# carry_skip_adder

===== config.mk =====
export PLATFORM = sky130hd
export DESIGN_NAME = carry_skip_adder
export DESIGN_NICKNAME = d
export VERILOG_FILES = /design/src/rtl/carry_skip_adder_pkg.sv /design/src/rtl/csa_skip_block.sv /design/src/rtl/carry_skip_adder.sv
export SDC_FILE = /design/constraint.sdc
export NUM_CORES = 1
export LEC_CHECK = 0
export CAP_MARGIN = 20
export CORE_AREA = 2 2 39 41
export DETAILED_ROUTE_END_ITERATION = 6
export DIE_AREA = 0 0 41 43
export PLACE_DENSITY = 0.66
export REMOVE_ABC_BUFFERS = 1
export SYNTH_ARGS = -nofsm -noshare
export SYNTH_HDL_FRONTEND = slang
export SYNTH_SLANG_ARGS = --single-unit
export TNS_END_PERCENT = 100

===== constraint.sdc =====
create_clock -name clk -period 0.8 [get_ports clk]
set_input_delay 0.08 -clock clk [delete_from_list [all_inputs] [get_ports clk]]
set_output_delay 0.08 -clock clk [all_outputs]
set_load 0.05 [all_outputs]

===== src/rtl/carry_skip_adder_pkg.sv =====
// Shared helpers for the carry-skip adder: parameter legality check used at elaboration.
package carry_skip_adder_pkg;

  function automatic bit csa_cfg_ok(input int width, input int block);
    return (width >= 1) && (block >= 1) && ((width % block) == 0);
  endfunction

endpackage


===== src/rtl/csa_skip_block.sv =====
// One carry-skip block: ripple-carry adder over BLOCK bits whose carry-out is
// bypassed straight from the block carry-in when every bit propagates.
module csa_skip_block #(
  parameter int BLOCK = 2
) (
  input  logic [BLOCK-1:0] i_a,
  input  logic [BLOCK-1:0] i_b,
  input  logic             i_cin,
  output logic [BLOCK-1:0] o_sum,
  output logic             o_cout
);

  logic [BLOCK-1:0] w_p;
  logic [BLOCK-1:0] w_g;
  logic [BLOCK:0]   w_c;

  assign w_p = i_a ^ i_b;
  assign w_g = i_a & i_b;

  always_comb begin
    w_c    = '0;
    w_c[0] = i_cin;
    for (int i = 0; i < BLOCK; i++) begin
      w_c[i+1] = w_g[i] | (w_p[i] & w_c[i]);
    end
  end

  assign o_sum = w_p ^ w_c[BLOCK-1:0];

  // Full propagate means the ripple result equals i_cin anyway; the mux just shortens the path.
  assign o_cout = (&w_p) ? i_cin : w_c[BLOCK];

endmodule


===== src/rtl/carry_skip_adder.sv =====
// Registered carry-skip adder: {cout, s} = a + b + cin, captured every rising clk edge.
// No handshake: inputs are sampled every cycle and results appear one cycle later.
module carry_skip_adder
  import carry_skip_adder_pkg::*;
#(
  parameter int WIDTH = 4,
  parameter int BLOCK = 2
) (
  input  logic             clk,
  input  logic             rst_n,
  input  logic [WIDTH-1:0] a,
  input  logic [WIDTH-1:0] b,
  input  logic             cin,
  output logic [WIDTH-1:0] s,
  output logic             cout
);

  localparam int NBLK = WIDTH / BLOCK;

  if (!csa_cfg_ok(WIDTH, BLOCK)) begin : g_bad_cfg
    $error("carry_skip_adder: WIDTH must be >= 1 and a multiple of BLOCK");
  end

  logic [WIDTH-1:0] w_sum;
  logic             w_cout;
  logic [WIDTH-1:0] r_s;
  logic             r_cout;

  // Each block gets its own carry nets so the inter-block chain stays a plain wire path.
  for (genvar k = 0; k < NBLK; k++) begin : g_blk
    logic w_bcin;
    logic w_bcout;

    if (k == 0) begin : g_first
      assign w_bcin = cin;
    end else begin : g_next
      assign w_bcin = g_blk[k-1].w_bcout;
    end

    csa_skip_block #(
      .BLOCK (BLOCK)
    ) u_blk (
      .i_a    (a[k*BLOCK +: BLOCK]),
      .i_b    (b[k*BLOCK +: BLOCK]),
      .i_cin  (w_bcin),
      .o_sum  (w_sum[k*BLOCK +: BLOCK]),
      .o_cout (w_bcout)
    );
  end

  assign w_cout = g_blk[NBLK-1].w_bcout;

  always_ff @(posedge clk or negedge rst_n) begin
    if (!rst_n) begin
      r_s    <= '0;
      r_cout <= 1'b0;
    end else begin
      r_s    <= w_sum;
      r_cout <= w_cout;
    end
  end

  assign s    = r_s;
  assign cout = r_cout;

endmodule


# shift_register_univ

[src/rtl/shift_register_univ.sv]
// Universal shift register: hold, parallel load, logical/arithmetic shifts,
// rotates and increment, with a registered carry-out and a live zero flag.
module shift_register_univ #(
  parameter int              WIDTH       = 8,
  parameter logic [WIDTH-1:0] RESET_VALUE = '0
) (
  input  logic             clk,
  input  logic             clr,
  input  logic             ena,
  input  logic [2:0]       mode,
  input  logic [WIDTH-1:0] d,
  input  logic             sin_r,
  input  logic             sin_l,
  output logic [WIDTH-1:0] q,
  output logic             co,
  output logic             zero
);

  typedef enum logic [2:0] {
    MODE_HOLD = 3'b000,
    MODE_LOAD = 3'b001,
    MODE_SHL  = 3'b010,
    MODE_SHR  = 3'b011,
    MODE_ROL  = 3'b100,
    MODE_ROR  = 3'b101,
    MODE_ASR  = 3'b110,
    MODE_CNT  = 3'b111
  } mode_e;

  logic [WIDTH-1:0] q_q, q_d;
  logic             co_q, co_d;
  logic [WIDTH:0]   inc_sum;
  mode_e            mode_sel;

  assign mode_sel = mode_e'(mode);
  // Carry of the increment lands in the extra top bit.
  assign inc_sum  = {1'b0, q_q} + {{WIDTH{1'b0}}, 1'b1};

  always_comb begin
    q_d  = q_q;
    co_d = co_q;
    case (mode_sel)
      MODE_HOLD: begin
        q_d  = q_q;
        co_d = co_q;
      end
      MODE_LOAD: begin
        q_d  = d;
        co_d = 1'b0;
      end
      MODE_SHL: begin
        q_d  = {q_q[WIDTH-2:0], sin_r};
        co_d = q_q[WIDTH-1];
      end
      MODE_SHR: begin
        q_d  = {sin_l, q_q[WIDTH-1:1]};
        co_d = q_q[0];
      end
      MODE_ROL: begin
        q_d  = {q_q[WIDTH-2:0], q_q[WIDTH-1]};
        co_d = q_q[WIDTH-1];
      end
      MODE_ROR: begin
        q_d  = {q_q[0], q_q[WIDTH-1:1]};
        co_d = q_q[0];
      end
      MODE_ASR: begin
        q_d  = {q_q[WIDTH-1], q_q[WIDTH-1:1]};
        co_d = q_q[0];
      end
      MODE_CNT: begin
        q_d  = inc_sum[WIDTH-1:0];
        co_d = inc_sum[WIDTH];
      end
      default: begin
        q_d  = q_q;
        co_d = co_q;
      end
    endcase
  end

  // clr wins over ena, which wins over the selected operation.
  always_ff @(posedge clk) begin
    if (clr) begin
      q_q  <= RESET_VALUE;
      co_q <= 1'b0;
    end else if (ena) begin
      q_q  <= q_d;
      co_q <= co_d;
    end
  end

  assign q    = q_q;
  assign co   = co_q;
  assign zero = (q_q == '0);

endmodule
[config.mk]
export PLATFORM = sky130hd
export DESIGN_NAME = shift_register_univ
export DESIGN_NICKNAME = d
export VERILOG_FILES = /design/src/rtl/shift_register_univ.sv
export SDC_FILE = /design/constraint.sdc
export NUM_CORES = 1
export LEC_CHECK = 0
export ABC_AREA = 1
export CAP_MARGIN = 0
export CORE_MARGIN = 2
export CORE_UTILIZATION = 42
export CTS_CLUSTER_SIZE = 10
export DETAILED_ROUTE_END_ITERATION = 12
export HOLD_SLACK_MARGIN = 0.08
export PLACE_DENSITY = 0.75
export SYNTH_ARGS = -nofsm -noshare
export SYNTH_HDL_FRONTEND = slang
export SYNTH_SLANG_ARGS = --single-unit
[constraint.sdc]
create_clock -name clk -period 1.45 [get_ports clk]
set_clock_uncertainty 0.1 [all_clocks]
set_input_delay 0.435 -clock clk [delete_from_list [all_inputs] [get_ports clk]]
set_output_delay 0.435 -clock clk [all_outputs]
set_load 0.02 [all_outputs]
# ls_tag_ctrl

### src/rtl/ls_tag_pkg.sv
// Shared definitions for the load/store tag controller.
// Latency: n/a (types, constants and pure functions only).
// Backpressure: n/a.
// Contents: request/lru op codes, FSM state encoding, one-hot helpers.
// Helpers accept vectors up to 32 bits wide, so NUM_WAYS is limited to 32.
package ls_tag_pkg;

  localparam logic [1:0] OP_NOP        = 2'b00;
  localparam logic [1:0] OP_LOAD       = 2'b01;
  localparam logic [1:0] OP_STORE      = 2'b10;
  localparam logic [1:0] OP_INVALIDATE = 2'b11;

  typedef enum logic [1:0] {
    IDLE   = 2'd0,
    LOOKUP = 2'd1,
    RESP   = 2'd2
  } state_t;

  // Index of the set bit; ORing the indices keeps it cheap and is exact
  // whenever the input really is one-hot.
  function automatic logic [31:0] onehot_to_idx(input logic [31:0] vec);
    logic [31:0] idx;
    idx = '0;
    for (int i = 0; i < 32; i++) begin
      if (vec[i]) idx = idx | 32'(i);
    end
    return idx;
  endfunction

  function automatic logic is_onehot(input logic [31:0] vec);
    return (vec != 32'd0) && ((vec & (vec - 32'd1)) == 32'd0);
  endfunction

endpackage

### src/rtl/ls_tag_match.sv
// Combinational fully-associative tag compare across all ways.
// Latency: 0 cycles (pure combinational).
// Backpressure: none; evaluated every cycle.
// Ports: i_tags/i_valid (way storage), i_tag (lookup key),
//        o_hit_vec (per-way match), o_hit (any match), o_hit_idx (encoded match).
module ls_tag_match #(
  parameter int NUM_WAYS = 4,
  parameter int TAG_W    = 20
) (
  input  logic [NUM_WAYS-1:0][TAG_W-1:0] i_tags,
  input  logic [NUM_WAYS-1:0]            i_valid,
  input  logic [TAG_W-1:0]               i_tag,
  output logic [NUM_WAYS-1:0]            o_hit_vec,
  output logic                           o_hit,
  output logic [$clog2(NUM_WAYS)-1:0]    o_hit_idx
);
  import ls_tag_pkg::*;

  localparam int IDX_W = $clog2(NUM_WAYS);

  always_comb begin
    o_hit_vec = '0;
    for (int i = 0; i < NUM_WAYS; i++) begin
      o_hit_vec[i] = i_valid[i] && (i_tags[i] == i_tag);
    end
  end

  // Tags are kept unique by construction, so hit_vec is 0- or 1-hot.
  assign o_hit     = |o_hit_vec;
  assign o_hit_idx = IDX_W'(onehot_to_idx(32'(o_hit_vec)));

endmodule

### src/rtl/ls_tag_ctrl.sv
// Fully-associative tag controller feeding the lru block (IDLE->LOOKUP->RESP).
// Latency: response valid 2 cycles after request handshake; max 1 request / 3 cycles.
// Backpressure: req_ready_o only in IDLE; response held stable until rsp_ready_i.
// Ports: req_* (request in), rsp_* (response out), ls_* (op stream to lru),
//        lru_valid_i/lru_way_i (one-hot victim from lru, sampled only in LOOKUP).
// Optional macro LS_TAG_CTRL_PERF_CNT_EN adds saturating hit_cnt_o/miss_cnt_o.
module ls_tag_ctrl #(
  parameter int NUM_WAYS = 4,
  parameter int TAG_W    = 20
) (
  input  logic                        clk,
  input  logic                        reset_n,
  input  logic                        req_valid_i,
  output logic                        req_ready_o,
  input  logic [1:0]                  req_op_i,
  input  logic [TAG_W-1:0]            req_tag_i,
  output logic                        rsp_valid_o,
  input  logic                        rsp_ready_i,
  output logic                        rsp_hit_o,
  output logic [$clog2(NUM_WAYS)-1:0] rsp_way_o,
  output logic                        rsp_err_o,
  output logic                        ls_valid_o,
  output logic [1:0]                  ls_op_o,
  output logic [$clog2(NUM_WAYS)-1:0] ls_way_o,
  input  logic                        lru_valid_i,
  input  logic [NUM_WAYS-1:0]         lru_way_i
`ifdef LS_TAG_CTRL_PERF_CNT_EN
  ,
  output logic [15:0]                 hit_cnt_o,
  output logic [15:0]                 miss_cnt_o
`endif
);
  import ls_tag_pkg::*;

  localparam int IDX_W = $clog2(NUM_WAYS);

  state_t                         r_state, w_state_nxt;
  logic [1:0]                     r_op;
  logic [TAG_W-1:0]               r_tag;
  logic [NUM_WAYS-1:0]            r_valid, w_valid_nxt;
  logic [NUM_WAYS-1:0][TAG_W-1:0] r_tags;
  logic                           r_rsp_hit, w_rsp_hit;
  logic                           r_rsp_err, w_rsp_err;
  logic [IDX_W-1:0]               r_rsp_way, w_rsp_way;
  logic                           w_wr_en;
  logic [NUM_WAYS-1:0]            w_hit_vec;
  logic                           w_hit;
  logic [IDX_W-1:0]               w_hit_idx;
  logic                           w_victim_ok;
  logic [IDX_W-1:0]               w_victim_idx;
  logic                           w_req_fire;

  ls_tag_match #(.NUM_WAYS(NUM_WAYS), .TAG_W(TAG_W)) u_match (
    .i_tags    (r_tags),
    .i_valid   (r_valid),
    .i_tag     (r_tag),
    .o_hit_vec (w_hit_vec),
    .o_hit     (w_hit),
    .o_hit_idx (w_hit_idx)
  );

  // Ready is masked by reset so the requester never sees it while held in reset.
  assign req_ready_o  = (r_state == IDLE) && reset_n;
  assign rsp_valid_o  = (r_state == RESP);
  assign rsp_hit_o    = r_rsp_hit;
  assign rsp_way_o    = r_rsp_way;
  assign rsp_err_o    = r_rsp_err;
  assign w_req_fire   = req_valid_i && req_ready_o;
  assign w_victim_ok  = lru_valid_i && is_onehot(32'(lru_way_i));
  assign w_victim_idx = IDX_W'(onehot_to_idx(32'(lru_way_i)));

  always_ff @(posedge clk or negedge reset_n) begin
    if (!reset_n) begin
      r_state   <= IDLE;
      r_op      <= OP_NOP;
      r_tag     <= '0;
      r_valid   <= '0;
      r_rsp_hit <= 1'b0;
      r_rsp_way <= '0;
      r_rsp_err <= 1'b0;
    end else begin
      r_state   <= w_state_nxt;
      r_valid   <= w_valid_nxt;
      r_rsp_hit <= w_rsp_hit;
      r_rsp_way <= w_rsp_way;
      r_rsp_err <= w_rsp_err;
      if (w_req_fire) begin
        r_op  <= req_op_i;
        r_tag <= req_tag_i;
      end
    end
  end

  // Tag storage carries no reset; the valid vector alone qualifies it.
  always_ff @(posedge clk) begin
    if (w_wr_en) r_tags[w_victim_idx] <= r_tag;
  end

  always_comb begin
    w_state_nxt = r_state;
    ls_valid_o  = 1'b0;
    ls_op_o     = OP_NOP;
    ls_way_o    = '0;
    w_rsp_hit   = r_rsp_hit;
    w_rsp_way   = r_rsp_way;
    w_rsp_err   = r_rsp_err;
    w_valid_nxt = r_valid;
    w_wr_en     = 1'b0;
    case (r_state)
      IDLE: begin
        if (w_req_fire) w_state_nxt = LOOKUP;
      end
      LOOKUP: begin
        w_state_nxt = RESP;
        w_rsp_hit   = 1'b0;
        w_rsp_way   = '0;
        w_rsp_err   = 1'b0;
        case (r_op)
          OP_LOAD, OP_STORE: begin
            if (w_hit) begin
              // Any hit, load or store, is only a recency touch for lru.
              ls_valid_o = 1'b1;
              ls_op_o    = OP_LOAD;
              ls_way_o   = w_hit_idx;
              w_rsp_hit  = 1'b1;
              w_rsp_way  = w_hit_idx;
            end else if (r_op == OP_STORE) begin
              // Allocation request; lru answers with its victim this same cycle.
              ls_valid_o = 1'b1;
              ls_op_o    = OP_STORE;
              if (w_victim_ok) begin
                w_wr_en     = 1'b1;
                w_valid_nxt = r_valid | lru_way_i;
                w_rsp_way   = w_victim_idx;
              end else begin
                w_rsp_err   = 1'b1;
              end
            end
          end
          OP_INVALIDATE: begin
            if (w_hit) begin
              ls_valid_o  = 1'b1;
              ls_op_o     = OP_INVALIDATE;
              ls_way_o    = w_hit_idx;
              w_rsp_hit   = 1'b1;
              w_rsp_way   = w_hit_idx;
              w_valid_nxt = r_valid & ~w_hit_vec;
            end
          end
          default: ;
        endcase
      end
      RESP: begin
        if (rsp_ready_i) w_state_nxt = IDLE;
      end
      default: w_state_nxt = IDLE;
    endcase
  end

`ifdef LS_TAG_CTRL_PERF_CNT_EN
  logic [15:0] r_hit_cnt, r_miss_cnt;
  logic        w_cnt_en;

  assign w_cnt_en = (r_state == LOOKUP) && ((r_op == OP_LOAD) || (r_op == OP_STORE));

  always_ff @(posedge clk or negedge reset_n) begin
    if (!reset_n) begin
      r_hit_cnt  <= '0;
      r_miss_cnt <= '0;
    end else if (w_cnt_en) begin
      if (w_hit && (r_hit_cnt != 16'hFFFF)) r_hit_cnt <= r_hit_cnt + 16'd1;
      if (!w_hit && (r_miss_cnt != 16'hFFFF)) r_miss_cnt <= r_miss_cnt + 16'd1;
    end
  end

  assign hit_cnt_o  = r_hit_cnt;
  assign miss_cnt_o = r_miss_cnt;
`endif

endmodule
### config.mk
export PLATFORM = sky130hd
export DESIGN_NAME = ls_tag_ctrl
export DESIGN_NICKNAME = d
export VERILOG_FILES = /design/src/rtl/ls_tag_pkg.sv /design/src/rtl/ls_tag_match.sv /design/src/rtl/ls_tag_ctrl.sv
export SDC_FILE = /design/constraint.sdc
export NUM_CORES = 1
export LEC_CHECK = 0
export ABC_AREA = 0
export CORE_MARGIN = 2
export CORE_UTILIZATION = 52
export DETAILED_ROUTE_END_ITERATION = 16
export PLACE_DENSITY = 0.8
export SYNTH_ARGS = -nofsm -noshare
export SYNTH_HDL_FRONTEND = slang
export SYNTH_SLANG_ARGS = --single-unit
### constraint.sdc
create_clock -name clk -period 3.96 [get_ports clk]
set_clock_uncertainty 0.2 [all_clocks]
set_input_delay 0.792 -clock clk [delete_from_list [all_inputs] [get_ports clk]]
set_output_delay 0.792 -clock clk [all_outputs]
set_load 0.005 [all_outputs]

==> gallery <==
Met2 routing.
shot_01.png
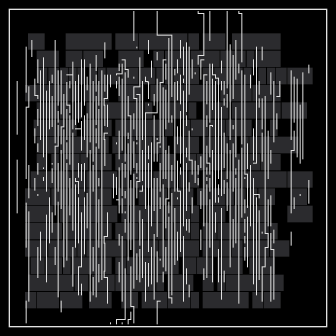
shot_02.png
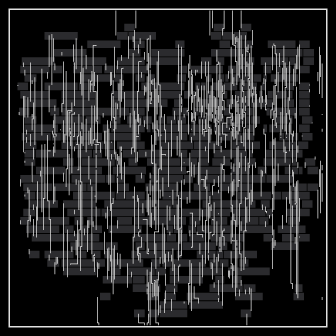
shot_03.png
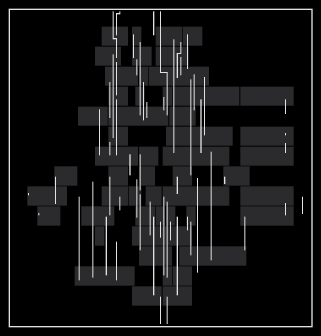
shift_register_univ is shot_01.png.
carry_skip_adder is shot_03.png.
ls_tag_ctrl is shot_02.png.

Key to shot_01.png:
share of all routed wire: 51%
longest straight run: 33.0 um

Fig. 1: shift_register_univ, cell outlines without signal wires
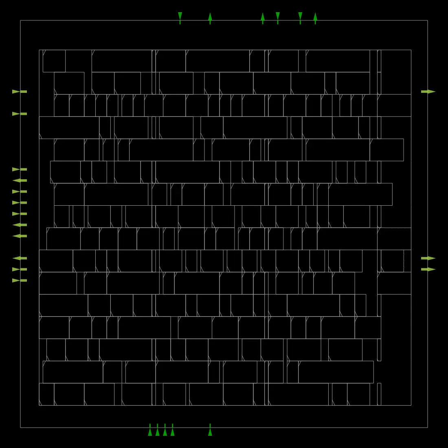
fraction of area in registers: 0.113
Finished Layout Cells: 233
cell row count: 16
registers: 9
tap cells: 27

==> run summary, shift_register_univ <==
Met2 usage -> 0.460
Failing checks -> negative setup slack
First-pass GRT wire length -> 5110 um
Max power group -> combinational cells
AND/OR/NAND/NOR Cells, Area Fraction -> 0.442
Setup Buffers After CTS -> 8
Slew at the pin closest to its max-slew limit -> 0.261 ns
RSZ-0062 raised after global routing -> true
CTS Sinks -> 9
Layer with the highest usage -> met2
Die Ht -> 49.9 um
Top logic cells by instance count in the layout -> nand2_1 (33), buf_4 (27), buf_6 (17), nor2_1 (15), a21oi_1 (13)
Critical Path Start Type -> register
Final worst path period share -> 1.21
Clock Path Buffers -> 2
CTS clk-pin slew, worst paths -> 0.06 ns
Status -> finished with violations
Final setup margin -> -0.300 ns
Chip area in the Yosys report -> 883 um2
Fin nets -> 225
CTS buffer count -> 3
Worst R2R Setup Slack -> -0.10 ns
Final Setup Violations -> 6
[shift_register_univ: worst max path at each step]
stage,slack [ns],from,end,cells after the start
finish,-0.30,q[7]$_SDFFE_PP0P_,zero,3
global route,-0.32,q[7]$_SDFFE_PP0P_,zero,3
CTS,-0.29,q[6]$_SDFFE_PP0P_,zero,3
detailed placement,-0.57,mode[1],co$_SDFFE_PP0P_,9
global placement,-0.55,mode[1],co$_SDFFE_PP0P_,9
floorplan,-0.004,q[5]$_SDFFE_PP0P_,zero,3
[shift_register_univ: cell families (layout without fill, tap and decap cells)]
logic type / Yosys count / count (layout)
buffers and inverters: 19 / 81
adder cells (fa/ha/maj): 2 / 2
AND-OR/OR-AND: 32 / 32
flip-flops: 9 / 9
AND/OR/NAND/NOR: 82 / 82
[shift_register_univ: worst max-delay path, stage by stage (launching register included)]
cell and delay [ns]:
dfxtp_2 0.33, nor4_2 0.28, and3_4 0.23, buf_6 0.11
[shift_register_univ: flip-flops by register name, indices dropped and copies added, names as in the netlist]
| register | cells |
|---|---|
| q | 8 |
| co | 1 |
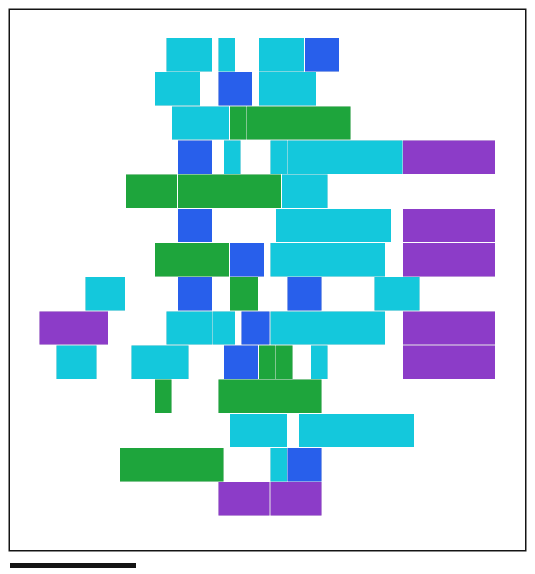
Fig. 2. Cell sizes after repair (carry_skip_adder).
Bar = 10 um.
| colour | size | cells | share |
|---|---|---|---|
| green | drive 2 | 11 | 21% |
| purple | drive 6 and up | 8 | 15% |
| blue | drive 3 to 4 | 10 | 19% |
| cyan | drive 1 or less | 23 | 44% |
non-clock buffer count: 21
final setup margin: -0.929 ns
Area Overhead vs Synth: 95.1%
final instance area: 647 um2

==> run summary, carry_skip_adder <==
Status -> finished with violations
Failing checks -> negative setup slack
First-pass GRT wire length -> 841 um
Switching power -> 0.433 mW
Max power group -> combinational cells
Yosys stat cell total -> 27
Critical path's most frequent cell -> fa_2
Post-Route WL -> 546 um
Final Setup Violations -> 9
Initial DRC Count -> 3
Critical Path Start Type -> input pin
Post-route DRC -> 0
Tool Warnings -> 31
Leakage -> 0.315 nW
CTS buffer count -> 3
Finished Layout Cells -> 68
FF+latch area -> 125 um2
Routed Antenna Nets -> 0
DRT Pass-1 Iters -> 2
Sequential share of the synthesized area -> 0.377
P per Cell Area -> 1930 mW/mm2
Pint -> 0.816 mW
Crit path DAT -> 1.89 ns
Final setup margin -> -0.929 ns
Switching share of total power -> 0.347
Top cells by area, synth -> dfrtp_1 (38%), fa_1 (24%), ha_1 (15%)
Synth Area in Compound Gates -> 0.102
Crit. Startpoint -> cin
Crit. End Element -> register
Netlist cell types -> 9
Via Count -> 256
Seq pwr -> 0.342 mW
Chip area -> 0.00176 mm2
Gate power share -> 0.491
Layout cells sized above 1 -> 0.558
Main logic family -> adder cells
Multi-input gate area -> 189 um2
Hold_ws -> 0.0528 ns
CTS Sinks -> 5
Post-DP HPWL -> 474 um
## carry_skip_adder: worst max-delay path: cells and delay by family
family,cells,cell delay (ns)
buf+inv,4,0.21
compound gates,3,0.52
simple gates,1,0.07
fa+ha+maj,4,1.03
## carry_skip_adder: registers in the layout, indices dropped and copies added (netlist names)
name and cells:
s 4, cout 1
## carry_skip_adder: repair_timing
| item | in CTS | in global routing |
|---|---|---|
| pin swaps | 4 | 2 |
| endpoints found under the hold margin | 0 | 0 |
| hold buffers | 0 | 0 |
| endpoints found under the setup margin | 10 | 9 |
| buffers inserted | 0 | 1 |
| resized | 31 | 0 |
## carry_skip_adder: area by class of cell
cell class              count  area share
multi-input cells          13       0.292
inverters                   9      0.0561
clock buffers               4      0.0406
repair buffers             21       0.387
flip-flops and latches      5       0.193
well taps                  16      0.0309
## carry_skip_adder: cell usage after synthesis (all sizes together)
cell	number
a21bo	1
a21boi	1
a41oi	1
dfrtp	5
fa	4
ha	4
inv	9
nand2	1
nand3	1
## carry_skip_adder: routing by layer
layer	GRT usage	routed length, um	up-vias
met3	0.0157	55	2
met2	0.128	321	12
met4	0.0800	14	0
met1	0.0629	154	115
li1	-	-	127
met5	0	0	-
Fig. 3: ls_tag_ctrl, sequential cells coloured by netlist name
Other sequential cells in the stronger grey, the rest of the logic in the fainter grey.
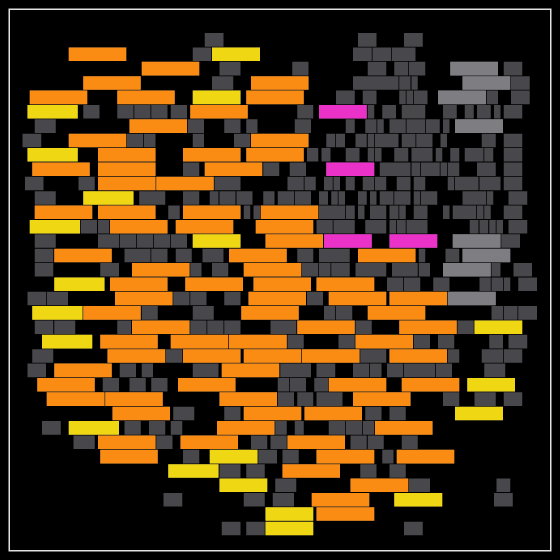
| colour | name in the netlist | flops |
|---|---|---|
| yellow | r_tag | 20 |
| orange | r_tags | 80 |
| magenta | r_valid | 4 |
seq pwr: 1.58 mW
Layout Utilization: 0.622
FF+latch area: 0.00321 mm2
fraction of area in registers: 0.557

==> run summary, ls_tag_ctrl <==
Hold endpoint -> rsp_hit_o$_DFFE_PN0P_
Antenna violations before repair -> 0
Hold buffers post-CTS -> 0
Synth Register Bits -> 112
Via Count -> 2,780
Max cap viols -> 0
Max-slew headroom -> 0.695
Cells on Worst Hold Path -> 1
Largest net degree at the start of global routing -> 33
Clock buf count -> 9
Synthesized area -> 0.00502 mm2
Crit-path leading delay family -> simple AND/OR/NAND/NOR gates
Routed Antenna Nets -> 0
Flop pwr share -> 0.592
Chip width -> 102 um
Synthesized area per cell -> 14.0 um2
Status -> completed
Post-DP HPWL -> 5870 um
Non-clock buffer count -> 50
Synth Area in Adders -> 0.00748
CTS Sinks -> 112
Chip area in the Yosys report -> 0.00502 mm2
Synth mux share -> 0.0491
Initial DRC Count -> 172
Final Setup Violations -> 0
CTS buffer count -> 9
Tap cells -> 129
P_comb -> 0.430 mW
Registers -> 112
Vias/cell -> 5.30
==> ls_tag_ctrl: per-stage QoR <==
stage | total power [mW] | utilization | cell area (um2)
final | 2.67 | 0.622 | 5770
after floorplan | 1.91 | - | 5020
after detailed placement | 2.03 | 0.596 | 5530
after global placement | 2.01 | 0.596 | 5530
after CTS | 2.68 | 0.617 | 5730
after global routing | 2.79 | 0.622 | 5770
==> ls_tag_ctrl: state kept, by name, summed over array words and instances (netlist names) <==
register,flops
r_op,2
r_state,2
r_tag,20
r_tags,80
r_valid,4
rsp_err_o,1
rsp_hit_o,1
rsp_way_o,2
==> ls_tag_ctrl: cells by family (layout without fill, tap and decap cells) <==
| family | after synthesis | count (layout) |
|---|---|---|
| buffers and inverters | 38 | 76 |
| AND/OR/NAND/NOR | 74 | 74 |
| adder cells (fa/ha/maj) | 3 | 3 |
| AND-OR/OR-AND | 28 | 28 |
| flip-flops | 112 | 112 |
| XOR/XNOR | 81 | 81 |
| multiplexers | 22 | 22 |
==> ls_tag_ctrl: metal layers <==
metal	GRT usage	vias up
li1	-	1340
met1	0.258	1351
met2	0.298	78
met3	0.0404	11
met4	0.0533	0
met5	0	-

# pic_isr_ctrl

Fig. 4: pic_isr_ctrl, met2 routing
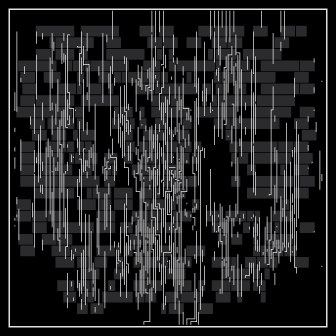

<file path="config.mk">
export PLATFORM = sky130hd
export DESIGN_NAME = pic_isr_ctrl
export DESIGN_NICKNAME = d
export VERILOG_FILES = /design/src/rtl/pic_pkg.sv /design/src/rtl/pic_rot_prio_sel.sv /design/src/rtl/pic_isr_ctrl.sv
export SDC_FILE = /design/constraint.sdc
export NUM_CORES = 1
export LEC_CHECK = 0
export CAP_MARGIN = 20
export CORE_UTILIZATION = 44
export CTS_BUF_LIST = sky130_fd_sc_hd__clkbuf_2
export CTS_CLUSTER_DIAMETER = 200
export DETAILED_ROUTE_END_ITERATION = 10
export PLACE_DENSITY_LB_ADDON = 0.2
export SYNTH_ARGS = -nofsm -noshare
export SYNTH_HDL_FRONTEND = slang
export SYNTH_SLANG_ARGS = --single-unit
</file>
<file path="constraint.sdc">
create_clock -name clk -period 9.4 [get_ports clk]
set_input_delay 2.35 -clock clk [delete_from_list [all_inputs] [get_ports clk]]
set_output_delay 2.35 -clock clk [all_outputs]
set_load 0.03 [all_outputs]
</file>
<file path="src/rtl/pic_pkg.sv">
// Shared types and helpers for the PIC in-service/priority logic.
// Level helpers work on vectors up to MAX_N wide, so N must not exceed MAX_N.
package pic_pkg;

    localparam int MAX_N = 64;
    localparam int MAX_L = 6;

    typedef enum logic {
        IDLE  = 1'b0,
        WAIT2 = 1'b1
    } pic_state_e;

    // Level reported for an acknowledge with no winning request.
    function automatic int spurious_level(input int n);
        return n - 1;
    endfunction

    // Lowest set index wins, so an illegal multi-hot input still encodes deterministically.
    function automatic int onehot_to_level(input logic [MAX_N-1:0] v);
        int lvl;
        lvl = 0;
        for (int i = MAX_N - 1; i >= 0; i--) begin
            if (v[i[MAX_L-1:0]]) begin
                lvl = i;
            end
        end
        return lvl;
    endfunction

    // Wrap is an explicit compare so non-power-of-two N behaves.
    function automatic int level_wrap_inc(input int lvl, input int n);
        return (lvl >= n - 1) ? 0 : lvl + 1;
    endfunction

endpackage

</file>
<file path="src/rtl/pic_rot_prio_sel.sv">
// Rotating-priority selector: returns the one-hot highest-priority set bit of req,
// where the level after lowest_level (cyclically) has the highest priority.
module pic_rot_prio_sel
    import pic_pkg::*;
#(
    parameter int N = 8,
    parameter int L = $clog2(N)
) (
    input  logic [L-1:0] lowest_level,
    input  logic [N-1:0] req,
    output logic [N-1:0] highest
);

    int           top_lvl;
    logic [L-1:0] rank [N];

    assign top_lvl = level_wrap_inc(int'(lowest_level), N);

    // rank 0 is the highest priority level
    for (genvar gi = 0; gi < N; gi++) begin : g_rank
        assign rank[gi] = (gi >= top_lvl) ? L'(gi - top_lvl) : L'(gi + N - top_lvl);
    end

    for (genvar gi = 0; gi < N; gi++) begin : g_win
        logic [N-1:0] beats;
        for (genvar gj = 0; gj < N; gj++) begin : g_cmp
            assign beats[gj] = req[gj] && (rank[gj] < rank[gi]);
        end
        assign highest[gi] = req[gi] && !(|beats);
    end

endmodule

</file>
<file path="src/rtl/pic_isr_ctrl.sv">
// In-service register controller: two-pulse INTA sequencing, EOI handling
// (non-specific, specific, automatic) and rotating priority for N levels.
module pic_isr_ctrl
    import pic_pkg::*;
#(
    parameter int N = 8,
    parameter int L = $clog2(N)
) (
    input  logic         clk,
    input  logic         rst_n,
    input  logic         inta_strobe,
    input  logic [N-1:0] irq_grant,
    input  logic         aeoi_mode,
    input  logic         rotate_on_aeoi,
    input  logic         eoi_ns,
    input  logic         eoi_sp,
    input  logic [L-1:0] eoi_level,
    input  logic         eoi_rotate,
    input  logic         set_prio,
    input  logic [L-1:0] set_prio_level,
    output logic [N-1:0] isr,
    output logic [N-1:0] highest_isr,
    output logic [L-1:0] lowest_level,
    output logic [N-1:0] irr_clear,
    output logic         vector_valid,
    output logic [L-1:0] vector_level,
    output logic         spurious
);

    localparam logic [L-1:0] SPUR_LVL = L'(spurious_level(N));

    pic_state_e   state_q, state_d;
    logic [L-1:0] lat_lvl_q, lat_lvl_d;
    logic         lat_sp_q, lat_sp_d;
    logic [N-1:0] isr_q, isr_d;
    logic [N-1:0] irr_clear_q, irr_clear_d;
    logic [L-1:0] lowest_q, lowest_d;
    logic         vec_vld_q, vec_vld_d;
    logic [L-1:0] vec_lvl_q, vec_lvl_d;
    logic         spur_q, spur_d;

    logic [N-1:0] set_mask, clr_mask;
    logic [L-1:0] grant_lvl, hi_lvl;
    logic         eoi_sp_ok, set_prio_ok;

    pic_rot_prio_sel #(.N(N), .L(L)) u_sel (
        .lowest_level (lowest_q),
        .req          (isr_q),
        .highest      (highest_isr)
    );

    assign grant_lvl   = L'(onehot_to_level(MAX_N'(irq_grant)));
    assign hi_lvl      = L'(onehot_to_level(MAX_N'(highest_isr)));
    assign eoi_sp_ok   = eoi_sp && (int'(eoi_level) < N);
    assign set_prio_ok = set_prio && (int'(set_prio_level) < N);

    always_comb begin
        state_d     = state_q;
        lat_lvl_d   = lat_lvl_q;
        lat_sp_d    = lat_sp_q;
        irr_clear_d = '0;
        vec_vld_d   = 1'b0;
        vec_lvl_d   = vec_lvl_q;
        spur_d      = 1'b0;
        set_mask    = '0;
        clr_mask    = '0;
        lowest_d    = lowest_q;

        // Rotation sources are applied lowest-precedence first so later ones override.
        if (set_prio_ok) begin
            lowest_d = set_prio_level;
        end

        case (state_q)
            IDLE: begin
                if (inta_strobe) begin
                    state_d = WAIT2;
                    if (|irq_grant) begin
                        lat_lvl_d   = grant_lvl;
                        lat_sp_d    = 1'b0;
                        set_mask    = N'(1) << grant_lvl;
                        irr_clear_d = set_mask;
                    end else begin
                        lat_lvl_d = SPUR_LVL;
                        lat_sp_d  = 1'b1;
                    end
                end
            end
            WAIT2: begin
                if (inta_strobe) begin
                    state_d   = IDLE;
                    vec_vld_d = 1'b1;
                    vec_lvl_d = lat_lvl_q;
                    spur_d    = lat_sp_q;
                    if (aeoi_mode && !lat_sp_q) begin
                        clr_mask = N'(1) << lat_lvl_q;
                        if (rotate_on_aeoi) begin
                            lowest_d = lat_lvl_q;
                        end
                    end
                end
            end
            default: state_d = IDLE;
        endcase

        if (eoi_sp_ok) begin
            clr_mask = clr_mask | (N'(1) << eoi_level);
            if (eoi_rotate) begin
                lowest_d = eoi_level;
            end
        end else if (eoi_ns && (|isr_q)) begin
            clr_mask = clr_mask | highest_isr;
            if (eoi_rotate) begin
                lowest_d = hi_lvl;
            end
        end

        // A same-cycle INTA set of a bit wins over any clear of it.
        isr_d = (isr_q & ~clr_mask) | set_mask;
    end

    always_ff @(posedge clk or negedge rst_n) begin
        if (!rst_n) begin
            state_q     <= IDLE;
            lat_lvl_q   <= '0;
            lat_sp_q    <= 1'b0;
            isr_q       <= '0;
            irr_clear_q <= '0;
            lowest_q    <= SPUR_LVL;
            vec_vld_q   <= 1'b0;
            vec_lvl_q   <= '0;
            spur_q      <= 1'b0;
        end else begin
            state_q     <= state_d;
            lat_lvl_q   <= lat_lvl_d;
            lat_sp_q    <= lat_sp_d;
            isr_q       <= isr_d;
            irr_clear_q <= irr_clear_d;
            lowest_q    <= lowest_d;
            vec_vld_q   <= vec_vld_d;
            vec_lvl_q   <= vec_lvl_d;
            spur_q      <= spur_d;
        end
    end

    assign isr          = isr_q;
    assign lowest_level = lowest_q;
    assign irr_clear    = irr_clear_q;
    assign vector_valid = vec_vld_q;
    assign vector_level = vec_lvl_q;
    assign spurious     = spur_q;

endmodule

</file>
# branch_resolve_flat

<file path="config.mk">
export PLATFORM = sky130hd
export DESIGN_NAME = branch_resolve_flat
export DESIGN_NICKNAME = d
export VERILOG_FILES = /design/src/rtl/branch_resolve_if.sv /design/src/rtl/branch_resolve.sv /design/src/flat_wrapper.sv
export SDC_FILE = /design/constraint.sdc
export NUM_CORES = 1
export LEC_CHECK = 0
export CORE_MARGIN = 5
export CORE_UTILIZATION = 45
export CTS_CLUSTER_SIZE = 8
export DETAILED_ROUTE_END_ITERATION = 7
export HOLD_SLACK_MARGIN = 0.03
export PLACE_DENSITY_LB_ADDON = 0.12
export SYNTH_ARGS = -nofsm -noshare
export SYNTH_HDL_FRONTEND = slang
export SYNTH_SLANG_ARGS = --single-unit
export TNS_END_PERCENT = 20
</file>
<file path="constraint.sdc">
create_clock -name clk -period 6.3 [get_ports clk]
set_clock_uncertainty 0.1 [all_clocks]
set_input_delay 0.63 -clock clk [delete_from_list [all_inputs] [get_ports clk]]
set_output_delay 0.63 -clock clk [all_outputs]
set_load 0.01 [all_outputs]
</file>
<file path="src/rtl/branch_resolve_if.sv">
// Execute-stage branch resolution bus: instruction in, redirect/link/exception out.
// Redirect handshake: a transfer happens on a rising clk edge where redirect_valid && redirect_ready; once raised, redirect_valid and redirect_pc hold until that edge.
interface branch_resolve_if;
    logic        in_valid;
    logic        in_ready;
    logic        is_branch;
    logic        is_jal;
    logic        is_jalr;
    logic [2:0]  funct3;
    logic [31:0] pc;
    logic [31:0] imm;
    logic [31:0] rs1;
    logic        pred_taken;
    logic        cmp_unsigned;
    logic        a_lt_b;
    logic        a_eq_b;
    logic        redirect_valid;
    logic [31:0] redirect_pc;
    logic        redirect_ready;
    logic        flush;
    logic        link_valid;
    logic [31:0] link_addr;
    logic        misaligned;
    logic        illegal;
    logic [1:0]  state_dbg;

    modport master (
        output in_valid, is_branch, is_jal, is_jalr, funct3, pc, imm, rs1,
               pred_taken, a_lt_b, a_eq_b, redirect_ready,
        input  in_ready, cmp_unsigned, redirect_valid, redirect_pc, flush,
               link_valid, link_addr, misaligned, illegal, state_dbg
    );

    modport slave (
        input  in_valid, is_branch, is_jal, is_jalr, funct3, pc, imm, rs1,
               pred_taken, a_lt_b, a_eq_b, redirect_ready,
        output in_ready, cmp_unsigned, redirect_valid, redirect_pc, flush,
               link_valid, link_addr, misaligned, illegal, state_dbg
    );
endinterface

</file>
<file path="src/rtl/branch_resolve.sv">
// Branch/jump resolution: outcome vs prediction, redirect handshake, timed flush.
// Optional BRANCH_STATS_EN adds saturating branch and mispredict counters.
module branch_resolve #(
    parameter int unsigned FLUSH_CYCLES = 2
) (
    input  logic clk,
    input  logic rst,
    branch_resolve_if.slave bus
`ifdef BRANCH_STATS_EN
    ,
    output logic [31:0] stat_branches,
    output logic [31:0] stat_mispredicts
`endif
);
    typedef enum logic [1:0] {
        IDLE     = 2'd0,
        REDIRECT = 2'd1,
        FLUSH    = 2'd2
    } state_t;

    state_t      state;
    logic [3:0]  flush_cnt;
    logic        cond_met;
    logic        br_illegal;
    logic        is_jump;
    logic        taken;
    logic        mis;
    logic        need_redirect;
    logic        accept;
    logic [31:0] fall_pc;
    logic [31:0] br_target;
    logic [31:0] jalr_target;
    logic [31:0] next_pc;

    assign bus.cmp_unsigned = bus.funct3[1];
    assign bus.in_ready     = (state == IDLE);
    assign bus.state_dbg    = state;
    assign accept           = bus.in_valid && (state == IDLE);

    always_comb begin
        cond_met = 1'b0;
        case (bus.funct3)
            3'b000:         cond_met = bus.a_eq_b;
            3'b001:         cond_met = !bus.a_eq_b;
            3'b100, 3'b110: cond_met = bus.a_lt_b;
            3'b101, 3'b111: cond_met = !bus.a_lt_b;
            default:        cond_met = 1'b0;
        endcase
    end

    assign fall_pc     = bus.pc + 32'd4;
    assign br_target   = bus.pc + bus.imm;
    assign jalr_target = (bus.rs1 + bus.imm) & ~32'd1;
    assign br_illegal  = bus.is_branch && (bus.funct3[2:1] == 2'b01);
    assign is_jump     = bus.is_jal || bus.is_jalr;
    assign taken       = is_jump || (bus.is_branch && !br_illegal && cond_met);
    assign next_pc     = bus.is_jalr ? jalr_target : (taken ? br_target : fall_pc);
    // A misaligned target raises an exception instead of redirecting fetch.
    assign mis         = (is_jump || (bus.is_branch && !br_illegal)) && next_pc[1];
    assign need_redirect = !mis &&
        (is_jump || (bus.is_branch && !br_illegal && (taken != bus.pred_taken)));

    always_ff @(posedge clk or posedge rst) begin
        if (rst) begin
            state              <= IDLE;
            flush_cnt          <= 4'd0;
            bus.redirect_valid <= 1'b0;
            bus.redirect_pc    <= 32'd0;
            bus.flush          <= 1'b0;
            bus.link_valid     <= 1'b0;
            bus.link_addr      <= 32'd0;
            bus.misaligned     <= 1'b0;
            bus.illegal        <= 1'b0;
        end else begin
            bus.link_valid <= 1'b0;
            bus.misaligned <= 1'b0;
            bus.illegal    <= 1'b0;
            case (state)
                IDLE: begin
                    if (accept) begin
                        bus.link_valid <= is_jump;
                        bus.misaligned <= mis;
                        bus.illegal    <= br_illegal;
                        if (is_jump) bus.link_addr <= fall_pc;
                        if (need_redirect) begin
                            bus.redirect_valid <= 1'b1;
                            bus.redirect_pc    <= next_pc;
                            state              <= REDIRECT;
                        end
                    end
                end
                REDIRECT: begin
                    if (bus.redirect_ready) begin
                        bus.redirect_valid <= 1'b0;
                        if (FLUSH_CYCLES == 0) begin
                            state <= IDLE;
                        end else begin
                            bus.flush <= 1'b1;
                            flush_cnt <= 4'(FLUSH_CYCLES);
                            state     <= FLUSH;
                        end
                    end
                end
                FLUSH: begin
                    if (flush_cnt == 4'd1) begin
                        bus.flush <= 1'b0;
                        state     <= IDLE;
                    end else begin
                        flush_cnt <= flush_cnt - 4'd1;
                    end
                end
                default: begin
                    bus.redirect_valid <= 1'b0;
                    bus.flush          <= 1'b0;
                    state              <= IDLE;
                end
            endcase
        end
    end

`ifdef BRANCH_STATS_EN
    always_ff @(posedge clk or posedge rst) begin
        if (rst) begin
            stat_branches    <= 32'd0;
            stat_mispredicts <= 32'd0;
        end else if (accept && bus.is_branch) begin
            if (stat_branches != 32'hFFFF_FFFF)
                stat_branches <= stat_branches + 32'd1;
            if (need_redirect && stat_mispredicts != 32'hFFFF_FFFF)
                stat_mispredicts <= stat_mispredicts + 32'd1;
        end
    end
`endif
endmodule

</file>
<file path="src/flat_wrapper.sv">
// flat-port wrapper written by rule: the top's interface ports become plain ports
module branch_resolve_flat 
#(
    parameter int unsigned FLUSH_CYCLES = 2
)
  (clk, rst, bus_in_valid, bus_is_branch, bus_is_jal, bus_is_jalr, bus_funct3, bus_pc, bus_imm, bus_rs1, bus_pred_taken, bus_a_lt_b, bus_a_eq_b, bus_redirect_ready, bus_in_ready, bus_cmp_unsigned, bus_redirect_valid, bus_redirect_pc, bus_flush, bus_link_valid, bus_link_addr, bus_misaligned, bus_illegal, bus_state_dbg);
  branch_resolve_if bus_i ();
  input  logic clk;
  input  logic rst;
  input wire logic [$bits(bus_i.in_valid)-1:0] bus_in_valid;
  input wire logic [$bits(bus_i.is_branch)-1:0] bus_is_branch;
  input wire logic [$bits(bus_i.is_jal)-1:0] bus_is_jal;
  input wire logic [$bits(bus_i.is_jalr)-1:0] bus_is_jalr;
  input wire logic [$bits(bus_i.funct3)-1:0] bus_funct3;
  input wire logic [$bits(bus_i.pc)-1:0] bus_pc;
  input wire logic [$bits(bus_i.imm)-1:0] bus_imm;
  input wire logic [$bits(bus_i.rs1)-1:0] bus_rs1;
  input wire logic [$bits(bus_i.pred_taken)-1:0] bus_pred_taken;
  input wire logic [$bits(bus_i.a_lt_b)-1:0] bus_a_lt_b;
  input wire logic [$bits(bus_i.a_eq_b)-1:0] bus_a_eq_b;
  input wire logic [$bits(bus_i.redirect_ready)-1:0] bus_redirect_ready;
  output wire logic [$bits(bus_i.in_ready)-1:0] bus_in_ready;
  output wire logic [$bits(bus_i.cmp_unsigned)-1:0] bus_cmp_unsigned;
  output wire logic [$bits(bus_i.redirect_valid)-1:0] bus_redirect_valid;
  output wire logic [$bits(bus_i.redirect_pc)-1:0] bus_redirect_pc;
  output wire logic [$bits(bus_i.flush)-1:0] bus_flush;
  output wire logic [$bits(bus_i.link_valid)-1:0] bus_link_valid;
  output wire logic [$bits(bus_i.link_addr)-1:0] bus_link_addr;
  output wire logic [$bits(bus_i.misaligned)-1:0] bus_misaligned;
  output wire logic [$bits(bus_i.illegal)-1:0] bus_illegal;
  output wire logic [$bits(bus_i.state_dbg)-1:0] bus_state_dbg;
  assign bus_i.in_valid = bus_in_valid;
  assign bus_i.is_branch = bus_is_branch;
  assign bus_i.is_jal = bus_is_jal;
  assign bus_i.is_jalr = bus_is_jalr;
  assign bus_i.funct3 = bus_funct3;
  assign bus_i.pc = bus_pc;
  assign bus_i.imm = bus_imm;
  assign bus_i.rs1 = bus_rs1;
  assign bus_i.pred_taken = bus_pred_taken;
  assign bus_i.a_lt_b = bus_a_lt_b;
  assign bus_i.a_eq_b = bus_a_eq_b;
  assign bus_i.redirect_ready = bus_redirect_ready;
  assign bus_in_ready = bus_i.in_ready;
  assign bus_cmp_unsigned = bus_i.cmp_unsigned;
  assign bus_redirect_valid = bus_i.redirect_valid;
  assign bus_redirect_pc = bus_i.redirect_pc;
  assign bus_flush = bus_i.flush;
  assign bus_link_valid = bus_i.link_valid;
  assign bus_link_addr = bus_i.link_addr;
  assign bus_misaligned = bus_i.misaligned;
  assign bus_illegal = bus_i.illegal;
  assign bus_state_dbg = bus_i.state_dbg;
  branch_resolve #(.FLUSH_CYCLES(FLUSH_CYCLES)) u_core (.clk(clk), .rst(rst), .bus(bus_i));
endmodule
</file>
Fig. 5: pic_isr_ctrl, cell outlines without signal wires
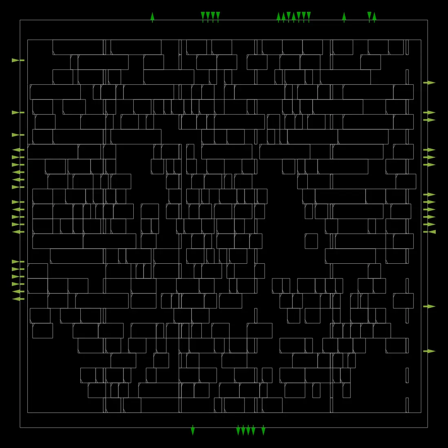
registers: 29
Layout Utilization: 0.587
cell row count: 25

## Picture notes: Fig. 4
main direction: vertical
share of all routed wire: 44%
nets with wire on the layer: 284
longest straight run: 37.4 um
wire length on this layer: 2,830 um
Post-Route WL: 6460 um
Via Count: 2,219
met2 usage: 0.374

==> run summary, pic_isr_ctrl <==
Post-route DRC -> 0
Yosys stat cell total -> 260
Congestion Overflow GR -> 0
Chip area in the Yosys report -> 0.00230 mm2
Clock Path Buffers -> 2
Initial DRC Count -> 203
Invs w/o clock -> 18
Layout cells sized above 1 -> 0.0994
IO Port Bufs -> 54
Tap cells -> 67
Status -> completed
Slew at the pin closest to its max-slew limit -> 0.610 ns
Multi-input gates -> 202
IO Count -> 55
Crit path time final -> 6.29 ns
Multi-input gate area -> 0.00140 mm2
Clk ins delay skew pair -> 0.34 ns
Final Setup Violations -> 0
Main logic family -> simple AND/OR/NAND/NOR gates
Crit path DRT -> 7.05 ns
CTS buffer count -> 5
Vias in the first global route -> 2,071
Ys Warns -> 0
Worst Setup EP -> highest_isr[2]
Non-clock buffer count -> 55
Clock buf count -> 5
Synth mux share -> 0.0321
Gr usage total -> 0.256
CTS clk-pin slew, worst paths -> 0.15 ns
AND/OR/NAND/NOR Cells, Area Fraction -> 0.265
Netlist cell types -> 66
Highest Clock Rate -> 159 MHz
Leakage -> 1.22 nW
[pic_isr_ctrl: flip-flops by register name, indices dropped and copies added (netlist names)]
register      flops
lowest_level      3
lat_lvl_q         3
state_q           1
irr_clear         8
vector_valid      1
spurious          1
lat_sp_q          1
vector_level      3
isr               8
[pic_isr_ctrl: report_power, final]
| group | switching [mW] | internal [mW] | leakage [nW] |
|---|---|---|---|
| combinational | 0.249 | 0.176 | 0.824 |
| clock | 0.0419 | 0.0163 | 0.0278 |
| sequential | 0.0582 | 0.158 | 0.372 |
| total | 0.350 | 0.350 | 1.22 |
[pic_isr_ctrl: stage by stage]
stage	power, mW	area [um2]	hold WS, ns	utilization	setup WS [ns]
final	0.700	2860	0.528	0.587	3.11
after global routing	0.748	2860	0.548	0.587	2.84
after CTS	0.696	2860	0.536	0.587	3.12
after detailed placement	0.636	2830	0.502	0.579	3.54
after global placement	0.640	2830	0.505	0.579	3.58
after floorplan	0.502	2300	0.479	-	3.99
[pic_isr_ctrl: routing by layer]
metal	vias to the layer above	routed length, um
met5	-	0
met4	0	70
met3	9	523
met2	123	2830
met1	1021	3030
li1	1066	-
Fig. 6: branch_resolve_flat, met1 routing
Bar = 50 um.
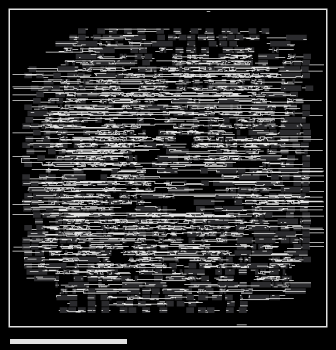
main direction: horizontal
longest straight run: 49.2 um
Via Count: 7,081
Post-Route WL: 22,300 um
GR Util met1: 0.330

Fig. 7: branch_resolve_flat, cell outlines without signal wires
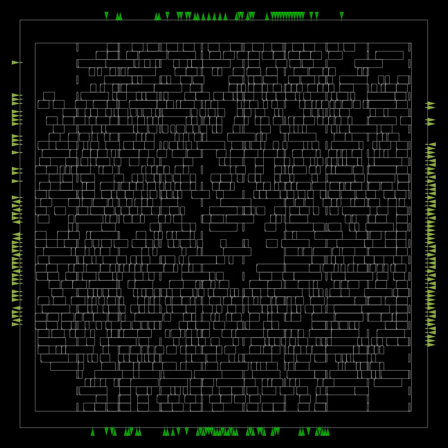
Core Box Area: 0.0153 mm2
tap cells: 211
registers: 75
Fillers: 1,453
Finished Layout Cells: 1,255

==> run summary, branch_resolve_flat <==
Worst path bufs/invs -> 1
Antenna violations before repair -> 0
Top cells by count, synth -> a21oi_1 (125), nor2_1 (110), dfrtp_1 (75)
Hold endpoint -> u_core.bus.redirect_valid$_DFFE_PP0P_
Dominant synthesized flop cell -> dfrtp_1
Cell row count -> 45
Area post-placement -> 0.00909 mm2
First-pass GRT wire length -> 35,200 um
Area leader share -> 0.265
Chip area -> 0.0184 mm2
Clk ins delay skew pair -> 0.34 ns
Status -> completed
Post-synth top area cell -> dfrtp_1
Synthesized area -> 0.00709 mm2
AND/OR/NAND/NOR Cells, Area Fraction -> 0.199
Non-clock buffer count -> 187
Critical Path Start Type -> input pin
TNS Setup -> 0 ns
[branch_resolve_flat: worst reg2reg max path: stages (launching register included)]
cell	delay [ns]
dfrtp_1	0.44
nor2_1	0.17
nand2_1	0.15
a21oi_1	0.19
o2111a_2	0.66
buf_4	0.49
mux2_2	0.38
[branch_resolve_flat: through the flow]
stage	std cells	worst slack, ns
4_1_cts	1255	2.75
3_3_place_gp	1239	2.42
3_5_place_dp	1239	2.41
2_1_floorplan	871	3.35
6_report	1255	2.69
5_1_grt	1255	2.54
[branch_resolve_flat: routing by layer]
layer  up-vias  wire length (um)  part of all wire  track usage
li1       3503                 -                 -            -
met1      3269             10100              0.46        0.330
met2       275             10300              0.46        0.393
met3        34              1390             0.062       0.0386
met4         0               452             0.020       0.0616
met5         -                 0                 0            0
[branch_resolve_flat: state kept, by name (all words and copies together), names as in the netlist]
signal	count
u_core.bus.illegal	1
u_core.bus.state_dbg	2
u_core.flush_cnt	4
u_core.bus.redirect_pc	32
u_core.bus.flush	1
u_core.bus.link_valid	1
u_core.bus.misaligned	1
u_core.bus.link_addr	32
u_core.bus.redirect_valid	1

# cal_ht_update

Fig. 8: cal_ht_update, sequential cells coloured by netlist name
Other sequential cells in the stronger grey, the rest of the logic in the fainter grey.
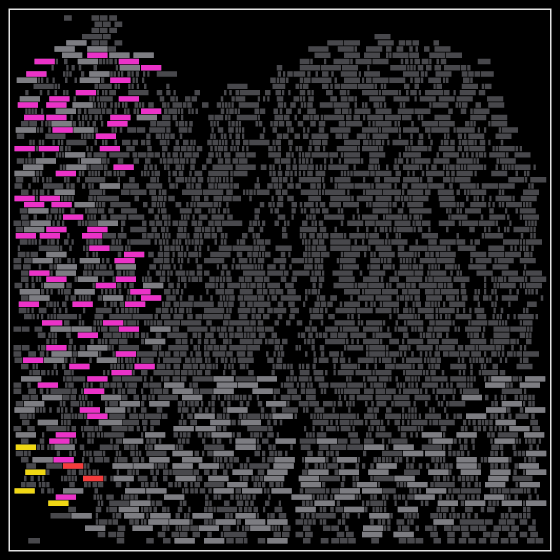

===== config.mk =====
export PLATFORM = sky130hd
export DESIGN_NAME = cal_ht_update
export DESIGN_NICKNAME = d
export VERILOG_FILES = /design/src/rtl/cal_ht_update.sv
export SDC_FILE = /design/constraint.sdc
export NUM_CORES = 1
export LEC_CHECK = 0
export ABC_AREA = 1
export ABC_CLOCK_PERIOD_IN_PS = 9400
export CORE_UTILIZATION = 45
export CTS_CLUSTER_DIAMETER = 50
export CTS_CLUSTER_SIZE = 8
export DETAILED_ROUTE_END_ITERATION = 7
export PLACE_DENSITY = 0.63
export SLEW_MARGIN = 20
export SYNTH_ARGS = -nofsm -noshare
export SYNTH_HDL_FRONTEND = slang
export SYNTH_SLANG_ARGS = --single-unit

===== constraint.sdc =====
create_clock -name clk -period 9.4 [get_ports clk]
set_input_delay 1.41 -clock clk [delete_from_list [all_inputs] [get_ports clk]]
set_output_delay 1.41 -clock clk [all_outputs]
set_load 0.02 [all_outputs]

===== src/rtl/cal_ht_update.sv =====
// rtl/cal_ht_update.sv - GRU hidden-state update: ht = ht1 + zt*(h~t - ht1), one cell per cycle
module cal_ht_update #(
    parameter int CELLNUM = 4,
    parameter int DATABIT = 16,
    parameter int FRACBIT = 13,
    parameter int STEP    = 10,
    parameter int HTNUM   = CELLNUM * DATABIT
) (
    input  logic                      clk,
    input  logic                      rst_n,
    input  logic                      start,
    input  logic                      htb_valid,
    input  logic signed [DATABIT-1:0] htb_data,
    input  logic        [HTNUM-1:0]   zt,
    output logic                      htb_ready,
    output logic        [HTNUM-1:0]   ht_out,
    output logic                      ht_valid,
    output logic        [3:0]         step_cnt,
    output logic                      busy,
    output logic                      done,
    output logic                      drop_err
);

    localparam int IDXW = (CELLNUM > 1) ? $clog2(CELLNUM) : 1;
    localparam int PW   = 2 * DATABIT + 1;   // product width
    localparam int SW   = PW + 1;            // sum width, never overflows
    localparam logic [IDXW-1:0] IDX_LAST = IDXW'(CELLNUM - 1);
    localparam logic signed [SW-1:0] SAT_MAX = SW'(2 ** (DATABIT - 1) - 1);
    localparam logic signed [SW-1:0] SAT_MIN = -SAT_MAX - SW'(1);

    typedef enum logic [1:0] {IDLE, COLLECT, UPDATE, COMMIT} state_t;

    state_t                    state_q;
    logic [IDXW-1:0]           idx_q;
    logic signed [DATABIT-1:0] htb_buf_q [CELLNUM];
    logic signed [DATABIT-1:0] z_buf_q   [CELLNUM];
    logic signed [DATABIT-1:0] new_buf_q [CELLNUM];
    logic [HTNUM-1:0]          ht_out_q;
    logic                      ht_valid_q;
    logic [3:0]                step_cnt_q;
    logic                      done_q;
    logic                      drop_q;

    logic signed [DATABIT-1:0] ht_cur;
    logic signed [DATABIT:0]   diff;
    logic signed [PW-1:0]      z_ext;
    logic signed [PW-1:0]      d_ext;
    logic signed [PW-1:0]      prod;
    logic signed [PW-1:0]      shifted;
    logic signed [SW-1:0]      sum_w;
    logic signed [DATABIT-1:0] cell_res;
    logic [HTNUM-1:0]          new_packed;

    // Single shared datapath for the cell selected by idx_q, saturated to the word range
    always_comb begin
        ht_cur   = $signed(ht_out_q[idx_q*DATABIT +: DATABIT]);
        diff     = {htb_buf_q[idx_q][DATABIT-1], htb_buf_q[idx_q]} - {ht_cur[DATABIT-1], ht_cur};
        z_ext    = {{(DATABIT+1){z_buf_q[idx_q][DATABIT-1]}}, z_buf_q[idx_q]};
        d_ext    = {{DATABIT{diff[DATABIT]}}, diff};
        prod     = z_ext * d_ext;
        shifted  = prod >>> FRACBIT;
        sum_w    = {{(SW-DATABIT){ht_cur[DATABIT-1]}}, ht_cur} + {shifted[PW-1], shifted};
        cell_res = sum_w[DATABIT-1:0];
        if (sum_w > SAT_MAX) begin
            cell_res = SAT_MAX[DATABIT-1:0];
        end else if (sum_w < SAT_MIN) begin
            cell_res = SAT_MIN[DATABIT-1:0];
        end
    end

    // Repack the per-cell results into the state word committed at the end of a step
    always_comb begin
        new_packed = '0;
        for (int i = 0; i < CELLNUM; i++) begin
            new_packed[i*DATABIT +: DATABIT] = new_buf_q[i];
        end
    end

    // Step sequencer: collect candidates, update cell by cell, commit; start always restarts
    always_ff @(posedge clk or negedge rst_n) begin
        if (!rst_n) begin
            state_q    <= IDLE;
            idx_q      <= '0;
            ht_out_q   <= '0;
            ht_valid_q <= 1'b0;
            step_cnt_q <= '0;
            done_q     <= 1'b0;
            drop_q     <= 1'b0;
            for (int i = 0; i < CELLNUM; i++) begin
                htb_buf_q[i] <= '0;
                z_buf_q[i]   <= '0;
                new_buf_q[i] <= '0;
            end
        end else begin
            ht_valid_q <= 1'b0;
            done_q     <= 1'b0;
            if (start) begin
                state_q    <= COLLECT;
                idx_q      <= '0;
                ht_out_q   <= '0;
                step_cnt_q <= '0;
                drop_q     <= 1'b0;
                for (int i = 0; i < CELLNUM; i++) begin
                    htb_buf_q[i] <= '0;
                    z_buf_q[i]   <= '0;
                    new_buf_q[i] <= '0;
                end
            end else begin
                if (htb_valid && state_q != COLLECT) begin
                    drop_q <= 1'b1;
                end
                case (state_q)
                    IDLE: begin
                    end
                    COLLECT: begin
                        if (htb_valid) begin
                            htb_buf_q[idx_q] <= htb_data;
                            if (idx_q == '0) begin
                                for (int i = 0; i < CELLNUM; i++) begin
                                    z_buf_q[i] <= $signed(zt[i*DATABIT +: DATABIT]);
                                end
                            end
                            if (idx_q == IDX_LAST) begin
                                idx_q   <= '0;
                                state_q <= UPDATE;
                            end else begin
                                idx_q <= idx_q + IDXW'(1);
                            end
                        end
                    end
                    UPDATE: begin
                        new_buf_q[idx_q] <= cell_res;
                        if (idx_q == IDX_LAST) begin
                            idx_q   <= '0;
                            state_q <= COMMIT;
                        end else begin
                            idx_q <= idx_q + IDXW'(1);
                        end
                    end
                    COMMIT: begin
                        ht_out_q   <= new_packed;
                        ht_valid_q <= 1'b1;
                        step_cnt_q <= step_cnt_q + 4'd1;
                        if (step_cnt_q == 4'(STEP - 1)) begin
                            done_q  <= 1'b1;
                            state_q <= IDLE;
                        end else begin
                            state_q <= COLLECT;
                        end
                    end
                    default: state_q <= IDLE;
                endcase
            end
        end
    end

    assign htb_ready = (state_q == COLLECT);
    assign busy      = (state_q != IDLE);
    assign ht_out    = ht_out_q;
    assign ht_valid  = ht_valid_q;
    assign step_cnt  = step_cnt_q;
    assign done      = done_q;
    assign drop_err  = drop_q;

endmodule


# button_conditioner_flat

==> config.mk <==
export PLATFORM = sky130hd
export DESIGN_NAME = button_conditioner_flat
export DESIGN_NICKNAME = d
export VERILOG_FILES = /design/src/rtl/btn_if.sv /design/src/rtl/button_conditioner.sv /design/src/flat_wrapper.sv
export SDC_FILE = /design/constraint.sdc
export NUM_CORES = 1
export LEC_CHECK = 0
export ABC_AREA = 0
export CAP_MARGIN = 20
export CORE_ASPECT_RATIO = 0.8
export CORE_MARGIN = 10
export CORE_UTILIZATION = 50
export DETAILED_ROUTE_END_ITERATION = 12
export PLACE_DENSITY = 0.67
export SLEW_MARGIN = 30
export SYNTH_ARGS = -nofsm -noshare
export SYNTH_HDL_FRONTEND = slang
export SYNTH_SLANG_ARGS = --single-unit
==> constraint.sdc <==
create_clock -name clk -period 6 [get_ports clk]
set_input_delay 1.2 -clock clk [delete_from_list [all_inputs] [get_ports clk]]
set_output_delay 1.2 -clock clk [all_outputs]
set_load 0.1 [all_outputs]
==> src/rtl/btn_if.sv <==
// Button bundle between the board pins and the timer front end.
// Pulse semantics: btn_press / btn_release are single-cycle, active-high
// event strobes with no back-pressure; a consumer must sample them every
// cycle. btn_level is a plain level. rep_state exposes each lane's repeat
// FSM state (2 bits per lane, lane i at [2*i +: 2]) for observation.
interface btn_if #(
  parameter int N_BTN = 5
) ();
  logic [N_BTN-1:0]   btn_raw;
  logic [N_BTN-1:0]   btn_level;
  logic [N_BTN-1:0]   btn_press;
  logic [N_BTN-1:0]   btn_release;
  logic               btn_any;
  logic [2*N_BTN-1:0] rep_state;

  // Board/consumer side: drives the raw pins, observes conditioned events.
  modport master (
    output btn_raw,
    input  btn_level, btn_press, btn_release, btn_any, rep_state
  );

  // Conditioner side.
  modport slave (
    input  btn_raw,
    output btn_level, btn_press, btn_release, btn_any, rep_state
  );
endinterface

==> src/rtl/button_conditioner.sv <==
// Pushbutton front end: per lane 2-flop sync -> debounce -> level ->
// press/release pulses, with optional auto-repeat on held buttons.
// Lanes are fully independent; every output is registered.
module button_conditioner #(
  parameter int               N_BTN           = 5,
  parameter int               DEBOUNCE_CYCLES = 1000000,
  parameter int               REPEAT_DELAY    = 50000000,
  parameter int               REPEAT_RATE     = 10000000,
  parameter logic [N_BTN-1:0] REPEAT_MASK     = 5'b00011
) (
  input logic  clk,
  input logic  rst,
  btn_if.slave bus
);

  localparam int DW   = $clog2(DEBOUNCE_CYCLES) + 1;
  localparam int RMAX = (REPEAT_DELAY > REPEAT_RATE) ? REPEAT_DELAY : REPEAT_RATE;
  localparam int RW   = $clog2(RMAX) + 1;

  localparam logic [DW-1:0] DEB_LAST   = DW'(DEBOUNCE_CYCLES - 1);
  localparam logic [RW-1:0] DELAY_LAST = RW'(REPEAT_DELAY - 1);
  localparam logic [RW-1:0] RATE_LAST  = RW'(REPEAT_RATE - 1);

  typedef enum logic [1:0] {
    IDLE   = 2'd0,
    DELAY  = 2'd1,
    REPEAT = 2'd2
  } rep_state_e;

  logic [N_BTN-1:0] level_q;
  logic [N_BTN-1:0] level_nxt_v;
  logic [N_BTN-1:0] press_q;
  logic [N_BTN-1:0] release_q;
  logic             any_q;

  for (genvar i = 0; i < N_BTN; i++) begin : g_lane
    localparam bit REP_EN = REPEAT_MASK[i];

    logic          s1, s2;
    logic          lvl, lvl_d, lvl_nxt;
    logic [DW-1:0] dcnt, dcnt_nxt;
    logic          press, rel;
    logic          rise, fall;
    rep_state_e    state, state_nxt;
    logic [RW-1:0] rcnt, rcnt_nxt;
    logic          fire;

    // Debounce: accept a new level only after it has differed for DEBOUNCE_CYCLES edges.
    always_comb begin
      dcnt_nxt = dcnt;
      lvl_nxt  = lvl;
      if (s2 == lvl) begin
        dcnt_nxt = '0;
      end else if (dcnt == DEB_LAST) begin
        lvl_nxt  = s2;
        dcnt_nxt = '0;
      end else begin
        dcnt_nxt = dcnt + DW'(1);
      end
    end

    // rise/fall are seen one edge after the level register changes.
    assign rise = lvl & ~lvl_d;
    assign fall = lvl_d & ~lvl;

    // Sync chain, debounce state and registered event pulses.
    always_ff @(posedge clk or posedge rst) begin
      if (rst) begin
        s1    <= 1'b0;
        s2    <= 1'b0;
        dcnt  <= '0;
        lvl   <= 1'b0;
        lvl_d <= 1'b0;
        press <= 1'b0;
        rel   <= 1'b0;
      end else begin
        s1    <= bus.btn_raw[i];
        s2    <= s1;
        dcnt  <= dcnt_nxt;
        lvl   <= lvl_nxt;
        lvl_d <= lvl;
        press <= rise | fire;
        rel   <= fall;
      end
    end

    // Repeat FSM state register.
    always_ff @(posedge clk or posedge rst) begin
      if (rst) begin
        state <= IDLE;
        rcnt  <= '0;
      end else begin
        state <= state_nxt;
        rcnt  <= rcnt_nxt;
      end
    end

    // Repeat FSM next state: delay after the press, then a fixed rate until release.
    always_comb begin
      state_nxt = state;
      rcnt_nxt  = rcnt;
      if (!REP_EN) begin
        state_nxt = IDLE;
        rcnt_nxt  = '0;
      end else begin
        case (state)
          IDLE: begin
            if (rise) begin
              state_nxt = DELAY;
              rcnt_nxt  = '0;
            end
          end
          DELAY: begin
            if (fall) begin
              state_nxt = IDLE;
              rcnt_nxt  = '0;
            end else if (rcnt == DELAY_LAST) begin
              state_nxt = REPEAT;
              rcnt_nxt  = '0;
            end else begin
              rcnt_nxt = rcnt + RW'(1);
            end
          end
          REPEAT: begin
            if (fall) begin
              state_nxt = IDLE;
              rcnt_nxt  = '0;
            end else if (rcnt == RATE_LAST) begin
              rcnt_nxt = '0;
            end else begin
              rcnt_nxt = rcnt + RW'(1);
            end
          end
          default: begin
            state_nxt = IDLE;
            rcnt_nxt  = '0;
          end
        endcase
      end
    end

    // Repeat FSM output: a repeat strobe, never on the release edge.
    always_comb begin
      fire = 1'b0;
      if (REP_EN && !fall) begin
        if (state == DELAY && rcnt == DELAY_LAST) fire = 1'b1;
        if (state == REPEAT && rcnt == RATE_LAST) fire = 1'b1;
      end
    end

    assign level_q[i]               = lvl;
    assign level_nxt_v[i]           = lvl_nxt;
    assign press_q[i]               = press;
    assign release_q[i]             = rel;
    assign bus.rep_state[2*i +: 2]  = state;
  end

  // btn_any follows the level registers in the same cycle, so it is built from their next values.
  always_ff @(posedge clk or posedge rst) begin
    if (rst) any_q <= 1'b0;
    else     any_q <= |level_nxt_v;
  end

  assign bus.btn_level   = level_q;
  assign bus.btn_press   = press_q;
  assign bus.btn_release = release_q;
  assign bus.btn_any     = any_q;

endmodule
==> src/flat_wrapper.sv <==
// flat-port wrapper written by rule: the top's interface ports become plain ports
module button_conditioner_flat 
#(
  parameter int               N_BTN           = 5,
  parameter int               DEBOUNCE_CYCLES = 1000000,
  parameter int               REPEAT_DELAY    = 50000000,
  parameter int               REPEAT_RATE     = 10000000,
  parameter logic [N_BTN-1:0] REPEAT_MASK     = 5'b00011
)
  (clk, rst, bus_btn_raw, bus_btn_level, bus_btn_press, bus_btn_release, bus_btn_any, bus_rep_state);
  btn_if #(.N_BTN(N_BTN)) bus_i ();
  input logic clk;
  input logic rst;
  input wire logic [$bits(bus_i.btn_raw)-1:0] bus_btn_raw;
  output wire logic [$bits(bus_i.btn_level)-1:0] bus_btn_level;
  output wire logic [$bits(bus_i.btn_press)-1:0] bus_btn_press;
  output wire logic [$bits(bus_i.btn_release)-1:0] bus_btn_release;
  output wire logic [$bits(bus_i.btn_any)-1:0] bus_btn_any;
  output wire logic [$bits(bus_i.rep_state)-1:0] bus_rep_state;
  assign bus_i.btn_raw = bus_btn_raw;
  assign bus_btn_level = bus_i.btn_level;
  assign bus_btn_press = bus_i.btn_press;
  assign bus_btn_release = bus_i.btn_release;
  assign bus_btn_any = bus_i.btn_any;
  assign bus_rep_state = bus_i.rep_state;
  button_conditioner #(.N_BTN(N_BTN), .DEBOUNCE_CYCLES(DEBOUNCE_CYCLES), .REPEAT_DELAY(REPEAT_DELAY), .REPEAT_RATE(REPEAT_RATE), .REPEAT_MASK(REPEAT_MASK)) u_core (.clk(clk), .rst(rst), .bus(bus_i));
endmodule

==> layout pictures side by side <==
Met1 routing.
Bar = 50 um.
Plate I
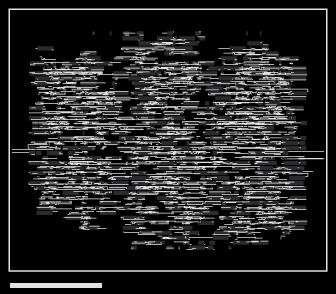
Plate II
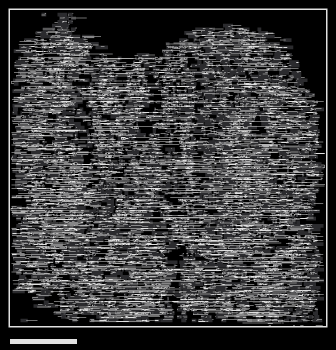
Plate II is cal_ht_update.
Plate I is button_conditioner_flat.
Of these, largest die: Plate II

Fig. 9: button_conditioner_flat, cell outlines without signal wires
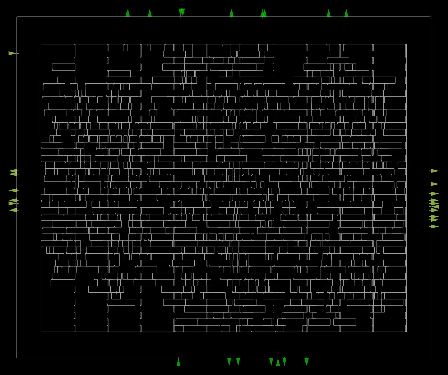
cell row count: 44
fraction of area in registers: 0.472

==> run summary, button_conditioner_flat <==
Congestion Overflow GR -> 0
First-pass GRT wire length -> 28,500 um
Flip-flops with a built-in enable -> 0
CTS root buf -> clkbuf_16
Most frequent cell after synthesis -> dfrtp_1
Fin nets -> 967
Hold Fails Final Rpt -> 0
Final worst path period share -> 0.543
Crit. Startpoint -> u_core.g_lane[0].lvl$_DFF_PP0_
Routed Antenna Nets -> 0
CTS tree -> yes
Fillers -> 1,578
Worst R2R Setup Slack -> 3.45 ns
CP Max Fanout -> 7
Logic share of the area -> 0.403
Placement-stage worst setup slack -> 3.18 ns
Area post-placement -> 0.00971 mm2
Status -> completed
Worst path bufs/invs -> 1
Synthesized area -> 0.00930 mm2
FF+latch area -> 0.00485 mm2
Main logic family -> simple AND/OR/NAND/NOR gates
Crit-path leading delay family -> buffers and inverters
Synth Register Bits -> 194
Floorplan core density -> 0.511
Sequential share of the synthesized area -> 0.522
Worst Setup EP -> bus_btn_level[0]
DRT Pass-1 Iters -> 5
[button_conditioner_flat: state kept, by name (all words and copies together), names as in the netlist, 4 cells and up]
signal               flops
u_core.g_lane.dcnt     105
u_core.g_lane.rcnt      54
u_core.g_lane.lvl        5
u_core.g_lane.lvl_d      5
u_core.g_lane.press      5
u_core.g_lane.rel        5
u_core.g_lane.s1         5
u_core.g_lane.s2         5
u_core.g_lane.state      4
[button_conditioner_flat: layout by cell type (no fill, tap or decap), types with 23 or more instances in the layout]
master             n
nand3_1           78
clkdlybuf4s50_1   26
dfrtp_1          194
xnor2_1           59
and3_1            28
nor2_1           172
xor2_1            82
nor3_1            23
nand4_1           23
nand2_1           65
[button_conditioner_flat: routing by layer]
layer,GRT usage,share of wire,wire length (um),vias to the layer above
li1,-,-,-,3138
met1,0.194,0.52,8360,2964
met2,0.202,0.44,7030,81
met3,0.0369,0.035,563,8
met4,0.0452,0.011,173,0
met5,0,0,0,-
Fig. 10: cal_ht_update, metal 3
Bar = 50 um.
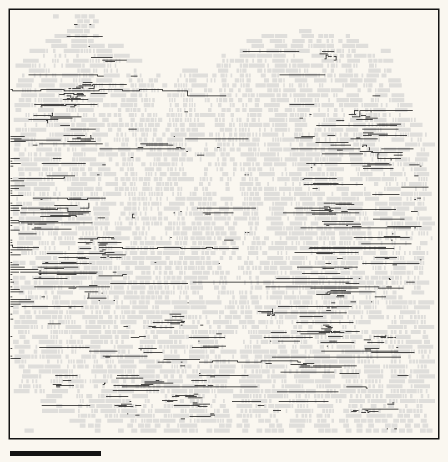
main direction: horizontal
longest straight run: 86.0 um
share of all routed wire: 6.1%
nets with wire on the layer: 304
wire length on this layer: 4,970 um
Post-Route WL: 81,500 um
Via Count: 22.9k
met3 Track Usage GR: 0.0408

Notes on Fig. 8 above:
| colour | name in the netlist | flops |
|---|---|---|
| yellow | step_cnt | 4 |
| red | state_q | 2 |
| magenta | new_buf_q | 64 |
not coloured: 197
Layout Utilization: 0.614
FF+latch area: 0.00669 mm2
fraction of area in registers: 0.202

==> run summary, cal_ht_update <==
Status -> finished with violations
Failing checks -> negative setup slack
Crit-path leading delay family -> adder cells
Final setup margin -> -0.141 ns
CP Max Fanout -> 8
Area Overhead vs Synth -> 34.4%
Chip area -> 0.0557 mm2
CTS root buf -> clkbuf_16
Final instance area -> 0.0331 mm2
Setup Buffers After CTS -> 37
Xor/xnor share -> 0.0191
Post-synth top area cell -> dfrtp_1
Met3 layer wire length in the routed design -> 4970 um
Hold buffers post-CTS -> 0
Congestion Overflow GR -> 0
Fin nets -> 4,116
First-pass GRT wire length -> 131,000 um
Synth Register Bits -> 267
Highest Clock Rate -> 105 MHz
Post-route DRC -> 0
Gr usage total -> 0.298
FF-to-FF Start -> idx_q[0]$_DFFE_PN0P_
Vias/cell -> 5.27
Placement-stage worst setup slack -> -0.564 ns
RePlAce Congestion -> 0.944
Synth Area in Compound Gates -> 0.103
Crit path DRT -> 9.85 ns
Final Setup Violations -> 60
IO Count -> 157
FF-to-FF End -> new_buf_q[8]$_DFFE_PN0P_
Layer with the highest usage -> met2
CTS clk-pin slew, worst paths -> 0.05 ns
## cal_ht_update: synthesized netlist by cell type, types with 2 or more instances
cell type    n
nor2_4       2
o22ai_1     55
buf_1       13
inv_1      627
and3_1       2
a21oi_2      4
buf_12       2
xor2_1      24
xor2_2       2
a32oi_2      4
clkinv_1     8
nor2_1     215
a31oi_1     12
o21ai_1      2
nand2_4     12
nor2_2       5
o21a_1       2
a32oi_1     16
nor4_1       4
ha_1       127
o21ai_2      3
o21ai_0    187
xnor2_1     26
nand3_1    171
nand3b_1     4
buf_2       16
inv_2        6
nor3_1      12
nand2_2     22
o221a_2      2
or2_2       14
fa_1       270
clkbuf_1    80
a21oi_1    150
nand2_1    742
o21bai_1     3
nand4_1     10
a21o_1       4
dfrtp_1    267
## cal_ht_update: final cells by class
cell class,instances,area [um2]
diodes,1,2.50
clock buffers,45,1070
inverters,641,2440
flip-flops and latches,267,6690
fillers,4773,20800
well taps,696,871
repair buffers,564,5010
clock inverters,6,87.6
multi-input cells,2120,16900

# sbqm_param_core_flat

Fig. 11: sbqm_param_core_flat, cell outlines without signal wires
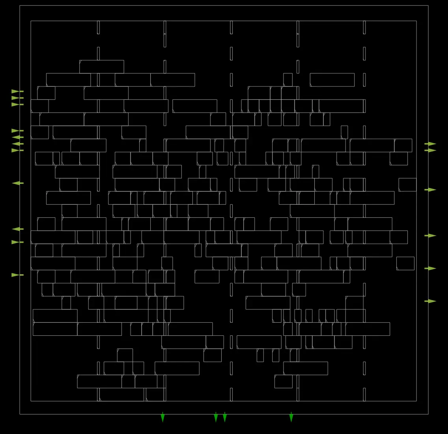

## config.mk

```make
export PLATFORM = sky130hd
export DESIGN_NAME = sbqm_param_core_flat
export DESIGN_NICKNAME = d
export VERILOG_FILES = /design/src/rtl/sbqm_param_core_if.sv /design/src/rtl/sbqm_param_core.sv /design/src/flat_wrapper.sv
export SDC_FILE = /design/constraint.sdc
export NUM_CORES = 1
export LEC_CHECK = 0
export CAP_MARGIN = 20
export CORE_MARGIN = 2
export CORE_UTILIZATION = 35
export DETAILED_ROUTE_END_ITERATION = 10
export SYNTH_ARGS = -nofsm -noshare
export SYNTH_HDL_FRONTEND = slang
export SYNTH_SLANG_ARGS = --single-unit
```

## constraint.sdc

```tcl
create_clock -name clk -period 3.1 [get_ports clk]
set_input_delay 0.31 -clock clk [delete_from_list [all_inputs] [get_ports clk]]
set_output_delay 0.31 -clock clk [all_outputs]
set_load 0.03 [all_outputs]
```

## src/rtl/sbqm_param_core_if.sv

```systemverilog
// Board-side signal bundle for the SBqM queue-management core.
// The master side drives raw sensors and teller levels. The slave side is the core.
interface sbqm_param_core_if #(
   parameter int N_TELLERS = 3,
   parameter int CNT_W     = 3,
   parameter int WT_W      = 5
);
   logic                 sensor_in;
   logic                 sensor_out;
   logic [N_TELLERS-1:0] teller_active;
   logic [CNT_W-1:0]     pcount;
   logic                 empty;
   logic                 full;
   logic                 entry_rejected;
   logic                 exit_rejected;
   logic [WT_W-1:0]      wtime;
   logic                 wtime_valid;
   logic                 busy;

   modport master (
      output sensor_in, sensor_out, teller_active,
      input  pcount, empty, full, entry_rejected, exit_rejected,
             wtime, wtime_valid, busy
   );

   modport slave (
      input  sensor_in, sensor_out, teller_active,
      output pcount, empty, full, entry_rejected, exit_rejected,
             wtime, wtime_valid, busy
   );
endinterface

```

## src/rtl/sbqm_param_core.sv

```systemverilog
// SBqM queue-management core.
// It debounces the entry and exit sensors and keeps a saturating customer count.
// It derives the expected waiting time with a serial restoring divider.
module sbqm_param_core #(
   parameter int DEPTH      = 7,
   parameter int N_TELLERS  = 3,
   parameter int SVC_TIME   = 3,
   parameter int DEB_CYCLES = 4,
   parameter int WT_W       = 5
) (
   input  logic               clk,
   input  logic               rst,
   sbqm_param_core_if.slave   bus
);
   localparam int CNT_W = $clog2(DEPTH + 1);
   localparam int TW    = $clog2(N_TELLERS + 1);
   localparam int NUM_W = $clog2(SVC_TIME * (DEPTH + N_TELLERS - 1) + 1);
   localparam int IW    = $clog2(NUM_W + 1);
   localparam int DW    = (DEB_CYCLES > 1) ? $clog2(DEB_CYCLES) : 1;

   typedef enum logic {S_IDLE, S_DIV} state_t;

   // ---------------- sensor path (bit 0 = entry, bit 1 = exit) ----------------
   logic [1:0]    w_raw;
   logic [1:0]    r_s1, r_s2, r_deb, r_deb_d;
   logic [DW-1:0] r_dcnt [2];
   logic [1:0]    w_evt;
   logic          w_inc, w_dec;

   assign w_raw = {bus.sensor_out, bus.sensor_in};

   // Synchronise both sensors, then flip each debounced level after DEB_CYCLES disagreeing cycles.
   always_ff @(posedge clk or posedge rst) begin
      if (rst) begin
         r_s1    <= '0;
         r_s2    <= '0;
         r_deb   <= '0;
         r_deb_d <= '0;
         for (int unsigned i = 0; i < 2; i++) r_dcnt[i] <= '0;
      end else begin
         r_s1    <= w_raw;
         r_s2    <= r_s1;
         r_deb_d <= r_deb;
         for (int unsigned i = 0; i < 2; i++) begin
            if (r_s2[i] == r_deb[i]) begin
               r_dcnt[i] <= '0;
            end else if (r_dcnt[i] == DW'(DEB_CYCLES - 1)) begin
               r_deb[i]  <= r_s2[i];
               r_dcnt[i] <= '0;
            end else begin
               r_dcnt[i] <= r_dcnt[i] + 1'b1;
            end
         end
      end
   end

   assign w_evt = r_deb & ~r_deb_d;
   assign w_inc = w_evt[0];
   assign w_dec = w_evt[1];

   // ---------------- teller path ----------------
   logic [N_TELLERS-1:0] r_ts1, r_ts2;
   logic [TW-1:0]        r_tcount, w_pop;

   // Count the active tellers in the synchronised vector.
   always_comb begin
      w_pop = '0;
      for (int unsigned i = 0; i < N_TELLERS; i++) w_pop = w_pop + TW'(r_ts2[i]);
   end

   // Synchronise teller levels and register their popcount.
   always_ff @(posedge clk or posedge rst) begin
      if (rst) begin
         r_ts1    <= '0;
         r_ts2    <= '0;
         r_tcount <= '0;
      end else begin
         r_ts1    <= bus.teller_active;
         r_ts2    <= r_ts1;
         r_tcount <= w_pop;
      end
   end

   // ---------------- customer counter ----------------
   logic [CNT_W-1:0] r_pcount, w_pcount_nx;
   logic             r_ent_rej, r_exi_rej, w_ent_rej_nx, w_exi_rej_nx;
   logic             w_empty, w_full;

   assign w_empty = (r_pcount == '0);
   assign w_full  = (r_pcount == CNT_W'(DEPTH));

   // Apply entry/exit events with saturation. A simultaneous pair at a bound moves away from it.
   always_comb begin
      w_pcount_nx  = r_pcount;
      w_ent_rej_nx = 1'b0;
      w_exi_rej_nx = 1'b0;
      unique case ({w_inc, w_dec})
         2'b10: if (w_full) w_ent_rej_nx = 1'b1; else w_pcount_nx = r_pcount + 1'b1;
         2'b01: if (w_empty) w_exi_rej_nx = 1'b1; else w_pcount_nx = r_pcount - 1'b1;
         2'b11: begin
            if (w_empty)     w_pcount_nx = r_pcount + 1'b1;
            else if (w_full) w_pcount_nx = r_pcount - 1'b1;
         end
         default: ;
      endcase
   end

   // Customer count and reject pulse registers.
   always_ff @(posedge clk or posedge rst) begin
      if (rst) begin
         r_pcount  <= '0;
         r_ent_rej <= 1'b0;
         r_exi_rej <= 1'b0;
      end else begin
         r_pcount  <= w_pcount_nx;
         r_ent_rej <= w_ent_rej_nx;
         r_exi_rej <= w_exi_rej_nx;
      end
   end

   // ---------------- waiting-time divider ----------------
   state_t           r_state, w_state_nx;
   logic [CNT_W-1:0] r_op_p, w_op_p_nx;
   logic [TW-1:0]    r_op_t, w_op_t_nx;
   logic [NUM_W-1:0] r_num, w_num_nx, w_numer, w_shift;
   logic [TW-1:0]    r_rem, w_rem_nx;
   logic [IW-1:0]    r_iter, w_iter_nx;
   logic [WT_W-1:0]  r_wtime, w_wtime_nx;
   logic             r_valid, w_valid_nx;
   logic [TW:0]      w_trial;
   logic             w_qbit, w_chg;

   // ceil(SVC_TIME*p/t) realised as floor((SVC_TIME*p + t - 1)/t). An empty queue forces zero.
   assign w_numer = (r_pcount == '0) ? '0 :
                    NUM_W'(SVC_TIME * int'(r_pcount) + int'(r_tcount) - 1);
   assign w_chg   = (r_pcount != r_op_p) || (r_tcount != r_op_t);
   assign w_trial = {r_rem, r_num[NUM_W-1]};
   assign w_qbit  = (w_trial >= {1'b0, r_op_t});
   assign w_shift = NUM_W'({r_num, w_qbit});

   // Next-state logic. An operand change takes priority, so it also aborts a division that is in progress.
   always_comb begin
      w_state_nx = r_state;
      w_op_p_nx  = r_op_p;
      w_op_t_nx  = r_op_t;
      w_num_nx   = r_num;
      w_rem_nx   = r_rem;
      w_iter_nx  = r_iter;
      w_wtime_nx = r_wtime;
      w_valid_nx = r_valid;
      if (w_chg) begin
         w_op_p_nx  = r_pcount;
         w_op_t_nx  = r_tcount;
         w_num_nx   = w_numer;
         w_rem_nx   = '0;
         w_iter_nx  = '0;
         w_valid_nx = 1'b0;
         if (r_tcount == '0) begin
            w_state_nx = S_IDLE;
            w_wtime_nx = '0;
         end else begin
            w_state_nx = S_DIV;
         end
      end else if (r_state == S_DIV) begin
         w_num_nx = w_shift;
         w_rem_nx = w_qbit ? TW'(w_trial - {1'b0, r_op_t}) : w_trial[TW-1:0];
         if (r_iter == IW'(NUM_W - 1)) begin
            w_state_nx = S_IDLE;
            w_wtime_nx = WT_W'(w_shift);
            w_valid_nx = 1'b1;
         end else begin
            w_iter_nx = r_iter + 1'b1;
         end
      end
   end

   // Divider state, operand and result registers.
   always_ff @(posedge clk or posedge rst) begin
      if (rst) begin
         r_state <= S_IDLE;
         r_op_p  <= '0;
         r_op_t  <= '0;
         r_num   <= '0;
         r_rem   <= '0;
         r_iter  <= '0;
         r_wtime <= '0;
         r_valid <= 1'b0;
      end else begin
         r_state <= w_state_nx;
         r_op_p  <= w_op_p_nx;
         r_op_t  <= w_op_t_nx;
         r_num   <= w_num_nx;
         r_rem   <= w_rem_nx;
         r_iter  <= w_iter_nx;
         r_wtime <= w_wtime_nx;
         r_valid <= w_valid_nx;
      end
   end

   assign bus.pcount         = r_pcount;
   assign bus.empty          = w_empty;
   assign bus.full           = w_full;
   assign bus.entry_rejected = r_ent_rej;
   assign bus.exit_rejected  = r_exi_rej;
   assign bus.wtime          = r_wtime;
   assign bus.wtime_valid    = r_valid;
   assign bus.busy           = (r_state == S_DIV);
endmodule

```

## src/flat_wrapper.sv

```systemverilog
// flat-port wrapper written by rule: the top's interface ports become plain ports
module sbqm_param_core_flat 
#(
   parameter int DEPTH      = 7,
   parameter int N_TELLERS  = 3,
   parameter int SVC_TIME   = 3,
   parameter int DEB_CYCLES = 4,
   parameter int WT_W       = 5
)
  (clk, rst, bus_sensor_in, bus_sensor_out, bus_teller_active, bus_pcount, bus_empty, bus_full, bus_entry_rejected, bus_exit_rejected, bus_wtime, bus_wtime_valid, bus_busy);
  sbqm_param_core_if #(.N_TELLERS(N_TELLERS), .CNT_W(3), .WT_W(WT_W)) bus_i ();
  input  logic clk;
  input  logic rst;
  input wire logic [$bits(bus_i.sensor_in)-1:0] bus_sensor_in;
  input wire logic [$bits(bus_i.sensor_out)-1:0] bus_sensor_out;
  input wire logic [$bits(bus_i.teller_active)-1:0] bus_teller_active;
  output wire logic [$bits(bus_i.pcount)-1:0] bus_pcount;
  output wire logic [$bits(bus_i.empty)-1:0] bus_empty;
  output wire logic [$bits(bus_i.full)-1:0] bus_full;
  output wire logic [$bits(bus_i.entry_rejected)-1:0] bus_entry_rejected;
  output wire logic [$bits(bus_i.exit_rejected)-1:0] bus_exit_rejected;
  output wire logic [$bits(bus_i.wtime)-1:0] bus_wtime;
  output wire logic [$bits(bus_i.wtime_valid)-1:0] bus_wtime_valid;
  output wire logic [$bits(bus_i.busy)-1:0] bus_busy;
  assign bus_i.sensor_in = bus_sensor_in;
  assign bus_i.sensor_out = bus_sensor_out;
  assign bus_i.teller_active = bus_teller_active;
  assign bus_pcount = bus_i.pcount;
  assign bus_empty = bus_i.empty;
  assign bus_full = bus_i.full;
  assign bus_entry_rejected = bus_i.entry_rejected;
  assign bus_exit_rejected = bus_i.exit_rejected;
  assign bus_wtime = bus_i.wtime;
  assign bus_wtime_valid = bus_i.wtime_valid;
  assign bus_busy = bus_i.busy;
  sbqm_param_core #(.DEPTH(DEPTH), .N_TELLERS(N_TELLERS), .SVC_TIME(SVC_TIME), .DEB_CYCLES(DEB_CYCLES), .WT_W(WT_W)) u_core (.clk(clk), .rst(rst), .bus(bus_i));
endmodule
```

# vga_fetch_unit

File: src/rtl/vga_fetch_unit.sv
// ============================================================================
//  Module   : vga_fetch_unit
//  Purpose  : Frame-buffer word fetcher with credit-limited requests feeding a
//             first-word-fall-through prefetch FIFO for the pixel serializer.
//  Options  : VGA_FETCH_UNDERFLOW_CNT_EN adds a saturating underflow counter.
//  Revision : 1.0 - initial release
// ============================================================================
`default_nettype none

module vga_fetch_unit #(
   parameter int ADDR_W      = 15,
   parameter int DATA_W      = 16,
   parameter int FIFO_DEPTH  = 8,
   parameter int BASE_ADDR   = 0,
   parameter int FRAME_WORDS = 19200
) (
   input  logic                         clk,
   input  logic                         rst,
   input  logic                         frame_start,
   input  logic                         vga_grant,
   output logic                         vga_req,
   output logic [ADDR_W-1:0]            vga_addr,
   input  logic                         mem_valid,
   input  logic [DATA_W-1:0]            mem_data,
   input  logic                         pix_rd,
   output logic [DATA_W-1:0]            pix_data,
   output logic                         pix_valid,
   output logic [$clog2(FIFO_DEPTH):0]  fifo_level,
   output logic                         underflow
`ifdef VGA_FETCH_UNDERFLOW_CNT_EN
   ,
   output logic [15:0]                  underflow_cnt
`endif
);

   localparam int PTR_W = $clog2(FIFO_DEPTH);
   localparam int LVL_W = PTR_W + 1;
   localparam logic [ADDR_W-1:0] FIRST_ADDR = ADDR_W'(BASE_ADDR);
   localparam logic [ADDR_W-1:0] LAST_ADDR  = ADDR_W'(BASE_ADDR + FRAME_WORDS - 1);
   localparam logic [LVL_W-1:0]  FULL_LEVEL = LVL_W'(FIFO_DEPTH);
   localparam logic [LVL_W:0]    CREDIT_MAX = (LVL_W+1)'(FIFO_DEPTH);

   typedef enum logic [1:0] {
      ST_IDLE  = 2'd0,
      ST_RUN   = 2'd1,
      ST_FLUSH = 2'd2
   } state_t;

   state_t              state;
   logic [LVL_W-1:0]    outstanding;
   logic [LVL_W-1:0]    outstanding_next;
   logic                accepted;
   logic [LVL_W:0]      committed;
   logic                credit_ok;

   logic [DATA_W-1:0]   storage [FIFO_DEPTH];
   logic [PTR_W-1:0]    rd_ptr;
   logic [PTR_W-1:0]    wr_ptr;
   logic                push;
   logic                pop;

   assign accepted = vga_grant && vga_req;

   // A grant and a return in the same cycle cancel; a stray return at zero is ignored.
   always_comb begin
      outstanding_next = outstanding;
      if (accepted && !mem_valid) begin
         outstanding_next = outstanding + LVL_W'(1);
      end else if (!accepted && mem_valid && (outstanding != '0)) begin
         outstanding_next = outstanding - LVL_W'(1);
      end
   end

   // Words already stored, words in flight, and the one granted right now must all fit.
   assign committed = {1'b0, fifo_level} + {1'b0, outstanding} + {{LVL_W{1'b0}}, accepted};
   assign credit_ok = (committed < CREDIT_MAX);

   always_ff @(posedge clk) begin
      if (rst) begin
         state       <= ST_IDLE;
         vga_req     <= 1'b0;
         vga_addr    <= FIRST_ADDR;
         outstanding <= '0;
      end else begin
         outstanding <= outstanding_next;
         vga_req     <= 1'b0;

         if (frame_start) begin
            vga_addr <= FIRST_ADDR;
         end else if (accepted) begin
            vga_addr <= (vga_addr == LAST_ADDR) ? FIRST_ADDR : vga_addr + ADDR_W'(1);
         end

         case (state)
            ST_IDLE: begin
               if (frame_start) begin
                  state <= (outstanding_next != '0) ? ST_FLUSH : ST_RUN;
               end
            end
            ST_RUN: begin
               if (frame_start) begin
                  state <= (outstanding_next != '0) ? ST_FLUSH : ST_RUN;
               end else begin
                  vga_req <= credit_ok;
               end
            end
            ST_FLUSH: begin
               // Leave as soon as the last stale return has been swallowed.
               if (!frame_start && (outstanding_next == '0)) begin
                  state   <= ST_RUN;
                  vga_req <= credit_ok;
               end
            end
            default: begin
               state <= ST_IDLE;
            end
         endcase
      end
   end

   assign pix_valid = (fifo_level != '0);
   assign pop       = pix_rd && pix_valid;
   assign push      = (state == ST_RUN) && mem_valid && ((fifo_level != FULL_LEVEL) || pop);
   assign pix_data  = pix_valid ? storage[rd_ptr] : '0;

   always_ff @(posedge clk) begin
      if (push) begin
         storage[wr_ptr] <= mem_data;
      end
   end

   always_ff @(posedge clk) begin
      if (rst || frame_start) begin
         rd_ptr     <= '0;
         wr_ptr     <= '0;
         fifo_level <= '0;
      end else begin
         if (push) begin
            wr_ptr <= wr_ptr + PTR_W'(1);
         end
         if (pop) begin
            rd_ptr <= rd_ptr + PTR_W'(1);
         end
         if (push && !pop) begin
            fifo_level <= fifo_level + LVL_W'(1);
         end else if (pop && !push) begin
            fifo_level <= fifo_level - LVL_W'(1);
         end
      end
   end

   always_ff @(posedge clk) begin
      if (rst) begin
         underflow <= 1'b0;
      end else begin
         underflow <= pix_rd && !pix_valid;
      end
   end

`ifdef VGA_FETCH_UNDERFLOW_CNT_EN
   // Survives frame_start so software can read a whole-session total.
   always_ff @(posedge clk) begin
      if (rst) begin
         underflow_cnt <= '0;
      end else if (pix_rd && !pix_valid && (underflow_cnt != 16'hFFFF)) begin
         underflow_cnt <= underflow_cnt + 16'd1;
      end
   end
`endif

endmodule

`default_nettype wire

File: config.mk
export PLATFORM = sky130hd
export DESIGN_NAME = vga_fetch_unit
export DESIGN_NICKNAME = d
export VERILOG_FILES = /design/src/rtl/vga_fetch_unit.sv
export SDC_FILE = /design/constraint.sdc
export NUM_CORES = 1
export LEC_CHECK = 0
export CORE_ASPECT_RATIO = 1.25
export CORE_MARGIN = 2
export CORE_UTILIZATION = 35
export DETAILED_ROUTE_END_ITERATION = 8
export GPL_TIMING_DRIVEN = 0
export PLACE_DENSITY = 0.49
export SLEW_MARGIN = 20
export SYNTH_ARGS = -nofsm -noshare
export SYNTH_HDL_FRONTEND = slang
export SYNTH_SLANG_ARGS = --single-unit
File: constraint.sdc
create_clock -name clk -period 3.84 [get_ports clk]
set_input_delay 0.576 -clock clk [delete_from_list [all_inputs] [get_ports clk]]
set_output_delay 0.576 -clock clk [all_outputs]
set_load 0.01 [all_outputs]
# alu_writeback_buffer

<file path="src/rtl/alu_writeback_buffer.sv">
`default_nettype none
// ============================================================================
// Module   : alu_writeback_buffer
// Brief    : In-order FIFO between the logic ALU and the register-file write
//            port; owns the architectural Z flag and a retired-write counter.
// Revision : 1.0
// ============================================================================
module alu_writeback_buffer #(
  parameter int WIDTH  = 20,
  parameter int DEPTH  = 4,
  parameter int ADDR_W = 4,
  parameter int CNT_W  = 16
) (
  input  logic                       clk,
  input  logic                       rst,
  input  logic                       flush,
  input  logic                       in_valid,
  output logic                       in_ready,
  input  logic [WIDTH-1:0]           in_result,
  input  logic                       in_zero,
  input  logic [ADDR_W-1:0]          in_dest,
  output logic                       wb_valid,
  input  logic                       wb_ready,
  output logic [WIDTH-1:0]           wb_data,
  output logic [ADDR_W-1:0]          wb_dest,
  output logic                       flag_z,
  output logic [$clog2(DEPTH):0]     count,
  output logic [CNT_W-1:0]           retired
);

  localparam int c_PTR_W = $clog2(DEPTH);
  localparam int c_CNT_B = c_PTR_W + 1;
  localparam logic [c_CNT_B-1:0] c_FULL = c_CNT_B'(DEPTH);

  logic [WIDTH-1:0]   r_mem_data [DEPTH];
  logic [ADDR_W-1:0]  r_mem_dest [DEPTH];
  logic               r_mem_zero [DEPTH];
  logic [c_PTR_W-1:0] r_rd_ptr;
  logic [c_PTR_W-1:0] r_wr_ptr;
  logic [c_CNT_B-1:0] r_count;
  logic               r_flag_z;
  logic [CNT_W-1:0]   r_retired;

  logic w_push;
  logic w_pop;

  // in_ready is a function of r_count only, so no combinational path from wb_ready.
  assign in_ready = (r_count != c_FULL);
  assign wb_valid = (r_count != '0);
  assign w_push   = in_valid & in_ready & ~flush;
  assign w_pop    = wb_valid & wb_ready & ~flush;

  assign wb_data  = wb_valid ? r_mem_data[r_rd_ptr] : '0;
  assign wb_dest  = wb_valid ? r_mem_dest[r_rd_ptr] : '0;
  assign flag_z   = r_flag_z;
  assign count    = r_count;
  assign retired  = r_retired;

  // Storage array carries no reset; validity is tracked solely by r_count.
  always_ff @(posedge clk) begin
    if (w_push) begin
      r_mem_data[r_wr_ptr] <= in_result;
      r_mem_dest[r_wr_ptr] <= in_dest;
      r_mem_zero[r_wr_ptr] <= in_zero;
    end
  end

  always_ff @(posedge clk or posedge rst) begin
    if (rst) begin
      r_rd_ptr  <= '0;
      r_wr_ptr  <= '0;
      r_count   <= '0;
      r_flag_z  <= 1'b0;
      r_retired <= '0;
    end else if (flush) begin
      r_rd_ptr  <= '0;
      r_wr_ptr  <= '0;
      r_count   <= '0;
    end else begin
      if (w_push) begin
        r_wr_ptr <= r_wr_ptr + c_PTR_W'(1);
      end
      if (w_pop) begin
        r_rd_ptr <= r_rd_ptr + c_PTR_W'(1);
        r_flag_z <= r_mem_zero[r_rd_ptr];
        if (r_retired != '1) begin
          r_retired <= r_retired + CNT_W'(1);
        end
      end
      if (w_push && !w_pop) begin
        r_count <= r_count + c_CNT_B'(1);
      end else if (!w_push && w_pop) begin
        r_count <= r_count - c_CNT_B'(1);
      end
    end
  end

endmodule
`default_nettype wire

</file>
<file path="config.mk">
export PLATFORM = sky130hd
export DESIGN_NAME = alu_writeback_buffer
export DESIGN_NICKNAME = d
export VERILOG_FILES = /design/src/rtl/alu_writeback_buffer.sv
export SDC_FILE = /design/constraint.sdc
export NUM_CORES = 1
export LEC_CHECK = 0
export CORE_ASPECT_RATIO = 0.6
export CORE_MARGIN = 4
export CORE_UTILIZATION = 48
export CTS_BUF_LIST = sky130_fd_sc_hd__clkbuf_8 sky130_fd_sc_hd__clkbuf_16
export DETAILED_ROUTE_END_ITERATION = 7
export PLACE_DENSITY = 0.72
export SYNTH_ARGS = -nofsm -noshare
export SYNTH_HDL_FRONTEND = slang
export SYNTH_SLANG_ARGS = --single-unit
</file>
<file path="constraint.sdc">
create_clock -name clk -period 2.9 [get_ports clk]
set_input_delay 0.435 -clock clk [delete_from_list [all_inputs] [get_ports clk]]
set_output_delay 0.435 -clock clk [all_outputs]
set_load 0.01 [all_outputs]
</file>
# tcp_rx_port_arbiter

===== src/rtl/tcp_rx_pkg.sv =====
// Shared types and defaults for the TCP receive path.
//   arb_state_t   : arbiter FSM states (IDLE, FWD, DRAIN)
//   TCP_DATA_W    : parser input word width
//   TCP_MAX_WORDS : longest legal segment in words (1500 B / 4 B)
package tcp_rx_pkg;

  typedef enum logic [1:0] {
    IDLE  = 2'd0,
    FWD   = 2'd1,
    DRAIN = 2'd2
  } arb_state_t;

  localparam int TCP_DATA_W    = 32;
  localparam int TCP_MAX_WORDS = 375;

endpackage


===== src/rtl/rr_arbiter.sv =====
// Combinational round-robin pick. Searches the request vector starting at
// the position just after ptr, wrapping, and returns the first requester.
//   req   in  N  request vector
//   ptr   in  W  last winner; it gets the lowest priority
//   grant out N  one-hot grant, zero when there are no requests
//   idx   out W  index of the granted requester, 0 when there are none
module rr_arbiter #(
  parameter int N = 4,
  parameter int W = $clog2(N)
) (
  input  logic [N-1:0] req,
  input  logic [W-1:0] ptr,
  output logic [N-1:0] grant,
  output logic [W-1:0] idx
);

  logic [W-1:0] cand;
  logic         found;

  always_comb begin
    grant = '0;
    idx   = '0;
    found = 1'b0;
    cand  = '0;
    for (int i = 1; i <= N; i++) begin
      cand = W'((int'(ptr) + i) % N);
      if (!found && req[cand]) begin
        found       = 1'b1;
        grant[cand] = 1'b1;
        idx         = cand;
      end
    end
  end

endmodule


===== src/rtl/tcp_rx_port_arbiter.sv =====
// Packet-granularity round-robin arbiter feeding the single TCP parser.
// Segments leave as contiguous valid words with at least one idle cycle
// between them; gaps and over-length segments are cut and flagged.
//   clk, reset  clock; synchronous active-high reset
//   in_data     NUM_PORTS*DATA_W  per-port words, port p at [p*DATA_W +: DATA_W]
//   in_valid    per-port word valid
//   in_last     per-port end of segment
//   in_ready    per-port accept, only the granted port in FWD/DRAIN
//   out_data / out_valid / out_last / out_port  registered word to the parser
//   err_gap     pulse: granted port dropped valid mid-segment
//   err_len     pulse: segment cut at MAX_WORDS
//   err_port    port tied to the error pulse
//   busy        FSM is not IDLE
//
// state | meaning
// IDLE  | no grant; pick the next requester after the RR pointer
// FWD   | forwarding words of granted port g, one per cycle
// DRAIN | discarding the rest of g's segment after a gap or truncation
module tcp_rx_port_arbiter
  import tcp_rx_pkg::*;
#(
  parameter int NUM_PORTS = 4,
  parameter int DATA_W    = TCP_DATA_W,
  parameter int MAX_WORDS = TCP_MAX_WORDS,
  parameter int PORT_W    = $clog2(NUM_PORTS)
) (
  input  logic                        clk,
  input  logic                        reset,
  input  logic [NUM_PORTS*DATA_W-1:0] in_data,
  input  logic [NUM_PORTS-1:0]        in_valid,
  input  logic [NUM_PORTS-1:0]        in_last,
  output logic [NUM_PORTS-1:0]        in_ready,
  output logic [DATA_W-1:0]           out_data,
  output logic                        out_valid,
  output logic                        out_last,
  output logic [PORT_W-1:0]           out_port,
  output logic                        err_gap,
  output logic                        err_len,
  output logic [PORT_W-1:0]           err_port,
  output logic                        busy
);

  localparam int CNT_W = $clog2(MAX_WORDS + 1);

  arb_state_t        state, state_n;
  logic [PORT_W-1:0] g, g_n, ptr, ptr_n;
  logic [CNT_W-1:0]  cnt, cnt_n, cnt_inc;
  logic [DATA_W-1:0] data_n;
  logic              valid_n, last_n, gap_n, len_n;
  logic [PORT_W-1:0] port_n, eport_n;

  logic [NUM_PORTS-1:0] pick_oh;
  logic [PORT_W-1:0]    pick_idx;
  logic [DATA_W-1:0]    words [NUM_PORTS];
  logic                 g_valid, g_last;

  for (genvar i = 0; i < NUM_PORTS; i++) begin : g_unpack
    assign words[i] = in_data[i*DATA_W +: DATA_W];
  end

  rr_arbiter #(.N(NUM_PORTS), .W(PORT_W)) u_rr (
    .req   (in_valid),
    .ptr   (ptr),
    .grant (pick_oh),
    .idx   (pick_idx)
  );

  assign g_valid  = in_valid[g];
  assign g_last   = in_last[g];
  assign busy     = (state != IDLE);
  assign in_ready = (state == FWD || state == DRAIN) ?
                    ({{(NUM_PORTS-1){1'b0}}, 1'b1} << g) : '0;

  // Saturating so the count can never wrap past MAX_WORDS.
  assign cnt_inc = (cnt == CNT_W'(MAX_WORDS)) ? cnt : cnt + 1'b1;

  always_comb begin
    state_n = state;
    g_n     = g;
    ptr_n   = ptr;
    cnt_n   = cnt;
    data_n  = out_data;
    valid_n = 1'b0;
    last_n  = 1'b0;
    port_n  = out_port;
    gap_n   = 1'b0;
    len_n   = 1'b0;
    eport_n = err_port;
    case (state)
      IDLE: begin
        if (|pick_oh) begin
          g_n     = pick_idx;
          ptr_n   = pick_idx;
          cnt_n   = '0;
          state_n = FWD;
        end
      end
      FWD: begin
        if (g_valid) begin
          data_n  = words[g];
          valid_n = 1'b1;
          port_n  = g;
          cnt_n   = cnt_inc;
          // A genuine last on the MAX_WORDS-th word wins over truncation.
          if (g_last) begin
            last_n  = 1'b1;
            state_n = IDLE;
          end else if (cnt_inc == CNT_W'(MAX_WORDS)) begin
            last_n  = 1'b1;
            len_n   = 1'b1;
            eport_n = g;
            state_n = DRAIN;
          end
        end else begin
          // The parser already ends the segment on the valid drop.
          gap_n   = 1'b1;
          eport_n = g;
          state_n = DRAIN;
        end
      end
      DRAIN: begin
        if (g_valid && g_last) state_n = IDLE;
      end
      default: state_n = IDLE;
    endcase
  end

  always_ff @(posedge clk) begin
    if (reset) begin
      state     <= IDLE;
      g         <= '0;
      ptr       <= PORT_W'(NUM_PORTS - 1);
      cnt       <= '0;
      out_data  <= '0;
      out_valid <= 1'b0;
      out_last  <= 1'b0;
      out_port  <= '0;
      err_gap   <= 1'b0;
      err_len   <= 1'b0;
      err_port  <= '0;
    end else begin
      state     <= state_n;
      g         <= g_n;
      ptr       <= ptr_n;
      cnt       <= cnt_n;
      out_data  <= data_n;
      out_valid <= valid_n;
      out_last  <= last_n;
      out_port  <= port_n;
      err_gap   <= gap_n;
      err_len   <= len_n;
      err_port  <= eport_n;
    end
  end

endmodule


===== config.mk =====
export PLATFORM = sky130hd
export DESIGN_NAME = tcp_rx_port_arbiter
export DESIGN_NICKNAME = d
export VERILOG_FILES = /design/src/rtl/tcp_rx_pkg.sv /design/src/rtl/rr_arbiter.sv /design/src/rtl/tcp_rx_port_arbiter.sv
export SDC_FILE = /design/constraint.sdc
export NUM_CORES = 1
export LEC_CHECK = 0
export CORE_MARGIN = 4
export CORE_UTILIZATION = 37
export DETAILED_ROUTE_END_ITERATION = 8
export PLACE_DENSITY = 0.85
export SLEW_MARGIN = 20
export SYNTH_ARGS = -nofsm -noshare
export SYNTH_HDL_FRONTEND = slang
export SYNTH_HIERARCHICAL = 1
export SYNTH_SLANG_ARGS = --single-unit

===== constraint.sdc =====
create_clock -name clk -period 3.4 [get_ports clk]
set_clock_uncertainty 0.2 [all_clocks]
set_input_delay 0.68 -clock clk [delete_from_list [all_inputs] [get_ports clk]]
set_output_delay 0.68 -clock clk [all_outputs]
set_load 0.01 [all_outputs]

Fig. 12: alu_writeback_buffer, sequential cells coloured by netlist name
Other sequential cells in the stronger grey, the rest of the logic in the fainter grey.
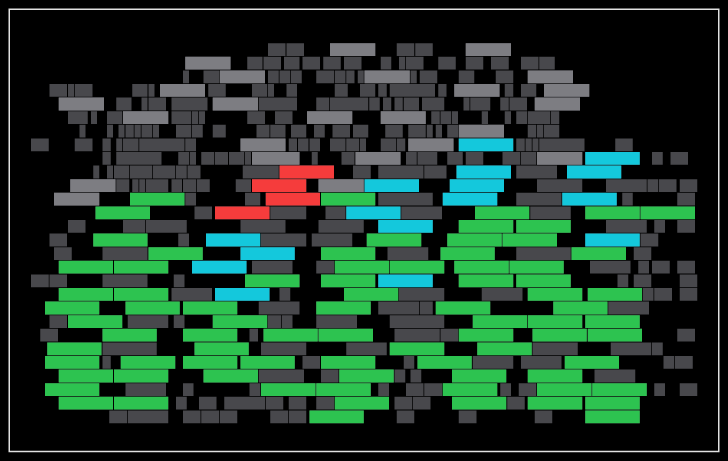
| colour | name in the netlist | flops |
|---|---|---|
| red | r_mem_zero | 4 |
| cyan | r_mem_dest | 16 |
| green | r_mem_data | 80 |
not coloured: 24
FF+latch area: 0.00360 mm2
fraction of area in registers: 0.534
seq pwr: 2.22 mW
Layout Utilization: 0.664

==> run summary, alu_writeback_buffer <==
Status -> completed
Synthesized area per cell -> 17.4 um2
Tap cells -> 135
Synth Area in Adders -> 0.0161
Core Box Area -> 0.0102 mm2
CTS tree -> yes
Area Overhead vs Synth -> 31.2%
DRT Pass-1 Iters -> 5
Main logic family -> multiplexers
CTS Sinks -> 124
Crit path DRT -> 2.47 ns
Logic share of the area -> 0.217
Sequential share of the synthesized area -> 0.701
Placement-stage worst setup slack -> 0.393 ns
Multi-input gate area -> 0.00146 mm2
Clk ins delay skew pair -> 0.40 ns
First-pass GRT wire length -> 15,900 um
## alu_writeback_buffer: where the power goes
group / switching (mW) / total (mW) / internal [mW]
clock: 0.754 / 2.19 / 1.43
combinational: 0.751 / 1.75 / 1.00
sequential: 0.133 / 2.22 / 2.09
total: 1.64 / 6.16 / 4.52
## alu_writeback_buffer: worst register-to-register path: cells and delay by family (launching register included)
kind / cells / cell delay, ns
and+or+nand+nor: 6 / 1.12
xor gates and xnor gates: 1 / 0.12
AOI/OAI and AO/OA: 1 / 0.28
DFF: 1 / 0.45
adders and majority gates: 1 / 0.41
## alu_writeback_buffer: state kept, by name, summed over array words and instances (netlist names)
| register | count |
|---|---|
| count | 3 |
| flag_z | 1 |
| r_mem_data | 80 |
| r_mem_dest | 16 |
| r_mem_zero | 4 |
| r_rd_ptr | 2 |
| r_wr_ptr | 2 |
| retired | 16 |
## alu_writeback_buffer: metrics by stage
stage	hold slack, ns	total power, mW
final	0.358	6.16
after CTS	0.365	6.24
after global placement	0.512	4.01
after global routing	0.402	6.46
after detailed placement	0.512	4.05
after floorplan	0.450	3.16
Fig. 13: vga_fetch_unit, sequential cells coloured by netlist name
Other sequential cells in the stronger grey, the rest of the logic in the fainter grey.
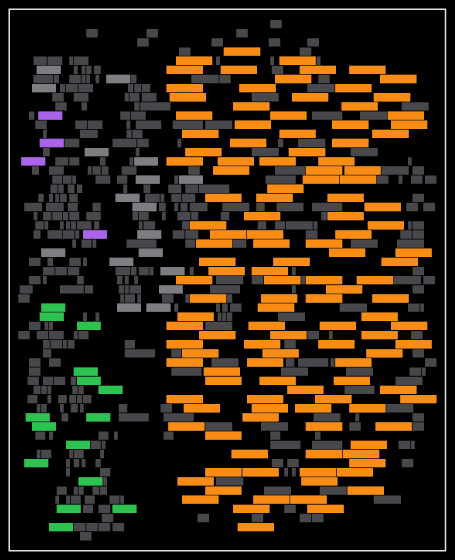
| colour | name in the netlist | flops |
|---|---|---|
| orange | storage | 128 |
| purple | outstanding | 4 |
| green | vga_addr | 15 |
seq pwr: 2.05 mW
Layout Utilization: 0.435
fraction of area in registers: 0.543
FF+latch area: 0.00456 mm2

==> run summary, vga_fetch_unit <==
Status -> completed
CTS tree -> yes
Via Count -> 3,897
Met3 layer wire length in the routed design -> 549 um
Flip-flops with a built-in enable -> 128
Maximum VDD drop -> 0.000313 V
WP depth -> 5
Post-DP HPWL -> 9680 um
Design Power -> 4.61 mW
Flop pwr share -> 0.444
Hold endpoint -> outstanding[2]$_SDFF_PP0_
Finished Layout Cells -> 792
Worst Setup EP -> pix_data[12]
Worst path cell trace -> buf_1, clkbuf_1, mux2i_1, nor2_1, clkdlybuf4s50_1
Crit path DAT -> 2.86 ns
Chip area -> 0.0208 mm2
CTS buffer count -> 17
Met3 Track Usage GR -> 0.0410
Post-Syn Instances -> 433
Largest net degree at the start of global routing -> 17
Async S/R FF share, synth -> 0
Max power group -> registers
Max cap viols -> 0
Worst R2R Setup Slack -> 0.72 ns
Tap cells -> 265
Top cells by area, synth -> edfxtp_1 (56%), dfxtp_1 (10%), mux4_2 (10%)
CP Max Fanout -> 10
Hold Fails Final Rpt -> 0
Non-clock buffer share -> 0.0847
P per Cell Area -> 548 mW/mm2
Slowest cell on crit path -> clkbuf_1
Max-slew headroom -> 0.402
Setup Buffers After CTS -> 0
vga_fetch_unit: cells in the mapped netlist, types with 2 or more instances:
library cell    n
a21o_1          3
a21oi_1        10
a22oi_1         2
a31oi_1         2
and2_1          2
and3_1          2
and4_1          2
buf_2           5
buf_6           2
clkbuf_1        9
dfxtp_1        36
edfxtp_1      128
ha_1           16
inv_1           7
mux2i_1        20
mux4_2         32
nand2_1        17
nand2b_1        4
nand3_1         7
nand4_1         6
nor2_1         56
nor2b_1         2
nor3_1         10
nor3b_1         2
o21ai_0         3
or3_1           3
xnor2_1         5
xor2_1         14
vga_fetch_unit: registers in the layout, indices dropped and copies added, names as in the netlist, named ones only:
name	flops
fifo_level	4
outstanding	4
rd_ptr	3
state	2
storage	128
underflow	1
vga_addr	15
vga_req	1
wr_ptr	3
vga_fetch_unit: cells by family after synthesis:
family | synth area share
DFF | 0.665
and+or+nand+nor | 0.0882
AOI/OAI and AO/OA | 0.0394
adders and majority gates | 0.0321
muxes | 0.134
buffers and inverters | 0.0173
xor gates and xnor gates | 0.0242
Fig. 14: tcp_rx_port_arbiter, met1 routing
Bar = 20 um.
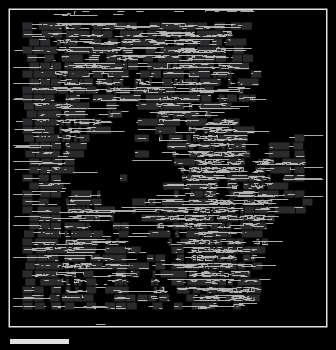
share of all routed wire: 36%
main direction: horizontal
wire length on this layer: 4,350 um
Via Count: 3,819
GR Util met1: 0.224
Post-Route WL: 12,000 um

Fig. 15: tcp_rx_port_arbiter, cell outlines without signal wires
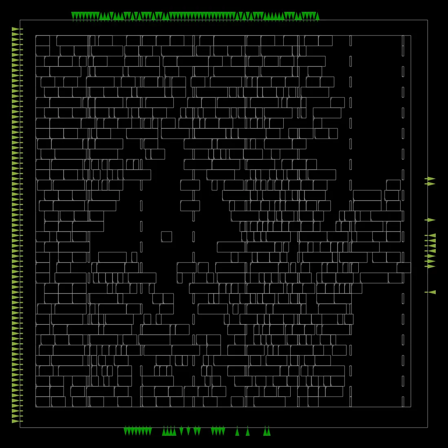
fraction of area in registers: 0.191
Fillers: 797
cell row count: 36

==> run summary, tcp_rx_port_arbiter <==
DRT Pass-1 Iters -> 6
Hold Fails Final Rpt -> 0
Floorplan core density -> 0.378
Sequential share of the synthesized area -> 0.301
Biggest regs -> out_data x32, cnt x9
TNS Setup -> 0 ns
Cells on Worst Hold Path -> 2
Design Power -> 3.32 mW
Clock Path Buffers -> 2
Clock buf count -> 7
Hold_sp -> out_port[1]$_SDFFE_PP0P_
FF-to-FF Start -> ptr[0]$_SDFFE_PP1P_
Xor/xnor share -> 0.00239
Async S/R FF share, synth -> 0
Setup Buffers After CTS -> 0
RSZ-0062 raised after global routing -> false
Seq pwr -> 0.872 mW
Clock group -> 0.379 mW
Status -> completed
CTS tree -> yes
Highest Clock Rate -> 303 MHz
Worst path cell trace -> dlygate4sd2_1, mux4_2, nand2_1, o21ai_1, a221o_1, or4_1, or2_4, nand2_1, a31oi_4, mux2_4
Chip area in the Yosys report -> 0.00366 mm2
## tcp_rx_port_arbiter: synthesized netlist by cell type (2+ instances only)
library cell and instances:
nand2b_1 7, a21o_1 2, nand3_1 4, nor4_1 3, ha_1 12, nor3b_1 4
mux2i_1 5, o31a_1 2, clkbuf_1 17, a221o_1 4, o21ai_1 6, mux4_2 36
o21ai_0 7, clkinv_1 2, buf_2 6, nand4b_1 2, and3b_1 3, a211oi_1 3
buf_6 4, a21oi_1 48, nor3_1 7, dfxtp_1 55, nor2_1 21, buf_1 2
and3_1 2, nand2_1 99, inv_1 8, a22oi_1 2, and2b_1 2
## tcp_rx_port_arbiter: layer usage
metal / track usage / part of all wire
met1: 0.224 / 0.36
met5: 0 / 0
met3: 0.0468 / 0.071
met4: 0.0532 / 0.010
met2: 0.381 / 0.55
## tcp_rx_port_arbiter: through the flow
| step | hold slack (ns) | utilization |
|---|---|---|
| after floorplan | 0.266 | - |
| after global placement | 0.240 | 0.587 |
| after detailed placement | 0.243 | 0.587 |
| after global routing | 0.280 | 0.598 |
| after CTS | 0.257 | 0.596 |
| final | 0.256 | 0.598 |
Fig. 16: sbqm_param_core_flat, metal 3
Bar = 20 um.
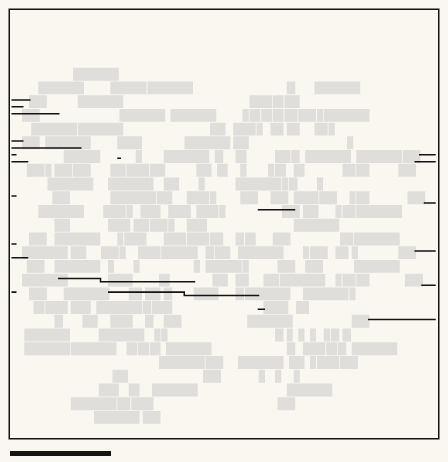
nets with wire on the layer: 18
longest straight run: 18.6 um
met3 Track Usage GR: 0.0364
Post-Route WL: 3720 um
Via Count: 1,414

About Fig. 11:
Finished Layout Cells: 295
tap cells: 77

==> run summary, sbqm_param_core_flat <==
Crit. Startpoint -> u_core.bus.pcount[0]$_DFFE_PP0P_
Synth Register Bits -> 47
Dominant synthesized flop cell -> dfrtp_1
CTS root buf -> clkbuf_8
Largest net degree at the start of global routing -> 48
Async S/R FF share, synth -> 1.00
Sequential share of the synthesized area -> 0.515
Xor/xnor share -> 0.0537
Status -> completed
Max-slew headroom -> 0.635
DRT met1 WL -> 1850 um
RePlAce Congestion -> 0.722
Clk ins delay skew pair -> 0.30 ns
Synth mux share -> 0.0630
IO Port Bufs -> 20
## sbqm_param_core_flat: power by group
part           internal (mW)  switching [mW]  total (mW)
combinational          0.534           0.631        1.17
clock                  0.162           0.207       0.369
sequential             0.767           0.146       0.913
total                   1.46           0.985        2.45
## sbqm_param_core_flat: metrics by stage
step / area [um2] / power, mW / setup WS [ns] / utilization / hold slack, ns
floorplan: 2280 / 1.84 / 0.559 / - / 0.331
global placement: 2540 / 2.09 / 0.675 / 0.402 / 0.332
detailed placement: 2540 / 2.10 / 0.612 / 0.402 / 0.336
CTS: 2630 / 2.49 / 0.586 / 0.416 / 0.358
global route: 2650 / 2.69 / 0.411 / 0.419 / 0.334
finish: 2650 / 2.45 / 0.591 / 0.419 / 0.293
## sbqm_param_core_flat: layout by cell type, fill, tap and decap left out, types with 6 or more instances in the layout
cell / synthesis / routed
xnor2_1: 8 / 8
inv_1: 11 / 10
a211oi_1: 6 / 6
a21o_1: 6 / 6
clkdlybuf4s50_1: 0 / 20
mux2i_1: 11 / 11
ha_1: 17 / 17
xor2_1: 6 / 6
nor2_1: 9 / 9
dfrtp_1: 47 / 47
nand2_1: 16 / 16

==> layout pictures side by side <==
Met2 routing.
panel A
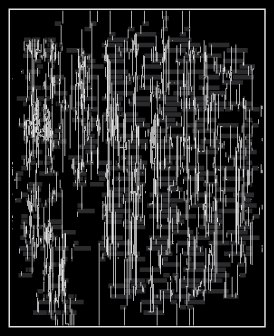
panel B
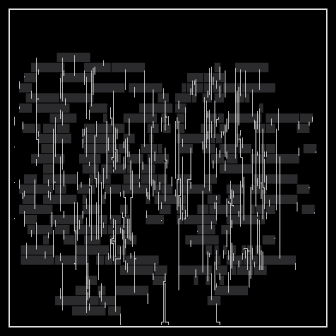
panel C
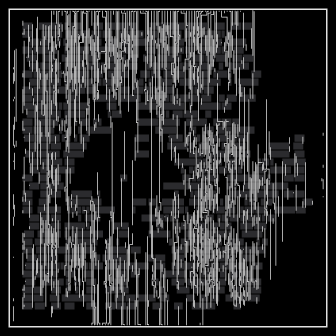
panel D
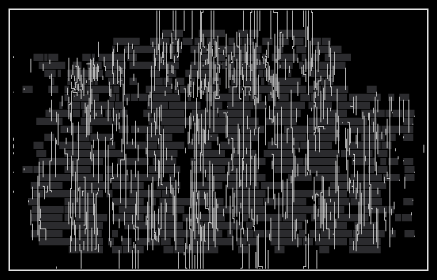
For sbqm_param_core_flat, see panel B.
For alu_writeback_buffer, see panel D.
For tcp_rx_port_arbiter, see panel C.
For vga_fetch_unit, see panel A.



==> screenshots <==
Metal 3.
image #1
Bar = 20 um.
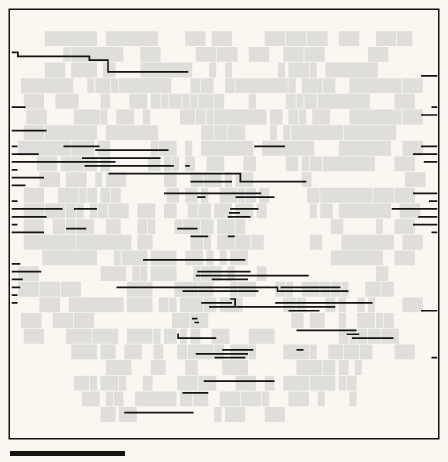
image #2
Bar = 50 um.
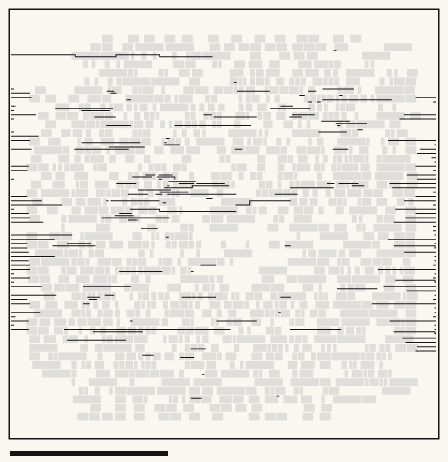
image #3
Bar = 50 um.
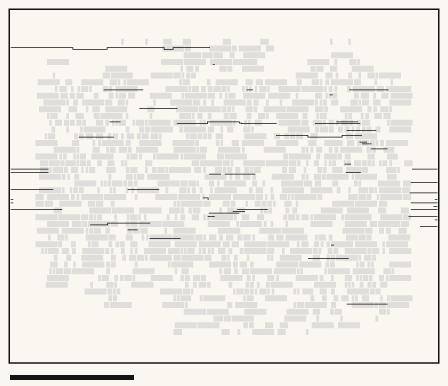
image #4
Bar = 50 um.
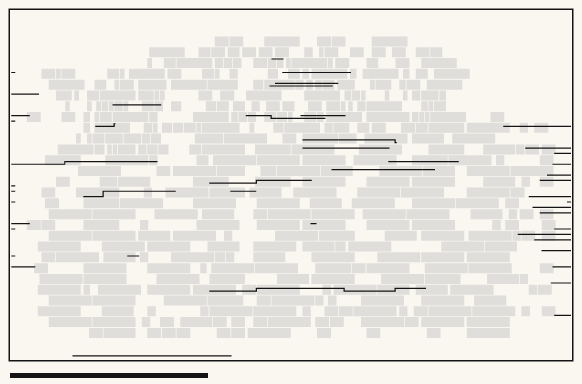
image #5
Bar = 20 um.
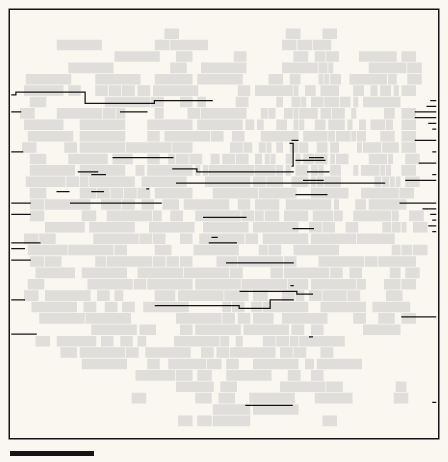
image #6
Bar = 20 um.
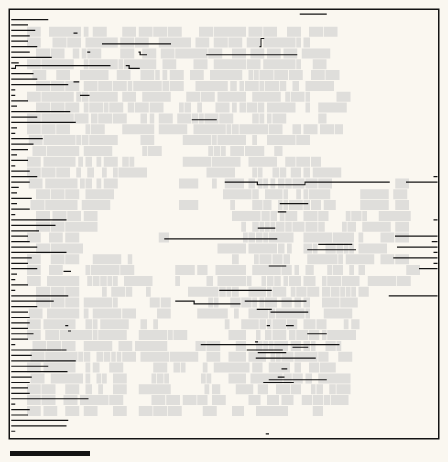
button_conditioner_flat is image #3.
branch_resolve_flat is image #2.
ls_tag_ctrl is image #5.
alu_writeback_buffer is image #4.
tcp_rx_port_arbiter is image #6.
pic_isr_ctrl is image #1.

Key to image #2:
longest straight run: 52.4 um
share of all routed wire: 6.2%


## Gallery

Met1 routing.
picture 1
Bar = 20 um.
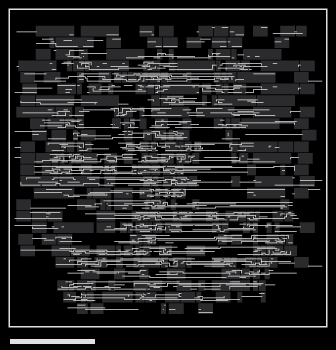
picture 2
Bar = 10 um.
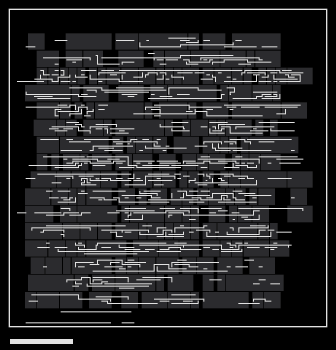
picture 3
Bar = 20 um.
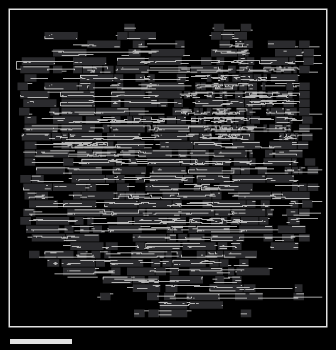
picture 4
Bar = 50 um.
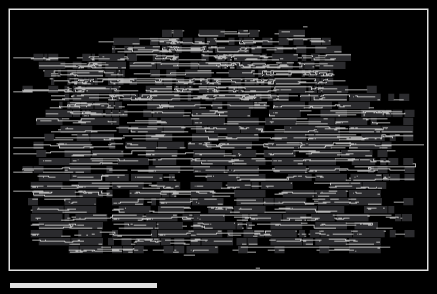
picture 5
Bar = 50 um.
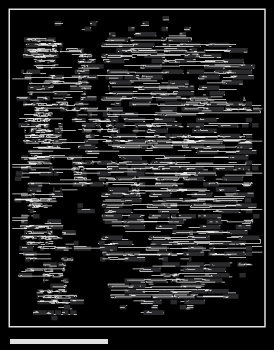
picture 6
Bar = 20 um.
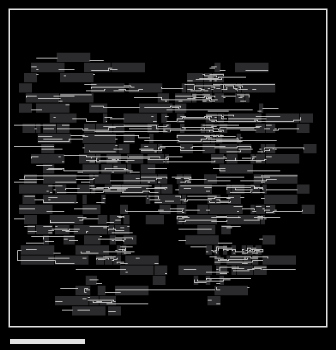
shift_register_univ is picture 2.
ls_tag_ctrl is picture 3.
alu_writeback_buffer is picture 4.
pic_isr_ctrl is picture 1.
sbqm_param_core_flat is picture 6.
vga_fetch_unit is picture 5.
- smallest die: picture 2

Key to picture 2:
main direction: horizontal
longest straight run: 19.3 um
wire length on this layer: 1,400 um

Power figures rest on the tool's default switching activity, not on a simulated workload.
